# ---- design 1 ----
design_1/final_clocks.png
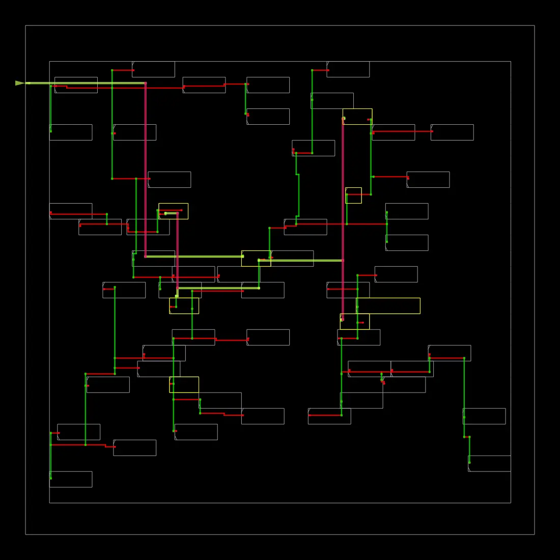

File: src/rtl/pc_sequencer.sv
// pc_sequencer
// ----------------------------------------------------------------------------
// Program-counter and run-control stage for a single-cycle CPU datapath.
// Owns the architectural PC and the executed-instruction counter, and
// provides start / halt / single-step control plus end-of-program detection.
//
// Parameters:
//   RESET_PC   - PC value after reset and after a restart from DONE.
//   MAX_INSTR  - executed-instruction limit (1..65535); reaching it ends the run.
//
// Ports:
//   clk          in   single clock, all state updates on the rising edge
//   rst          in   synchronous active-high reset
//   start        in   begin (IDLE), resume (PAUSE) or restart (DONE)
//   step_mode    in   sampled when leaving IDLE; 1 = enter PAUSE (single-step)
//   step         in   in PAUSE, executes one instruction in each cycle it is high
//   halt_req     in   in RUN, suppresses execution this cycle and pauses
//   end_addr     in   program end; the instruction at this address never runs
//   next_pc      in   next-sequential address from the CPU (PC+4)
//   pc           out  current instruction address
//   run_en       out  instruction at pc executes this cycle (gates RegWrite/MemWrite)
//   done         out  high while in DONE
//   instr_count  out  instructions executed since the last start from IDLE
// ----------------------------------------------------------------------------
module pc_sequencer #(
    parameter logic [31:0] RESET_PC  = 32'h0000_0000,
    parameter logic [15:0] MAX_INSTR = 16'd1024
) (
    input  logic        clk,
    input  logic        rst,
    input  logic        start,
    input  logic        step_mode,
    input  logic        step,
    input  logic        halt_req,
    input  logic [31:0] end_addr,
    input  logic [31:0] next_pc,
    output logic [31:0] pc,
    output logic        run_en,
    output logic        done,
    output logic [15:0] instr_count
);

    localparam logic [1:0] ST_IDLE  = 2'd0;
    localparam logic [1:0] ST_RUN   = 2'd1;
    localparam logic [1:0] ST_PAUSE = 2'd2;
    localparam logic [1:0] ST_DONE  = 2'd3;

    logic [1:0]  state_reg;
    logic [1:0]  state_next;
    logic [31:0] pc_reg;
    logic [31:0] pc_next;
    logic [15:0] count_reg;
    logic [15:0] count_next;
    logic        done_reg;
    logic        done_next;

    logic [31:0] aligned_pc;
    logic [15:0] count_inc;
    logic        exec_en;
    logic        unused_low_bits;

    // Word-align the CPU's next address: instruction fetches are always on
    // 4-byte boundaries, so the two low bits from the CPU are discarded.
    genvar gi;
    generate
        for (gi = 0; gi < 32; gi = gi + 1) begin : g_align
            if (gi < 2) begin : g_low
                assign aligned_pc[gi] = 1'b0;
            end else begin : g_high
                assign aligned_pc[gi] = next_pc[gi];
            end
        end
    endgenerate

    assign unused_low_bits = ^next_pc[1:0];

    assign count_inc = count_reg + 16'd1;

    // Execution qualifier. Reset forces it low so a reset edge never lets the
    // datapath commit architectural state.
    always_comb begin
        exec_en = 1'b0;
        if (!rst) begin
            if (state_reg == ST_RUN && !halt_req) begin
                exec_en = 1'b1;
            end else if (state_reg == ST_PAUSE && step) begin
                exec_en = 1'b1;
            end
        end
    end

    always_comb begin
        state_next = state_reg;
        pc_next    = pc_reg;
        count_next = count_reg;

        if (exec_en) begin
            // Retire one instruction. The end check is made on the new PC so
            // done rises on the same edge as the final PC update.
            pc_next    = aligned_pc;
            count_next = count_inc;
            if (aligned_pc == end_addr || count_inc == MAX_INSTR) begin
                state_next = ST_DONE;
            end
        end else begin
            case (state_reg)
                ST_IDLE: begin
                    if (start) begin
                        count_next = 16'd0;
                        if (pc_reg == end_addr) begin
                            // Empty program: nothing to execute.
                            state_next = ST_DONE;
                        end else if (step_mode) begin
                            state_next = ST_PAUSE;
                        end else begin
                            state_next = ST_RUN;
                        end
                    end
                end
                ST_RUN: begin
                    // Only reachable here with halt_req high.
                    state_next = ST_PAUSE;
                end
                ST_PAUSE: begin
                    // step has priority; here step is low.
                    if (start) begin
                        state_next = ST_RUN;
                    end
                end
                ST_DONE: begin
                    // Count is kept for inspection until the next start from IDLE.
                    if (start) begin
                        state_next = ST_IDLE;
                        pc_next    = RESET_PC;
                    end
                end
                default: begin
                    state_next = ST_IDLE;
                end
            endcase
        end
    end

    assign done_next = (state_next == ST_DONE);

    always_ff @(posedge clk) begin
        if (rst) begin
            state_reg <= ST_IDLE;
            pc_reg    <= RESET_PC;
            count_reg <= 16'd0;
            done_reg  <= 1'b0;
        end else begin
            state_reg <= state_next;
            pc_reg    <= pc_next;
            count_reg <= count_next;
            done_reg  <= done_next;
        end
    end

    assign pc          = pc_reg;
    assign run_en      = exec_en;
    assign done        = done_reg;
    assign instr_count = count_reg;

endmodule
File: config.mk
export PLATFORM = sky130hd
export DESIGN_NAME = pc_sequencer
export DESIGN_NICKNAME = d
export VERILOG_FILES = /design/src/rtl/pc_sequencer.sv
export SDC_FILE = /design/constraint.sdc
export NUM_CORES = 1
export LEC_CHECK = 0
export ABC_AREA = 1
export ABC_CLOCK_PERIOD_IN_PS = 4400
export CORE_MARGIN = 4
export CORE_UTILIZATION = 48
export CTS_CLUSTER_DIAMETER = 100
export CTS_CLUSTER_SIZE = 40
export DETAILED_ROUTE_END_ITERATION = 8
export PLACE_DENSITY_LB_ADDON = 0.2
export SLEW_MARGIN = 20
export SYNTH_ARGS = -nofsm -noshare
export SYNTH_HDL_FRONTEND = slang
export SYNTH_SLANG_ARGS = --single-unit
export TNS_END_PERCENT = 10
File: constraint.sdc
create_clock -name clk -period 4.4 [get_ports clk]
set_input_delay 1.32 -clock clk [delete_from_list [all_inputs] [get_ports clk]]
set_output_delay 1.32 -clock clk [all_outputs]
set_load 0.01 [all_outputs]
# ---- design 2 ----
===== src/rtl/sdram_refresh_arbiter.sv =====
// Arbitrates the SDRAM command port between Zorro II accesses and AUTO REFRESH, tracking owed refreshes.
// Optional macro SDRAM_REFRESH_BURST_EN: drain the whole refresh backlog back-to-back before returning to idle.
module sdram_refresh_arbiter #(
  parameter int REFRESH_INTERVAL = 780,
  parameter int MAX_PENDING      = 4,
  parameter int T_RFC            = 7
) (
  input  logic       MEMCLK,
  input  logic       RESET_n,
  input  logic       init_done,
  input  logic       acc_req,
  input  logic       acc_done,
  output logic       acc_grant,
  output logic       ref_cmd,
  output logic [2:0] ref_pending,
  output logic       ref_overflow,
  output logic       idle
);

  localparam int IW = (REFRESH_INTERVAL > 1) ? $clog2(REFRESH_INTERVAL) : 1;
  localparam int RW = $clog2(T_RFC);
  localparam logic [IW-1:0] INT_LAST = IW'(REFRESH_INTERVAL - 1);
  localparam logic [RW-1:0] RFC_LAST = RW'(T_RFC - 1);
  localparam logic [2:0]    PEND_MAX = 3'(MAX_PENDING);

  typedef enum logic [1:0] {S_INIT, S_IDLE, S_ACCESS, S_REFRESH} state_t;

  state_t        state;
  logic [IW-1:0] int_cnt;
  logic [RW-1:0] rfc_cnt;
  logic          running;
  logic          tick;
  logic          ovf_set;
  logic [2:0]    pend_nxt;

  // Backlog update: a tick and a refresh command in the same cycle cancel out.
  function automatic logic [2:0] pend_update(input logic [2:0] p, input logic inc, input logic dec);
    if (inc && !dec) return (p == PEND_MAX) ? p : p + 3'd1;
    if (dec && !inc) return (p == 3'd0) ? p : p - 3'd1;
    return p;
  endfunction

  always_comb begin
    running  = (state != S_INIT) || init_done;
    tick     = running && (int_cnt == INT_LAST);
    ovf_set  = tick && !ref_cmd && (ref_pending == PEND_MAX);
    pend_nxt = pend_update(ref_pending, tick, ref_cmd);
  end

  always_ff @(posedge MEMCLK or negedge RESET_n) begin
    if (!RESET_n) begin
      int_cnt      <= '0;
      ref_pending  <= 3'd0;
      ref_overflow <= 1'b0;
    end else begin
      if (running) int_cnt <= tick ? '0 : int_cnt + IW'(1);
      ref_pending <= pend_nxt;
      if (ovf_set) ref_overflow <= 1'b1;
    end
  end

  // Port ownership; all outputs registered so the sequencer sees clean levels.
  always_ff @(posedge MEMCLK or negedge RESET_n) begin
    if (!RESET_n) begin
      state     <= S_INIT;
      acc_grant <= 1'b0;
      ref_cmd   <= 1'b0;
      idle      <= 1'b0;
      rfc_cnt   <= '0;
    end else begin
      ref_cmd <= 1'b0;
      case (state)
        S_INIT: begin
          if (init_done) begin
            state <= S_IDLE;
            idle  <= 1'b1;
          end
        end
        S_IDLE: begin
          if ((ref_pending == PEND_MAX) || (!acc_req && ref_pending != 3'd0)) begin
            state   <= S_REFRESH;
            ref_cmd <= 1'b1;
            idle    <= 1'b0;
            rfc_cnt <= '0;
          end else if (acc_req) begin
            state     <= S_ACCESS;
            acc_grant <= 1'b1;
            idle      <= 1'b0;
          end
        end
        S_ACCESS: begin
          if (acc_done) begin
            state     <= S_IDLE;
            acc_grant <= 1'b0;
            idle      <= 1'b1;
          end
        end
        S_REFRESH: begin
          if (rfc_cnt == RFC_LAST) begin
`ifdef SDRAM_REFRESH_BURST_EN
            if (pend_nxt != 3'd0) begin
              ref_cmd <= 1'b1;
              rfc_cnt <= '0;
            end else begin
              state <= S_IDLE;
              idle  <= 1'b1;
            end
`else
            state <= S_IDLE;
            idle  <= 1'b1;
`endif
          end else begin
            rfc_cnt <= rfc_cnt + RW'(1);
          end
        end
        default: begin
          state     <= S_INIT;
          acc_grant <= 1'b0;
          idle      <= 1'b0;
        end
      endcase
    end
  end

endmodule

===== config.mk =====
export PLATFORM = sky130hd
export DESIGN_NAME = sdram_refresh_arbiter
export DESIGN_NICKNAME = d
export VERILOG_FILES = /design/src/rtl/sdram_refresh_arbiter.sv
export SDC_FILE = /design/constraint.sdc
export NUM_CORES = 1
export LEC_CHECK = 0
export CAP_MARGIN = 10
export CORE_UTILIZATION = 50
export DETAILED_ROUTE_END_ITERATION = 10
export PLACE_DENSITY_LB_ADDON = 0.1
export SYNTH_ARGS = -nofsm -noshare
export SYNTH_HDL_FRONTEND = slang
export SYNTH_SLANG_ARGS = --single-unit

===== constraint.sdc =====
create_clock -name MEMCLK -period 5.7 [get_ports MEMCLK]
set_input_delay 1.71 -clock MEMCLK [delete_from_list [all_inputs] [get_ports MEMCLK]]
set_output_delay 1.71 -clock MEMCLK [all_outputs]
set_load 0.01 [all_outputs]

design_1/zoom.png
Region (2, 46) to (42, 86) um. Cells in gray, sequential cells in the stronger gray; small squares are vias.
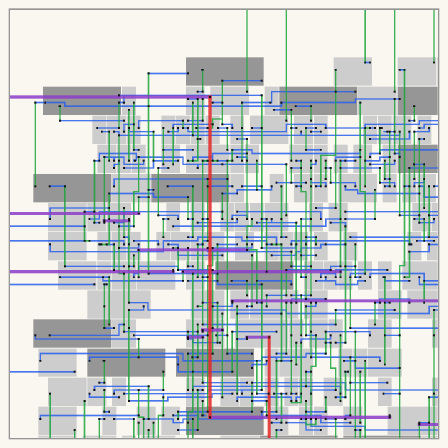
| layer | color |
|---|---|
| met4 | red |
| met3 | purple |
| met1 | blue |
| met2 | green |
most frequent: nand2_1 (38)
cells with their middle in the window: 135
sequential cells in the window: 12
netlist names of flops here include: `instr_count` (11), `pc` (1)

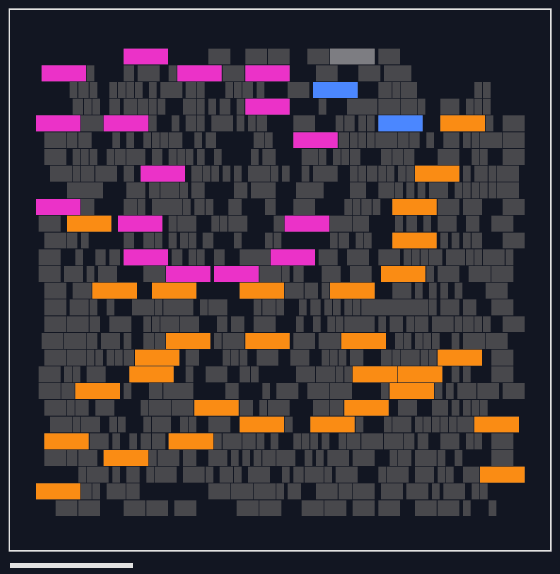
design_1/registers.png
The bar under the picture is 20 um long.
| netlist name | color | placed flops |
|---|---|---|
| `state_reg` | blue | 2 |
| `instr_count` | magenta | 16 |
| `pc` | orange | 30 |
not colored: 1

## Picture notes: design_1/final_clocks.png
clock skew after layout: 7.62 ps
Skew-Pair Late Insertion Delay: 310 ps
power in the clock group: 0.344 mW
number of buffers inserted during clock tree synthesis: 5
count of clock-net buffers in the final layout: 6

==> notes.md, design 1 <==
Implementation run completed; key figures follow.

Outcome:
- The run finished with clean final reports.

Power:
- The run puts the combinational power at 0.324 mW.
- The run puts the switching part of the total at 0.291.
- The run gives the net switching power as 0.341 mW.
- The run puts the internal power of the cells at 0.832 mW.

Floorplanning:
- After floorplanning, the core was sized to cover 0.00606 mm^2.
- The run puts the tap cell count at 75.
- The run puts the die outline area at 0.00771 mm^2.
- The run puts the die width at 87.8 um.

Layout:
- Counting only logic cells after layout, the most numerous master is nand2_1.
- The run gives the layout filler cell count as 523.
- The run puts the number of non-clock buffers at 120.
- The design has 49 sequential cells.

GRT:
- The run gives the routing usage on met3 as 0.0480.
- The run puts the routing usage on met2 at 0.420.
- The initial antenna violation count came to 0.
- The run puts the pin count of the biggest net entering global routing at 31.

Place:
- The run gives the post-detailed-placement half-perimeter wirelength as 6890 um.

Setup path:
- The run gives the launching point of the worst reg2reg path as instr_count[0]$_SDFFE_PP0P_.
- The run gives the classification of the worst setup path as in2out.
- For the worst reg-to-reg path, the endpoint reported by OpenROAD is done$_SDFF_PP0_.
- The run gives the startpoint type of the worst setup path as a primary input.

Job:
- The run gives the number of violations of the max-capacitance limit as 0.

Min path:
- Hold analysis lists the worst path endpoint as pc[18]$_SDFFE_PP0P_.

Final timing:
- The run gives the shortest clock period the worst path allows after layout as 4060 ps.

Clock tree:
- The run puts the clock-pin slew reported for the worst setup and hold paths after clock tree synthesis at 90 ps.
- The run gives the count of cells resized by post-cts repair as 0.

Logic synthesis:
- The run puts the share of Yosys cell area claimed by the top area cell type at 0.321.
- By count the netlist is led by 153 x nand2_1, 53 x inv_1, 49 x dfxtp_1.
- The run puts the number of standard cells after synthesis at 468.
- The run gives the number of warnings reported in the yosys synthesis log as 0.
- The run gives the simple-gate share of the synthesized area as 0.350.

Route:
- The detail route stage leaves a number of antenna-violating nets equal to 0.
- The run puts the detailed-route DRC error count at 0.
[design 1: routing by layer]
metal / up-vias / wire length (um)
met1: 1549 / 3780
met3: 13 / 557
met2: 92 / 4460
li1: 1707 / -
met5: - / 0
met4: 0 / 169
[design 1: cell families after synthesis]
kind of cell | Yosys count
AND-OR/OR-AND | 55
XOR/XNOR | 42
adder cells (fa/ha/maj) | 1
buffers and inverters | 69
flip-flops | 49
other | 1
AND/OR/NAND/NOR | 251
[design 1: critical path: stages]
cell	delay (ps)
clkdlybuf4s50_1	410
o31ai_2	240
nand2_2	90
inv_2	60
clkdlybuf4s50_1	610
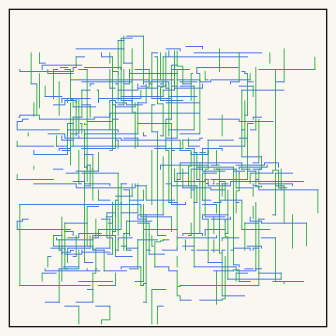
design_2/metal_stack.png
Only two layers are drawn.
| layer | color | wire length |
|---|---|---|
| met2 | green | 1,040 um |
| met1 | blue | 1,040 um |
per-cell routed wire length: 13.0 um
global routing usage summed across all routing layers: 0.195
DRT Wirelength: 2150 um
vias after detailed routing: 937

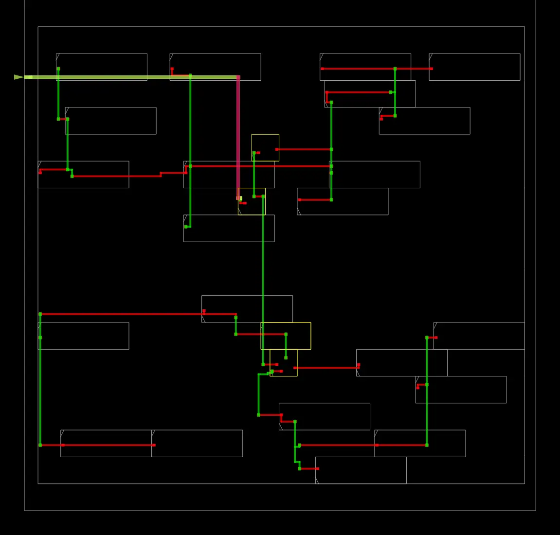
design_2/final_clocks.png
power in the clock group: 0.0850 mW
number of buffers inserted during clock tree synthesis: 3

==> notes.md, design 2 <==
Implementation run completed; key figures follow.

Outcome:
- The run finished with clean final reports.

Final timing:
- The transition time recorded at the tightest slew-check pin is 976 ps.

Clock tree:
- TritonCTS built the clock tree.

Setup path:
- The largest single stage delay on the critical path is 590 ps.
- The run gives the data arrival at the endpoint of the critical path as 3710 ps.
- Among cell families on the critical path, the largest total delay comes from AND-OR/OR-AND gates.
- Per STA, the startpoint of the critical path is init_done.

Logic synthesis:
- The run puts the area fraction in mux cells at 0.00810.
- The run gives the tally of unique sky130hd cells used after synthesis as 34.
- The area fraction of the largest cell type after synthesis is 0.445.
- In this run, the synthesized area fraction spent on and/or/nand/nor cells is recorded as 0.197.
- The synthesized design spends more area on one cell type than any other, namely dfrtp_1.
- The commonest register cell is dfrtp_1.
- In this run, synthesis produced a sequential element count of 22.
- Yosys mapped a number of flops with a built-in enable equal to 0.
- The run puts the total cells reported by yosys after synthesis at 124.
- The run puts the number of standard cells after synthesis at 124.

Layout:
- The run gives the register containing the most flip-flops in the final layout as int_cnt.
- The run gives the area taken by flip-flops and latches as 551 um^2.
- The run puts the layout filler cell count at 198.
- The run gives the fraction of the core area covered by cells at the end of the flow as 0.620.

Route:
- The run puts the amount of wire on met2 after detailed routing at 1040 um.
- In the log, the iteration count for the first detailed-route pass is 4.
- The run gives the total met3 wirelength after detailed routing as 64 um.

Power:
- Of the total power, combinational logic draws 0.425.
- The run gives the standby leakage power as 0.643 nW.
- The run gives the switching part of the total as 0.406.
- The run puts the ratio of total power to cell area at 478 mW/mm^2.

Place:
- The run gives the routability congestion estimate from global placement as 0.812.
- The run gives the post-detailed-placement half-perimeter wirelength as 1590 um.
- Input and output buffers added on the ports amount to 11.

Floorplanning:
- The run puts the floorplan die height at 51.7 um.
- The run puts the die width at 51.7 um.
-- design 2: final cells by class --
cell class | instances | area share
clock buffers | 4 | 0.0257
well taps | 28 | 0.0248
repair buffers | 11 | 0.0781
multi-input cells | 89 | 0.452
inverters | 11 | 0.0293
flip-flops and latches | 22 | 0.390
-- design 2: worst register-to-register path, stage by stage, from the launching register on --
cell and delay, ps:
dfrtp_1 460, or4b_4 590, nor4_4 470, inv_1 100, ha_1 230, a21oi_1 210, o21ai_0 130, a22o_1 240

# ---- design 3 ----
design_3/zoom.png
Region (4, 53) to (44, 93) um. Cells in gray, sequential cells in the stronger gray; small squares are vias.
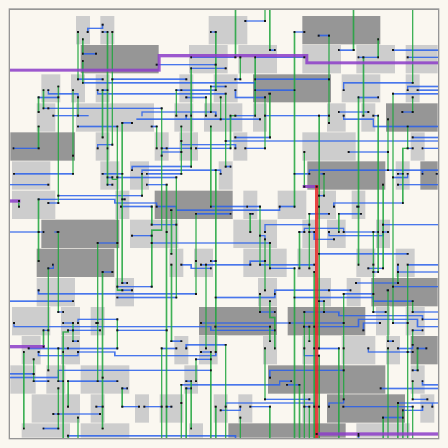

--- config.mk ---
export PLATFORM = sky130hd
export DESIGN_NAME = alu_cmd_sequencer
export DESIGN_NICKNAME = d
export VERILOG_FILES = /design/src/rtl/alu_cmd_sequencer.sv
export SDC_FILE = /design/constraint.sdc
export NUM_CORES = 1
export LEC_CHECK = 0
export ABC_AREA = 1
export ABC_CLOCK_PERIOD_IN_PS = 2400
export CAP_MARGIN = 20
export CELL_PAD_IN_SITES_DETAIL_PLACEMENT = 1
export CELL_PAD_IN_SITES_GLOBAL_PLACEMENT = 1
export CORE_MARGIN = 2
export CORE_UTILIZATION = 40
export DETAILED_ROUTE_END_ITERATION = 12
export GPL_TIMING_DRIVEN = 0
export PLACE_DENSITY_LB_ADDON = 0.1
export RECOVER_POWER = 50
export SLEW_MARGIN = 20
export SYNTH_ARGS = -nofsm -noshare
export SYNTH_HDL_FRONTEND = slang
export SYNTH_SLANG_ARGS = --single-unit
--- constraint.sdc ---
create_clock -name clk -period 2.4 [get_ports clk]
set_input_delay 0.24 -clock clk [delete_from_list [all_inputs] [get_ports clk]]
set_output_delay 0.24 -clock clk [all_outputs]
set_load 0.02 [all_outputs]
--- src/rtl/alu_cmd_sequencer.sv ---
// ============================================================================
// Module   : alu_cmd_sequencer
// Brief    : Buffers ALU commands in a FIFO, drives the ALU and returns results.
// Revision : 1.0
// ============================================================================
`default_nettype none

module alu_cmd_sequencer #(
  parameter int DEPTH = 4,
  parameter int AW    = 2
) (
  input  logic          clk,
  input  logic          rst_n,
  input  logic          cmd_valid_i,
  output logic          cmd_ready_o,
  input  logic [2:0]    cmd_sel_i,
  input  logic [3:0]    cmd_a_i,
  input  logic [3:0]    cmd_b_i,
  input  logic          cmd_chain_i,
  output logic [3:0]    alu_a_o,
  output logic [3:0]    alu_b_o,
  output logic [2:0]    alu_sel_o,
  input  logic [3:0]    alu_out_i,
  input  logic [3:0]    alu_bin_i,
  input  logic          alu_c_i,
  input  logic          alu_v_i,
  input  logic          alu_z_i,
  input  logic          alu_n_i,
  output logic          rsp_valid_o,
  input  logic          rsp_ready_i,
  output logic [2:0]    rsp_sel_o,
  output logic [3:0]    rsp_data_o,
  output logic [3:0]    rsp_bin_o,
  output logic [3:0]    rsp_flags_o,
  output logic [AW:0]   fifo_level_o
);

  localparam logic [AW:0] C_LEVEL_FULL = (AW+1)'(DEPTH);

  typedef enum logic [1:0] {
    IDLE = 2'd0,
    EXEC = 2'd1,
    RESP = 2'd2
  } state_e;

  state_e          state_q;
  logic [11:0]     mem_q [DEPTH];
  logic [AW-1:0]   wr_ptr_q, wr_ptr_d;
  logic [AW-1:0]   rd_ptr_q, rd_ptr_d;
  logic [AW:0]     level_q, level_d;
  logic [3:0]      last_q;

  logic            w_full, w_empty, w_push, w_pop;
  logic [11:0]     w_head;
  logic [3:0]      w_load_a;

  assign w_full       = (level_q == C_LEVEL_FULL);
  assign w_empty      = (level_q == '0);
  assign cmd_ready_o  = rst_n & ~w_full;
  assign w_push       = cmd_valid_i & cmd_ready_o;
  // A pop always coincides with loading the ALU drive registers.
  assign w_pop        = ~w_empty & ((state_q == IDLE) | ((state_q == RESP) & rsp_ready_i));
  assign w_head       = mem_q[rd_ptr_q];
  assign w_load_a     = w_head[11] ? last_q : w_head[7:4];
  assign fifo_level_o = level_q;

  always_comb begin
    wr_ptr_d = w_push ? wr_ptr_q + 1'b1 : wr_ptr_q;
    rd_ptr_d = w_pop  ? rd_ptr_q + 1'b1 : rd_ptr_q;
    level_d  = level_q;
    case ({w_push, w_pop})
      2'b10:   level_d = level_q + 1'b1;
      2'b01:   level_d = level_q - 1'b1;
      default: level_d = level_q;
    endcase
  end

  always_ff @(posedge clk) begin
    if (w_push) begin
      mem_q[wr_ptr_q] <= {cmd_chain_i, cmd_sel_i, cmd_a_i, cmd_b_i};
    end
  end

  always_ff @(posedge clk) begin
    if (!rst_n) begin
      wr_ptr_q <= '0;
      rd_ptr_q <= '0;
      level_q  <= '0;
    end else begin
      wr_ptr_q <= wr_ptr_d;
      rd_ptr_q <= rd_ptr_d;
      level_q  <= level_d;
    end
  end

  always_ff @(posedge clk) begin
    if (!rst_n) begin
      state_q     <= IDLE;
      alu_a_o     <= '0;
      alu_b_o     <= '0;
      alu_sel_o   <= '0;
      rsp_valid_o <= 1'b0;
      rsp_sel_o   <= '0;
      rsp_data_o  <= '0;
      rsp_bin_o   <= '0;
      rsp_flags_o <= '0;
      last_q      <= '0;
    end else begin
      case (state_q)
        IDLE: begin
          if (w_pop) begin
            alu_a_o   <= w_load_a;
            alu_b_o   <= w_head[3:0];
            alu_sel_o <= w_head[10:8];
            state_q   <= EXEC;
          end
        end
        EXEC: begin
          rsp_data_o  <= alu_out_i;
          rsp_bin_o   <= alu_bin_i;
          rsp_flags_o <= {alu_c_i, alu_v_i, alu_z_i, alu_n_i};
          rsp_sel_o   <= alu_sel_o;
          last_q      <= alu_out_i;
          rsp_valid_o <= 1'b1;
          state_q     <= RESP;
        end
        RESP: begin
          if (rsp_ready_i) begin
            rsp_valid_o <= 1'b0;
            if (w_pop) begin
              alu_a_o   <= w_load_a;
              alu_b_o   <= w_head[3:0];
              alu_sel_o <= w_head[10:8];
              state_q   <= EXEC;
            end else begin
              state_q   <= IDLE;
            end
          end
        end
        default: state_q <= IDLE;
      endcase
    end
  end

endmodule

`default_nettype wire

# ---- design 4 ----
<file path="config.mk">
export PLATFORM = sky130hd
export DESIGN_NAME = btn_debouncer_flat
export DESIGN_NICKNAME = d
export VERILOG_FILES = /design/src/rtl/btn_debouncer_if.sv /design/src/rtl/btn_debouncer.sv /design/src/flat_wrapper.sv
export SDC_FILE = /design/constraint.sdc
export NUM_CORES = 1
export LEC_CHECK = 0
export CORE_MARGIN = 2
export CORE_UTILIZATION = 30
export DETAILED_ROUTE_END_ITERATION = 6
export PLACE_DENSITY = 0.54
export SLEW_MARGIN = 10
export SYNTH_ARGS = -nofsm -noshare
export SYNTH_HDL_FRONTEND = slang
export SYNTH_SLANG_ARGS = --single-unit
</file>
<file path="constraint.sdc">
create_clock -name clk -period 4.4 [get_ports clk]
set_input_delay 0.88 -clock clk [delete_from_list [all_inputs] [get_ports clk]]
set_output_delay 0.88 -clock clk [all_outputs]
set_load 0.05 [all_outputs]
</file>
<file path="src/rtl/btn_debouncer_if.sv">
// ----------------------------------------------------------------------------
// btn_debouncer_if
//   Bundles the button-side and conditioned-output signals of btn_debouncer.
//
//   btn_raw      raw, asynchronous, bouncy button pins (bit i = channel i)
//   btn_level    debounced level per channel
//   btn_press    one-cycle pulse on an accepted 0->1 transition
//   btn_release  one-cycle pulse on an accepted 1->0 transition
//
//   master : the side that owns the pins and consumes the conditioned outputs
//   slave  : the debouncer itself
// ----------------------------------------------------------------------------
interface btn_debouncer_if #(
  parameter int N_BTN = 5
);
  logic [N_BTN-1:0] btn_raw;
  logic [N_BTN-1:0] btn_level;
  logic [N_BTN-1:0] btn_press;
  logic [N_BTN-1:0] btn_release;

  modport master (
    output btn_raw,
    input  btn_level,
    input  btn_press,
    input  btn_release
  );

  modport slave (
    input  btn_raw,
    output btn_level,
    output btn_press,
    output btn_release
  );
endinterface

</file>
<file path="src/rtl/btn_debouncer.sv">
// ----------------------------------------------------------------------------
// btn_debouncer
//   Conditions raw push-button inputs: per channel a two-flop synchronizer,
//   a four-state debounce FSM and registered single-cycle press/release
//   pulses. Channels are fully independent.
//
//   clk   system clock, all state updates on the rising edge
//   rst   synchronous, active-high reset
//   btn   btn_debouncer_if.slave : btn_raw in, btn_level / btn_press /
//         btn_release out (N_BTN bits each)
//
//   A clean level change on btn_raw shows up on btn_level, together with the
//   matching pulse, DEBOUNCE_CYCLES+2 edges after it is first sampled.
//   DEBOUNCE_CYCLES must be at least 2.
// ----------------------------------------------------------------------------
module btn_debouncer #(
  parameter int N_BTN           = 5,
  parameter int DEBOUNCE_CYCLES = 2_000_000,
  parameter int CNT_W           = $clog2(DEBOUNCE_CYCLES)
) (
  input  logic            clk,
  input  logic            rst,
  btn_debouncer_if.slave  btn
);

  typedef enum logic [1:0] {
    IDLE         = 2'b00,
    PRESS_WAIT   = 2'b01,
    PRESSED      = 2'b10,
    RELEASE_WAIT = 2'b11
  } state_e;

  // Last count value before a level change is accepted; the counter never
  // goes past it, so it cannot wrap.
  localparam logic [CNT_W-1:0] CNT_LAST = CNT_W'(DEBOUNCE_CYCLES - 1);
  localparam logic [CNT_W-1:0] CNT_ONE  = CNT_W'(1);

  logic [N_BTN-1:0] sync1_q;
  logic [N_BTN-1:0] sync0_q;
  state_e           state_q [N_BTN];
  state_e           state_d [N_BTN];
  logic [CNT_W-1:0] cnt_q   [N_BTN];
  logic [CNT_W-1:0] cnt_d   [N_BTN];
  logic [N_BTN-1:0] level_o;
  logic [N_BTN-1:0] press_d;
  logic [N_BTN-1:0] release_d;
  logic [N_BTN-1:0] press_q;
  logic [N_BTN-1:0] release_q;

  // --------------------------------------------------------------------------
  // State register: synchronizer, FSM state, counters and pulse flops.
  // --------------------------------------------------------------------------
  // NOTE: non-blocking assignments here so every flop samples pre-edge
  // values; this is what makes sync1 -> sync0 a real two-stage chain.
  always_ff @(posedge clk) begin
    if (rst) begin
      sync1_q   <= '0;
      sync0_q   <= '0;
      state_q   <= '{default: IDLE};
      cnt_q     <= '{default: '0};
      press_q   <= '0;
      release_q <= '0;
    end else begin
      sync1_q   <= btn.btn_raw;
      sync0_q   <= sync1_q;
      state_q   <= state_d;
      cnt_q     <= cnt_d;
      press_q   <= press_d;
      release_q <= release_d;
    end
  end

  // --------------------------------------------------------------------------
  // Next-state and counter logic, one FSM per channel.
  // --------------------------------------------------------------------------
  // NOTE: defaults assigned before the case so no path leaves a variable
  // unassigned, which would otherwise infer a latch.
  always_comb begin
    for (int i = 0; i < N_BTN; i++) begin
      state_d[i] = state_q[i];
      cnt_d[i]   = cnt_q[i];
      unique case (state_q[i])
        IDLE: begin
          if (sync0_q[i]) begin
            state_d[i] = PRESS_WAIT;
            cnt_d[i]   = CNT_ONE;
          end else begin
            cnt_d[i]   = '0;
          end
        end
        PRESS_WAIT: begin
          if (!sync0_q[i]) begin
            // Glitch: fall back silently and restart the count.
            state_d[i] = IDLE;
            cnt_d[i]   = '0;
          end else if (cnt_q[i] == CNT_LAST) begin
            state_d[i] = PRESSED;
            cnt_d[i]   = '0;
          end else begin
            cnt_d[i]   = cnt_q[i] + CNT_ONE;
          end
        end
        PRESSED: begin
          if (!sync0_q[i]) begin
            state_d[i] = RELEASE_WAIT;
            cnt_d[i]   = CNT_ONE;
          end else begin
            cnt_d[i]   = '0;
          end
        end
        RELEASE_WAIT: begin
          if (sync0_q[i]) begin
            state_d[i] = PRESSED;
            cnt_d[i]   = '0;
          end else if (cnt_q[i] == CNT_LAST) begin
            state_d[i] = IDLE;
            cnt_d[i]   = '0;
          end else begin
            cnt_d[i]   = cnt_q[i] + CNT_ONE;
          end
        end
        default: begin
          state_d[i] = IDLE;
          cnt_d[i]   = '0;
        end
      endcase
    end
  end

  // --------------------------------------------------------------------------
  // Outputs: level decodes the current state; pulses are decoded from the
  // accepting transitions and registered, so they coincide with the first
  // cycle in which btn_level shows the new value.
  // --------------------------------------------------------------------------
  always_comb begin
    level_o   = '0;
    press_d   = '0;
    release_d = '0;
    for (int i = 0; i < N_BTN; i++) begin
      level_o[i]   = (state_q[i] == PRESSED) || (state_q[i] == RELEASE_WAIT);
      press_d[i]   = (state_q[i] == PRESS_WAIT)   && (state_d[i] == PRESSED);
      release_d[i] = (state_q[i] == RELEASE_WAIT) && (state_d[i] == IDLE);
    end
  end

  assign btn.btn_level   = level_o;
  assign btn.btn_press   = press_q;
  assign btn.btn_release = release_q;

endmodule

</file>
<file path="src/flat_wrapper.sv">
// flat-port wrapper written by rule: the top's interface ports become plain ports
module btn_debouncer_flat 
#(
  parameter int N_BTN           = 5,
  parameter int DEBOUNCE_CYCLES = 2_000_000,
  parameter int CNT_W           = $clog2(DEBOUNCE_CYCLES)
)
  (clk, rst, btn_btn_raw, btn_btn_level, btn_btn_press, btn_btn_release);
  btn_debouncer_if #(.N_BTN(N_BTN)) btn_i ();
  input  logic clk;
  input  logic rst;
  input wire logic [$bits(btn_i.btn_raw)-1:0] btn_btn_raw;
  output wire logic [$bits(btn_i.btn_level)-1:0] btn_btn_level;
  output wire logic [$bits(btn_i.btn_press)-1:0] btn_btn_press;
  output wire logic [$bits(btn_i.btn_release)-1:0] btn_btn_release;
  assign btn_i.btn_raw = btn_btn_raw;
  assign btn_btn_level = btn_i.btn_level;
  assign btn_btn_press = btn_i.btn_press;
  assign btn_btn_release = btn_i.btn_release;
  btn_debouncer #(.N_BTN(N_BTN), .DEBOUNCE_CYCLES(DEBOUNCE_CYCLES), .CNT_W(CNT_W)) u_core (.clk(clk), .rst(rst), .btn(btn_i));
endmodule
</file>
# ---- design 5 ----
**config.mk**
```make
export PLATFORM = sky130hd
export DESIGN_NAME = reg_file_ctrl
export DESIGN_NICKNAME = d
export VERILOG_FILES = /design/src/rtl/reg_file_pkg.sv /design/src/rtl/reg_file_ctrl.sv
export SDC_FILE = /design/constraint.sdc
export NUM_CORES = 1
export LEC_CHECK = 0
export ABC_AREA = 1
export ABC_CLOCK_PERIOD_IN_PS = 3200
export CAP_MARGIN = 20
export CORE_MARGIN = 1
export CORE_UTILIZATION = 25
export DETAILED_ROUTE_END_ITERATION = 12
export REMOVE_ABC_BUFFERS = 1
export SLEW_MARGIN = 5
export SYNTH_ARGS = -nofsm -noshare
export SYNTH_HDL_FRONTEND = slang
export SYNTH_SLANG_ARGS = --single-unit
```
**constraint.sdc**
```tcl
create_clock -name CLK -period 3.2 [get_ports CLK]
set_clock_uncertainty 0.1 [all_clocks]
set_input_delay 0.32 -clock CLK [delete_from_list [all_inputs] [get_ports CLK]]
set_output_delay 0.32 -clock CLK [all_outputs]
set_load 0.05 [all_outputs]
```
**src/rtl/reg_file_pkg.sv**
```systemverilog
// Shared types and constants for the register-file controller slice.
//   op_e    : command encodings carried on req_op
//   state_e : controller sequencing states
package reg_file_pkg;

    localparam int unsigned REG_DW   = 8;
    localparam int unsigned REG_AW   = 3;
    localparam int unsigned NUM_REGS = 8;

    typedef enum logic [1:0] {
        OP_WRITE  = 2'b00,
        OP_READ   = 2'b01,
        OP_COPY   = 2'b10,
        OP_SETSRC = 2'b11
    } op_e;

    typedef enum logic [2:0] {
        ST_IDLE = 3'd0,
        ST_RD   = 3'd1,
        ST_SD   = 3'd2,
        ST_WR   = 3'd3,
        ST_SS   = 3'd4,
        ST_RSP  = 3'd5
    } state_e;

endpackage

```
**src/rtl/reg_file_ctrl.sv**
```systemverilog
// Sequencer that turns single-beat register commands into reg_file strobe
// sequences and returns a single-beat response.
//   CLK, RST_N                        : clock, async active-low reset
//   req_valid/req_ready/req_*         : command channel (op, src, dst, data)
//   rsp_valid/rsp_ready/rsp_data      : response channel
//   SETSRC/SETDEST/REGWRITE/rt_index/
//   write_value                       : registered drive to reg_file
//   rs, rt                            : read data from reg_file
module reg_file_ctrl
    import reg_file_pkg::*;
#(
    parameter int unsigned DW = REG_DW,
    parameter int unsigned AW = REG_AW
) (
    input  logic          CLK,
    input  logic          RST_N,
    input  logic          req_valid,
    output logic          req_ready,
    input  logic [1:0]    req_op,
    input  logic [AW-1:0] req_src,
    input  logic [AW-1:0] req_dst,
    input  logic [DW-1:0] req_data,
    output logic          rsp_valid,
    input  logic          rsp_ready,
    output logic [DW-1:0] rsp_data,
    output logic          SETSRC,
    output logic          SETDEST,
    output logic          REGWRITE,
    output logic [AW-1:0] rt_index,
    output logic [DW-1:0] write_value,
    input  logic [DW-1:0] rs,
    input  logic [DW-1:0] rt
);

    state_e        state_q, state_d;
    op_e           op_q, op_d;
    logic [AW-1:0] dst_q, dst_d;
    logic [DW-1:0] data_q, data_d;          // WRITE payload or COPY-captured rt
    logic          ready_q, ready_d;
    logic          setsrc_q, setsrc_d;
    logic          setdest_q, setdest_d;
    logic          regwrite_q, regwrite_d;
    logic [AW-1:0] rt_index_q, rt_index_d;
    logic [DW-1:0] write_value_q, write_value_d;
    logic          rsp_valid_q, rsp_valid_d;
    logic [DW-1:0] rsp_data_q, rsp_data_d;

    // The source-pointer read port is observed by consumers downstream, not here.
    logic unused_rs;
    assign unused_rs = ^rs;

    always_comb begin
        state_d       = state_q;
        op_d          = op_q;
        dst_d         = dst_q;
        data_d        = data_q;
        setsrc_d      = 1'b0;
        setdest_d     = 1'b0;
        regwrite_d    = 1'b0;
        rt_index_d    = rt_index_q;
        write_value_d = write_value_q;
        rsp_valid_d   = rsp_valid_q;
        rsp_data_d    = rsp_data_q;

        unique case (state_q)
            ST_IDLE: begin
                if (req_valid && ready_q) begin
                    op_d   = op_e'(req_op);
                    dst_d  = req_dst;
                    data_d = req_data;
                    unique case (op_e'(req_op))
                        OP_WRITE: begin
                            state_d    = ST_SD;
                            setdest_d  = 1'b1;
                            rt_index_d = req_dst;
                        end
                        OP_READ, OP_COPY: begin
                            state_d    = ST_RD;
                            rt_index_d = req_src;
                        end
                        OP_SETSRC: begin
                            state_d    = ST_SS;
                            setsrc_d   = 1'b1;
                            rt_index_d = req_src;
                        end
                    endcase
                end
            end
            ST_RD: begin
                // rt reflects reg[src] for the whole RD cycle; sample it on exit.
                if (op_q == OP_COPY) begin
                    data_d     = rt;
                    state_d    = ST_SD;
                    setdest_d  = 1'b1;
                    rt_index_d = dst_q;
                end else begin
                    rsp_data_d  = rt;
                    rsp_valid_d = 1'b1;
                    state_d     = ST_RSP;
                end
            end
            ST_SD: begin
                state_d       = ST_WR;
                regwrite_d    = 1'b1;
                write_value_d = data_q;
            end
            ST_WR: begin
                state_d     = ST_RSP;
                rsp_valid_d = 1'b1;
                rsp_data_d  = data_q;
            end
            ST_SS: begin
                state_d     = ST_RSP;
                rsp_valid_d = 1'b1;
                rsp_data_d  = '0;
            end
            ST_RSP: begin
                if (rsp_ready) begin
                    rsp_valid_d = 1'b0;
                    state_d     = ST_IDLE;
                end
            end
            default: state_d = ST_IDLE;
        endcase

        // Registered ready keeps req_ready low during reset and the first cycle after it.
        ready_d = (state_d == ST_IDLE);
    end

    always_ff @(posedge CLK or negedge RST_N) begin
        if (!RST_N) begin
            state_q       <= ST_IDLE;
            op_q          <= OP_WRITE;
            dst_q         <= '0;
            data_q        <= '0;
            ready_q       <= 1'b0;
            setsrc_q      <= 1'b0;
            setdest_q     <= 1'b0;
            regwrite_q    <= 1'b0;
            rt_index_q    <= '0;
            write_value_q <= '0;
            rsp_valid_q   <= 1'b0;
            rsp_data_q    <= '0;
        end else begin
            state_q       <= state_d;
            op_q          <= op_d;
            dst_q         <= dst_d;
            data_q        <= data_d;
            ready_q       <= ready_d;
            setsrc_q      <= setsrc_d;
            setdest_q     <= setdest_d;
            regwrite_q    <= regwrite_d;
            rt_index_q    <= rt_index_d;
            write_value_q <= write_value_d;
            rsp_valid_q   <= rsp_valid_d;
            rsp_data_q    <= rsp_data_d;
        end
    end

    assign req_ready   = ready_q;
    assign rsp_valid   = rsp_valid_q;
    assign rsp_data    = rsp_data_q;
    assign SETSRC      = setsrc_q;
    assign SETDEST     = setdest_q;
    assign REGWRITE    = regwrite_q;
    assign rt_index    = rt_index_q;
    assign write_value = write_value_q;

endmodule

```
# ---- design 6 ----
File: config.mk
export PLATFORM = sky130hd
export DESIGN_NAME = id_ex_stage
export DESIGN_NICKNAME = d
export VERILOG_FILES = /design/src/rtl/id_ex_stage.sv
export SDC_FILE = /design/constraint.sdc
export NUM_CORES = 1
export LEC_CHECK = 0
export ABC_CLOCK_PERIOD_IN_PS = 2760
export CORE_ASPECT_RATIO = 1.1
export CORE_UTILIZATION = 30
export CTS_BUF_LIST = sky130_fd_sc_hd__clkbuf_16
export CTS_CLUSTER_DIAMETER = 50
export DETAILED_ROUTE_END_ITERATION = 8
export PLACE_DENSITY = 0.7
export RECOVER_POWER = 25
export SLEW_MARGIN = 20
export SYNTH_ARGS = -nofsm -noshare
export SYNTH_HDL_FRONTEND = slang
export SYNTH_SLANG_ARGS = --single-unit
File: constraint.sdc
create_clock -name clk_i -period 2.76 [get_ports clk_i]
set_input_delay 0.552 -clock clk_i [delete_from_list [all_inputs] [get_ports clk_i]]
set_output_delay 0.552 -clock clk_i [all_outputs]
set_load 0.1 [all_outputs]
File: src/rtl/id_ex_stage.sv
// Decode-to-execute pipeline register feeding the ALU, with forwarding and load-use interlock.
// Optional: define ID_EX_FORWARDING_EN for EX/MEM and MEM/WB operand forwarding.
module id_ex_stage #(
  parameter int XLEN = 32,
  parameter int RA_W = 5
) (
  input  logic            clk_i,
  input  logic            rst_i,
  input  logic            valid_i,
  output logic            ready_o,
  input  logic [XLEN-1:0] pc_i,
  input  logic [XLEN-1:0] rs1_data_i,
  input  logic [XLEN-1:0] rs2_data_i,
  input  logic [XLEN-1:0] imm_i,
  input  logic [RA_W-1:0] rs1_addr_i,
  input  logic [RA_W-1:0] rs2_addr_i,
  input  logic [RA_W-1:0] rd_addr_i,
  input  logic [4:0]      aluc_i,
  input  logic            a_sel_pc_i,
  input  logic            b_sel_imm_i,
  input  logic            reg_write_i,
  input  logic            flush_i,
  input  logic [RA_W-1:0] exmem_rd_i,
  input  logic            exmem_wr_i,
  input  logic            exmem_load_i,
  input  logic [XLEN-1:0] exmem_data_i,
  input  logic [RA_W-1:0] memwb_rd_i,
  input  logic            memwb_wr_i,
  input  logic [XLEN-1:0] memwb_data_i,
  output logic            valid_o,
  input  logic            ready_i,
  output logic [XLEN-1:0] A_o,
  output logic [XLEN-1:0] B_o,
  output logic [4:0]      aluc_o,
  output logic [XLEN-1:0] store_data_o,
  output logic [RA_W-1:0] rd_addr_o,
  output logic            reg_write_o,
  output logic [XLEN-1:0] pc_o
);

  typedef struct packed {
    logic [XLEN-1:0] pc;
    logic [XLEN-1:0] rs1;
    logic [XLEN-1:0] rs2;
    logic [XLEN-1:0] imm;
    logic [RA_W-1:0] rs1_addr;
    logic [RA_W-1:0] rs2_addr;
    logic [RA_W-1:0] rd_addr;
    logic [4:0]      aluc;
    logic            a_sel_pc;
    logic            b_sel_imm;
    logic            reg_write;
  } id_ex_t;

  id_ex_t          q;
  logic            valid_q;
  logic [XLEN-1:0] op1;
  logic [XLEN-1:0] op2;
  logic [XLEN-1:0] nxt1;
  logic [XLEN-1:0] nxt2;
  logic            nz1;
  logic            nz2;
  logic            use1;
  logic            m1_ex;
  logic            m2_ex;
  logic            m1_wb;
  logic            m2_wb;
  logic            hazard;
  logic            accept;
  logic            advance;

  assign nz1   = |q.rs1_addr;
  assign nz2   = |q.rs2_addr;
  assign use1  = ~q.a_sel_pc;
  assign m1_ex = exmem_wr_i & (exmem_rd_i == q.rs1_addr) & nz1;
  assign m2_ex = exmem_wr_i & (exmem_rd_i == q.rs2_addr) & nz2;
  assign m1_wb = memwb_wr_i & (memwb_rd_i == q.rs1_addr) & nz1;
  assign m2_wb = memwb_wr_i & (memwb_rd_i == q.rs2_addr) & nz2;

`ifdef ID_EX_FORWARDING_EN
  // A load in EX/MEM has no data yet, so it must not forward.
  always_comb begin
    op1 = q.rs1;
    if (!nz1)                     op1 = '0;
    else if (m1_ex & ~exmem_load_i) op1 = exmem_data_i;
    else if (m1_wb)               op1 = memwb_data_i;
  end

  always_comb begin
    op2 = q.rs2;
    if (!nz2)                     op2 = '0;
    else if (m2_ex & ~exmem_load_i) op2 = exmem_data_i;
    else if (m2_wb)               op2 = memwb_data_i;
  end

  assign hazard = valid_q & exmem_load_i & ((use1 & m1_ex) | m2_ex);
  assign nxt1   = op1;
  assign nxt2   = op2;
`else
  logic unused_fwd;
  assign unused_fwd = ^{exmem_load_i, exmem_data_i, memwb_data_i};

  assign op1    = nz1 ? q.rs1 : '0;
  assign op2    = nz2 ? q.rs2 : '0;
  assign hazard = valid_q &
                  ((use1 & (m1_ex | m1_wb)) | m2_ex | m2_wb);
  // Decode keeps its read ports pointed at our sources while stalled.
  assign nxt1   = rs1_data_i;
  assign nxt2   = rs2_data_i;
`endif

  assign valid_o = valid_q & ~hazard;
  assign ready_o = ~rst_i & (~valid_q | (ready_i & valid_o));
  assign accept  = valid_i & ready_o & ~flush_i;
  assign advance = valid_o & ready_i;

  assign A_o          = q.a_sel_pc ? q.pc : op1;
  assign B_o          = q.b_sel_imm ? q.imm : op2;
  assign store_data_o = op2;
  assign aluc_o       = q.aluc;
  assign rd_addr_o    = q.rd_addr;
  assign reg_write_o  = q.reg_write;
  assign pc_o         = q.pc;

  always_ff @(posedge clk_i) begin
    if (rst_i) begin
      valid_q <= 1'b0;
      q       <= '0;
    end else if (flush_i) begin
      valid_q <= 1'b0;
    end else if (accept) begin
      valid_q     <= 1'b1;
      q.pc        <= pc_i;
      q.rs1       <= rs1_data_i;
      q.rs2       <= rs2_data_i;
      q.imm       <= imm_i;
      q.rs1_addr  <= rs1_addr_i;
      q.rs2_addr  <= rs2_addr_i;
      q.rd_addr   <= rd_addr_i;
      q.aluc      <= aluc_i;
      q.a_sel_pc  <= a_sel_pc_i;
      q.b_sel_imm <= b_sel_imm_i;
      q.reg_write <= reg_write_i;
    end else if (advance) begin
      valid_q <= 1'b0;
    end else if (valid_q) begin
      // Capture values retiring during the stall before they leave.
      q.rs1 <= nxt1;
      q.rs2 <= nxt2;
    end
  end

endmodule

design_5/metal_stack.png
Only two layers are drawn.
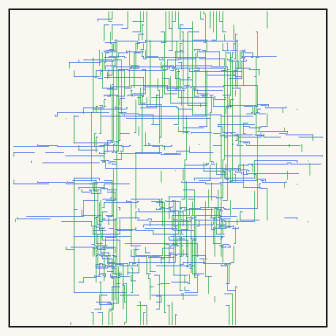
| layer | color | wire length |
|---|---|---|
| met1 | blue | 2,120 um |
| met2 | green | 2,190 um |
global routing usage summed across all routing layers: 0.118
DRT Wirelength: 4580 um
vias after detailed routing: 1,646

==> notes.md, design 5 <==
Implementation run completed; key figures follow.

Outcome:
- The run finished with clean final reports.

Clock tree:
- The run puts the H-tree depth at 2.
- The run gives the clock sink count as 40.
- Buffers inserted during clock tree synthesis total 5.
- Looking at the clock tree report, the maximum root-to-sink buffer count equals 2.
- Post-CTS timing repair inserted 0 buffers for setup.
- Clock tree synthesis selected as its root buffer the cell clkbuf_8.

Place:
- The run gives the number of cells after detailed placement as 379.
- The run gives the post-detailed-placement half-perimeter wirelength as 3280 um.
- The run puts the pre-CTS setup slack at 1260 ps.

GRT:
- Entering global routing, the biggest net connects 41 pins.
- The first global-routing pass estimated 7730 um of wire.
- The run gives the initial antenna violation count as 0.

Logic synthesis:
- For reference, the top cells by count after synthesis are 73 x nand2_1, 40 x dfrtp_1, 29 x inv_1.
- The run puts the area fraction in mux cells at 0.
- The run puts the xor/xnor share of the synthesized area at 0.
- The run puts the proportion of synthesized flip-flops having asynchronous set or reset at 1.00.
- The run puts the number of warnings reported in the yosys synthesis log at 0.
- After synthesis, the cell types taking the most area are dfrtp_1 50%, nand2_1 14%, inv_1 5.4%, o21ai_2 4.8%, o21ai_0 3.7%.
- Per Yosys stat, the portion of area used by sequential elements is 0.496.

Setup path:
- The run gives the source of the critical timing path as rt_index[2]$_DFFE_PN0P_.
- The worst setup path is captured at a primary output.
- Walking the worst path, the cells encountered are clkdlybuf4s50_1.
- The run puts the data arrival at the endpoint of the critical path at 1490 ps.
- The run gives the worst path required time as 2780 ps.
- The run gives the setup slack on the worst flop-to-flop path as 1480 ps.
- The run gives the worst stage delay on the critical path as 830 ps.

Layout:
- The layout summary lists the proportion of cells stronger than drive strength 1 as 0.130.
- The run gives the tally of non-filler cells in the final layout as 387.
- The run gives the number of antenna diodes as 0.
- After filler insertion, the fill cell instance count of the layout stands at 846.
- The run puts the logic area at 827 um^2.

Power:
- The run gives the clock network power consumption as 0.415 mW.
- The run puts the sequential power at 0.875 mW.
- The run gives the heaviest power group as combinational logic.
- The power report puts the net switching power at 1.42 mW.
- In this run the static leakage power is 1.29 nW.
- The run puts the combinational share of power at 0.558.

Route:
- The run puts the number of routed nets with antenna violations at 0.

Final timing:
- The run puts the final max-slew violation count at 0.
- The run gives the shortest clock period the worst path allows after layout as 1910 ps.
- After layout, the worst setup slack is 1290 ps.
- The run gives the maximum clock frequency as 0.525 GHz.

Floorplanning:
- The run puts the I/O pin count at 60.

Min path:
- In this run the worst hold path is classified as in2async.
## design 5: layout make-up
type	count	area share
Inverter	32	0.0446
Clock inverter	3	0.0158
Tap cell	102	0.0474
Clock buffer	5	0.0256
Timing Repair Buffer	51	0.188
Sequential cell	40	0.372
Multi-Input combinational cell	154	0.307
## design 5: per-layer routing
layer  wire, um  vias up  GRT usage
met2       2190       37      0.185
li1           -      834          -
met3        208        6     0.0307
met4         64        0     0.0391
met1       2120      769      0.157
met5          0        -          0
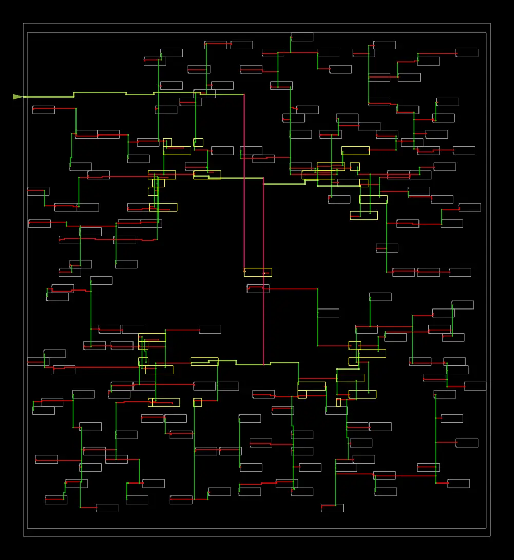
design_6/final_clocks.png
number of buffers inserted during clock tree synthesis: 17
count of clock-net buffers in the final layout: 17
power in the clock group: 2.32 mW
Skew-Pair Late Insertion Delay: 420 ps
clock skew after layout: 9.95 ps

==> notes.md, design 6 <==
Implementation run completed; key figures follow.

Outcome:
- The flow ran to the end, and the final reports show no timing, DRC or antenna violations.

Place:
- The run gives the number of cells after detailed placement as 1,339.
- The run puts the pre-CTS setup slack at -137 ps.
- The run gives the routability congestion estimate from global placement as 0.779.

Setup path:
- The run gives the startpoint type of the worst setup path as a primary input.
- The run gives the capturing element type of the critical path as a primary output.
- The run puts the worst path required time at 2210 ps.
- The run gives the number of buffers and inverters on the critical path as 2.
- In this run the critical path is formed by clkdlybuf4s50_1 -> xnor2_1 -> nand4_1 -> o22ai_2 -> a221oi_2 -> nor2_1 -> nor2_2 -> buf_12.
- The run puts the data arrival at the endpoint of the critical path at 2140 ps.
- The worst register-to-register path begins at q[16]$_SDFFE_PP0P_.

Floorplanning:
- The run puts the floorplan die height at 172 um.
- The run gives the I/O pin count as 374.
- The run gives the starting utilization of the core area as 0.309.
- The run gives the die outline area as 0.0269 mm^2.

Layout:
- The run gives the share of final layout cell area taken by non-clock buffers as 0.328.
- Per the final layout report, the fraction of cells sized above drive strength 1 comes to 0.301.
- Of the total standard cell area in the layout, the sequential portion is 0.244.
- The run puts the total number of nets in the final design at 1,248.
- The run gives the layout overhead on the synthesized area as 58.3%.
- The layout stage reports a final design area of 0.0125 mm^2.
- Among all cell classes, the greatest summed area belongs to combinational gates.

Clock tree:
- The run puts the clock sink count at 152.
- The run gives the count of hold buffers inserted by post-cts repair as 0.
- The clock H-tree reported by CTS has 4 levels.
- Clock tree synthesis selected as its root buffer the cell clkbuf_16.
- The run gives the count of cells resized by post-cts repair as 3.

Logic synthesis:
- Ranked by total cell area, the synthesized netlist is headed by dfxtp_1 39%, mux2_2 13%, nand2b_1 10%, mux2i_1 8.1%, nor2b_1 7.0%.
- The run puts the register area share after synthesis at 0.387.
- The run puts the simple-gate share of the synthesized area at 0.208.

Power:
- The worst-case IR drop observed on VDD is 0.000307 V.
- The run gives the sequential power as 2.36 mW.
- The report lists the power per cell area as 499 mW/mm^2.

Route:
- The run puts the count of routing violations after the opening detailed-route iteration at 252.
- In the routed design, unresolved DRC markers number 0.

Final timing:
- The highest clock rate this design can be run at is 0.372 GHz.
- The run gives the post-route worst hold slack as 469 ps.

Job:
- The run gives the number of violations of the max-capacitance limit as 0.

Min path:
- Hold analysis lists the worst path endpoint as q[56]$_SDFFE_PP0P_.
[design 6: state kept, by name (all words and copies together), names as in the netlist]
signal and cells:
q 108, pc_o 32, aluc_o 5, rd_addr_o 5, reg_write_o 1, valid_q 1
[design 6: layer usage]
layer,GRT usage,part of all wire
met5,0,0.00056
met4,0.0435,0.011
met3,0.0654,0.086
met2,0.299,0.50
met1,0.189,0.41
[design 6: through the flow]
step	TNS (ps)	power, mW
final	0	6.21
after global routing	0	6.48
after CTS	0	6.35
after detailed placement	-11280	3.98
after global placement	-1800	3.96
after floorplan	0	3.40
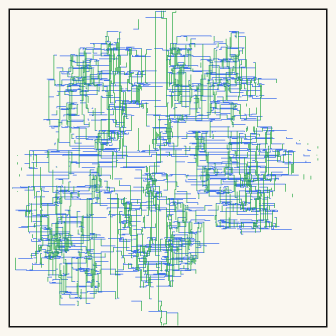
design_4/metal_stack.png
Only two layers are drawn.
| layer | color | wire length |
|---|---|---|
| met1 | blue | 6,090 um |
| met2 | green | 5,320 um |
per-cell routed wire length: 12.4 um
global routing usage summed across all routing layers: 0.123
vias after detailed routing: 4,672

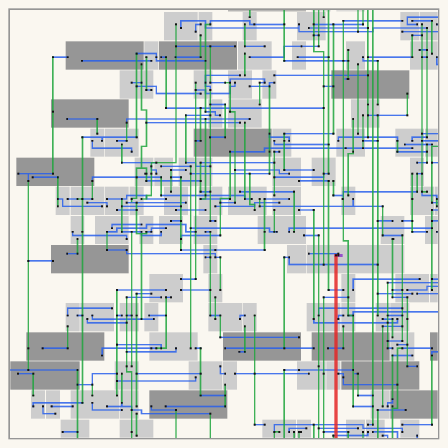
design_4/zoom.png
Region (16, 88) to (56, 128) um. Cells in gray, sequential cells in the stronger gray; small squares are vias.
| layer | color |
|---|---|
| met3 | purple |
| met4 | red |
| met1 | blue |
| met2 | green |
sequential cells in the window: 14
most frequent: nor2_1 (14), dfxtp_1 (14), nand2_1 (8)
cells with their middle in the window: 97
netlist names of flops here include: `u_core.cnt_q` (13), `u_core.sync1_q` (1)

==> notes.md, design 4 <==
Implementation run completed; key figures follow.

Outcome:
- The flow ran to the end, and the final reports show no timing, DRC or antenna violations.

Power:
- Of all power groups, the one with the highest power is the clock network.
- The run puts the highest ir drop seen on vdd at 0.000270 V.

Setup path:
- The run gives the launching point of the worst reg2reg path as u_core.cnt_q[63]$_SDFF_PP0_.
- The run gives the data arrival at the endpoint of the critical path as 1660 ps.

Clock tree:
- The run puts the count of cells resized by post-cts repair at 0.

Layout:
- The run gives the layout overhead on the synthesized area as 17.7%.

Logic synthesis:
- Sorting the synthesized cells by area gives the leading types as dfxtp_1 46%, nor2_1 5.0%, xor2_1 4.9%, xnor2_1 4.6%, nand3_1 3.2%.
- The run gives the total cell area reported by yosys after synthesis as 0.00590 mm^2.
- The run gives the adder-cell share of the synthesized area as 0.0106.
- The run gives the average cell area after synthesis as 8.70 um^2.
- Per the synth stats, the proportion of register bits with asynchronous set or reset is 0.
- The run gives the register bit count reported by yosys as 135.

Final timing:
- The run puts the clock skew after layout at 7.54 ps.
- The run gives the final max-slew violation count as 0.

GRT:
- For this run, global-route usage on met2 was measured as 0.188.

Min path:
- For the worst min-delay path, the startpoint reported by OpenROAD is u_core.sync1_q[0]$_SDFF_PP0_.

Route:
- The routed design uses 5320 um of met2 wire.
- The run gives the number of routed nets with antenna violations as 0.
-- design 4: layout make-up --
type,count,share of cell area
Antenna cell,1,0.000360
Clock buffer,24,0.0694
Clock inverter,8,0.0173
Inverter,27,0.0146
Multi-Input combinational cell,487,0.429
Sequential cell,135,0.389
Tap cell,265,0.0478
Timing Repair Buffer,23,0.0324
-- design 4: state kept, by name, indices dropped and copies added (netlist names) --
name / flops
u_core.sync0_q: 5
u_core.btn.btn_release: 5
u_core.state_q: 10
u_core.sync1_q: 5
u_core.cnt_q: 105
u_core.btn.btn_press: 5
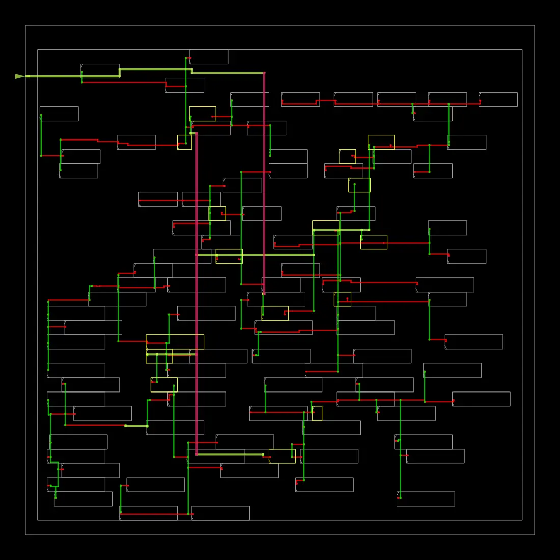
design_3/final_clocks.png
Skew-Pair Late Insertion Delay: 350 ps
clock skew after layout: 9.25 ps
number of flip-flops and latches: 86
power in the clock group: 1.05 mW
count of clock-net buffers in the final layout: 9

About design_3/zoom.png:
| layer | color |
|---|---|
| met4 | red |
| met2 | green |
| met3 | purple |
| met1 | blue |
cells with their middle in the window: 100
sequential cells in the window: 15
netlist names of flops here include: `fifo_level_o` (3), `alu_b_o` (2), `mem_q` (2)
most frequent: nor2_1 (20), dfxtp_1 (13), clkdlybuf4s50_1 (11)

==> notes.md, design 3 <==
Implementation run completed; key figures follow.

Final timing:
- Setup repair after global routing left no endpoint under its margin.
- The run gives the aggregate negative setup slack as 0 ps.

Layout:
- The run gives the area taken by flip-flops and latches as 0.00220 mm^2.
- Leaving out the clock tree, the finished layout contains an inverter count of 41.
- In the layout the commonest cells are 66 x nor2_1, 48 x edfxtp_1, 45 x clkdlybuf4s50_1.
- Of the total standard cell area in the layout, the multi-input combinational portion is 0.227.
- Summing all multi-input logic gate instances after layout gives 982 um^2.
- The run puts the share of final layout cell area taken by non-clock buffers at 0.152.
- The run gives the fraction of area in clock buffers and inverters as 0.0470.
- The register with the most flip-flops in the layout has 48 of them.

Clock tree:
- TritonCTS built the clock tree.
- The run gives the clock-pin slew reported for the worst setup and hold paths after clock tree synthesis as 90 ps.

Setup path:
- The run puts the number of buffers and inverters on the critical path at 2.
- The run gives the largest delay contributor family on the critical path as simple AND/OR/NAND/NOR gates.
- The run puts the worst stage delay on the critical path at 390 ps.
- The critical path goes through inv_2 -> nand3_1 -> nand3_1 -> ha_1 -> inv_1 -> fa_1 -> a21oi_1 -> o21ai_0 -> nand2_1 -> nand2_1 -> nor2_1.
- For flop-to-flop paths, the worst setup slack is 250 ps.
- The run gives the startpoint type of the worst setup path as a flip-flop.

Outcome:
- The flow ran to the end, and the final reports show no timing, DRC or antenna violations.

Logic synthesis:
- The run gives the proportion of synthesized flip-flops having asynchronous set or reset as 0.
- Of the total synthesized cell area, the portion taken by XOR and XNOR cells is 0.00505.
- Of the total synthesized cell area, the portion taken by full adders, half adders and majority gates is 0.0238.
- The run puts the total cell area reported by yosys after synthesis at 0.00347 mm^2.
- The run puts the number of standard cells after synthesis at 344.

Route:
- The run puts the routed wirelength normalized by instance count at 15.8 um.
- The run puts the count of TritonRoute iterations in the first routing pass at 4.
- After detailed routing, the met2 layer carries 3980 um of wire.
- The run gives the via total after detailed routing as 2,542.
- Routed signal wires occupy layers up through met4.

Power:
- The run puts the sequential group share of total power at 0.402.
- The largest part of the power goes to sequential cells.
- The run puts the clock network fraction of total power at 0.216.
- The run puts the internal power of the cells at 3.02 mW.

Place:
- The run gives the routability congestion estimate from global placement as 0.746.
- The run gives the number of cells after detailed placement as 506.

GRT:
- The first global-routing pass estimated 13,800 um of wire.
- The global router reports that the layer with the highest usage is met2.

Job:
- The stage logs contain a warning count of 29.
design 3: path summary, 6_finish.rpt:
| kind | from | to | depth (start not counted) |
|---|---|---|---|
| worst min-delay path | rst_n | fifo_level_o[0]$_SDFFE_PN0P_ | 3 |
| worst max register to register | fifo_level_o[1]$_SDFFE_PN0P_ | fifo_level_o[2]$_SDFFE_PN0P_ | 11 |
| worst max-delay path | fifo_level_o[1]$_SDFFE_PN0P_ | fifo_level_o[2]$_SDFFE_PN0P_ | 11 |
| worst min register to register | rsp_valid_o$_SDFFE_PN0P_ | rsp_valid_o$_SDFFE_PN0P_ | 2 |


==> gallery <==
Sequential cells colored by netlist name.
picture 1
The bar under the picture is 20 um long.
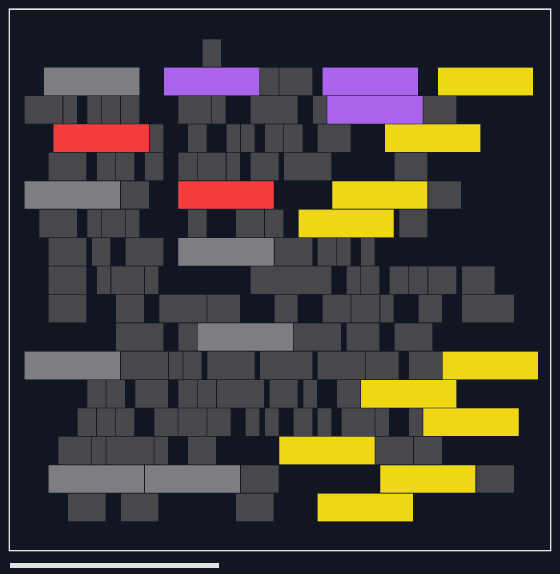
picture 2
The bar under the picture is 50 um long.
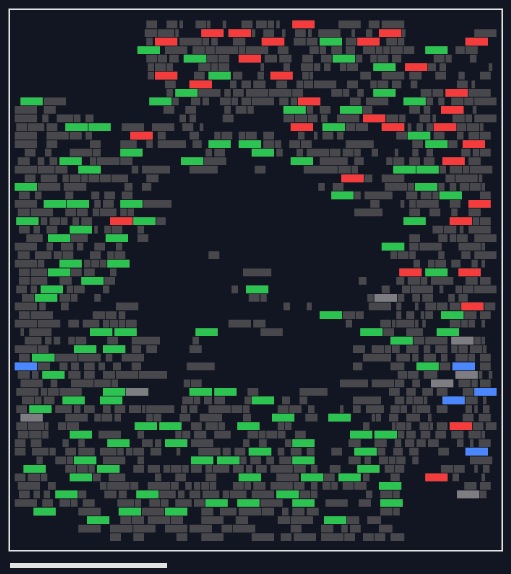
picture 3
The bar under the picture is 20 um long.
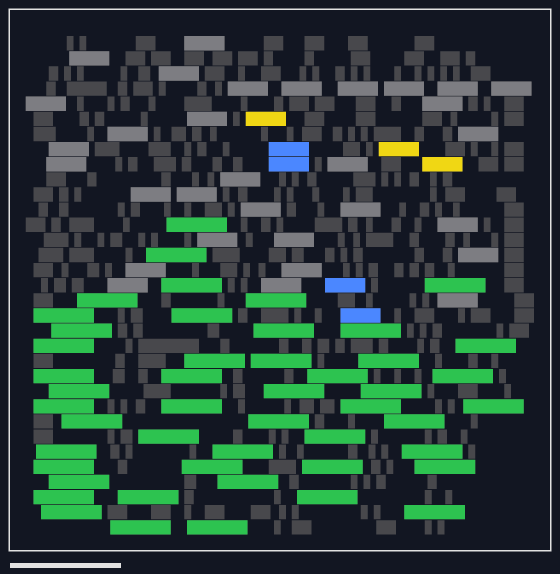
picture 4
The bar under the picture is 50 um long.
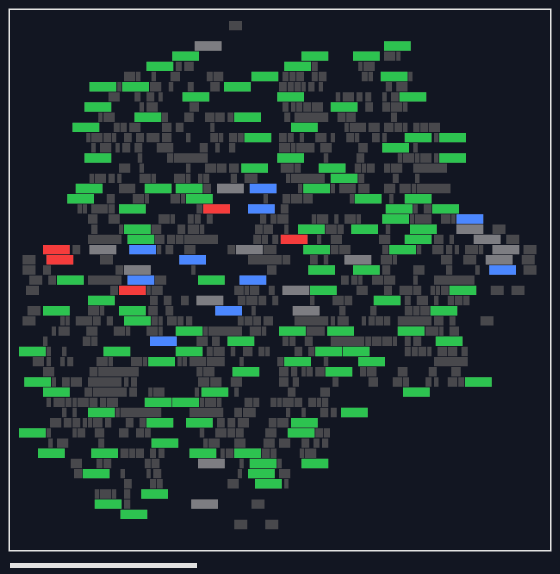
picture 5
The bar under the picture is 20 um long.
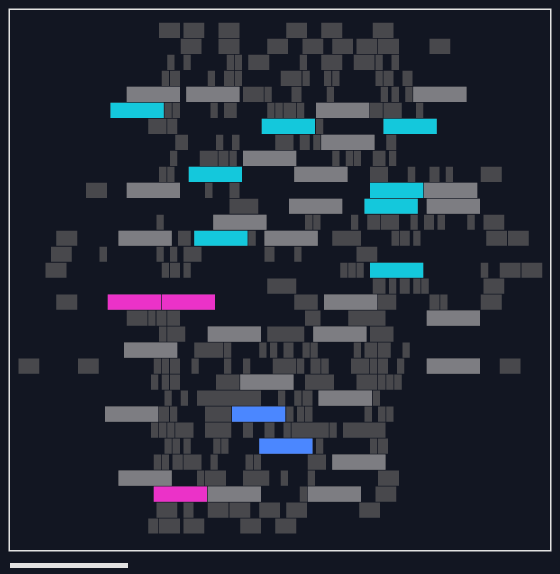
Of these, largest die: picture 2
Of these, most cells: picture 2
Picture 2 comes from design 6.
Picture 1 comes from design 2.
Picture 4 comes from design 4.
Picture 3 comes from design 3.
Picture 5 comes from design 5.


==> notes/layouts.md <==
Pictures saved along the way, in no particular order.

Metal layers overlaid.
Only two layers are drawn.
panel A
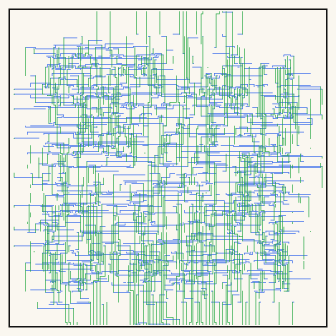
panel B
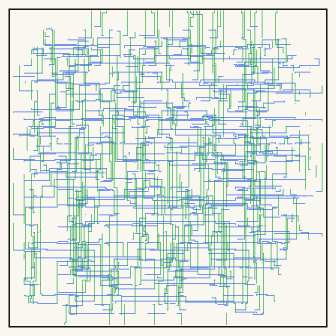
panel C
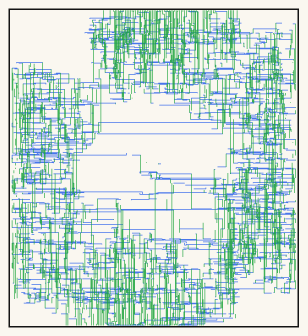
design 1 -> panel A
design 3 -> panel B
design 6 -> panel C

No activity file was given, so power comes from the tool's default toggle rates.
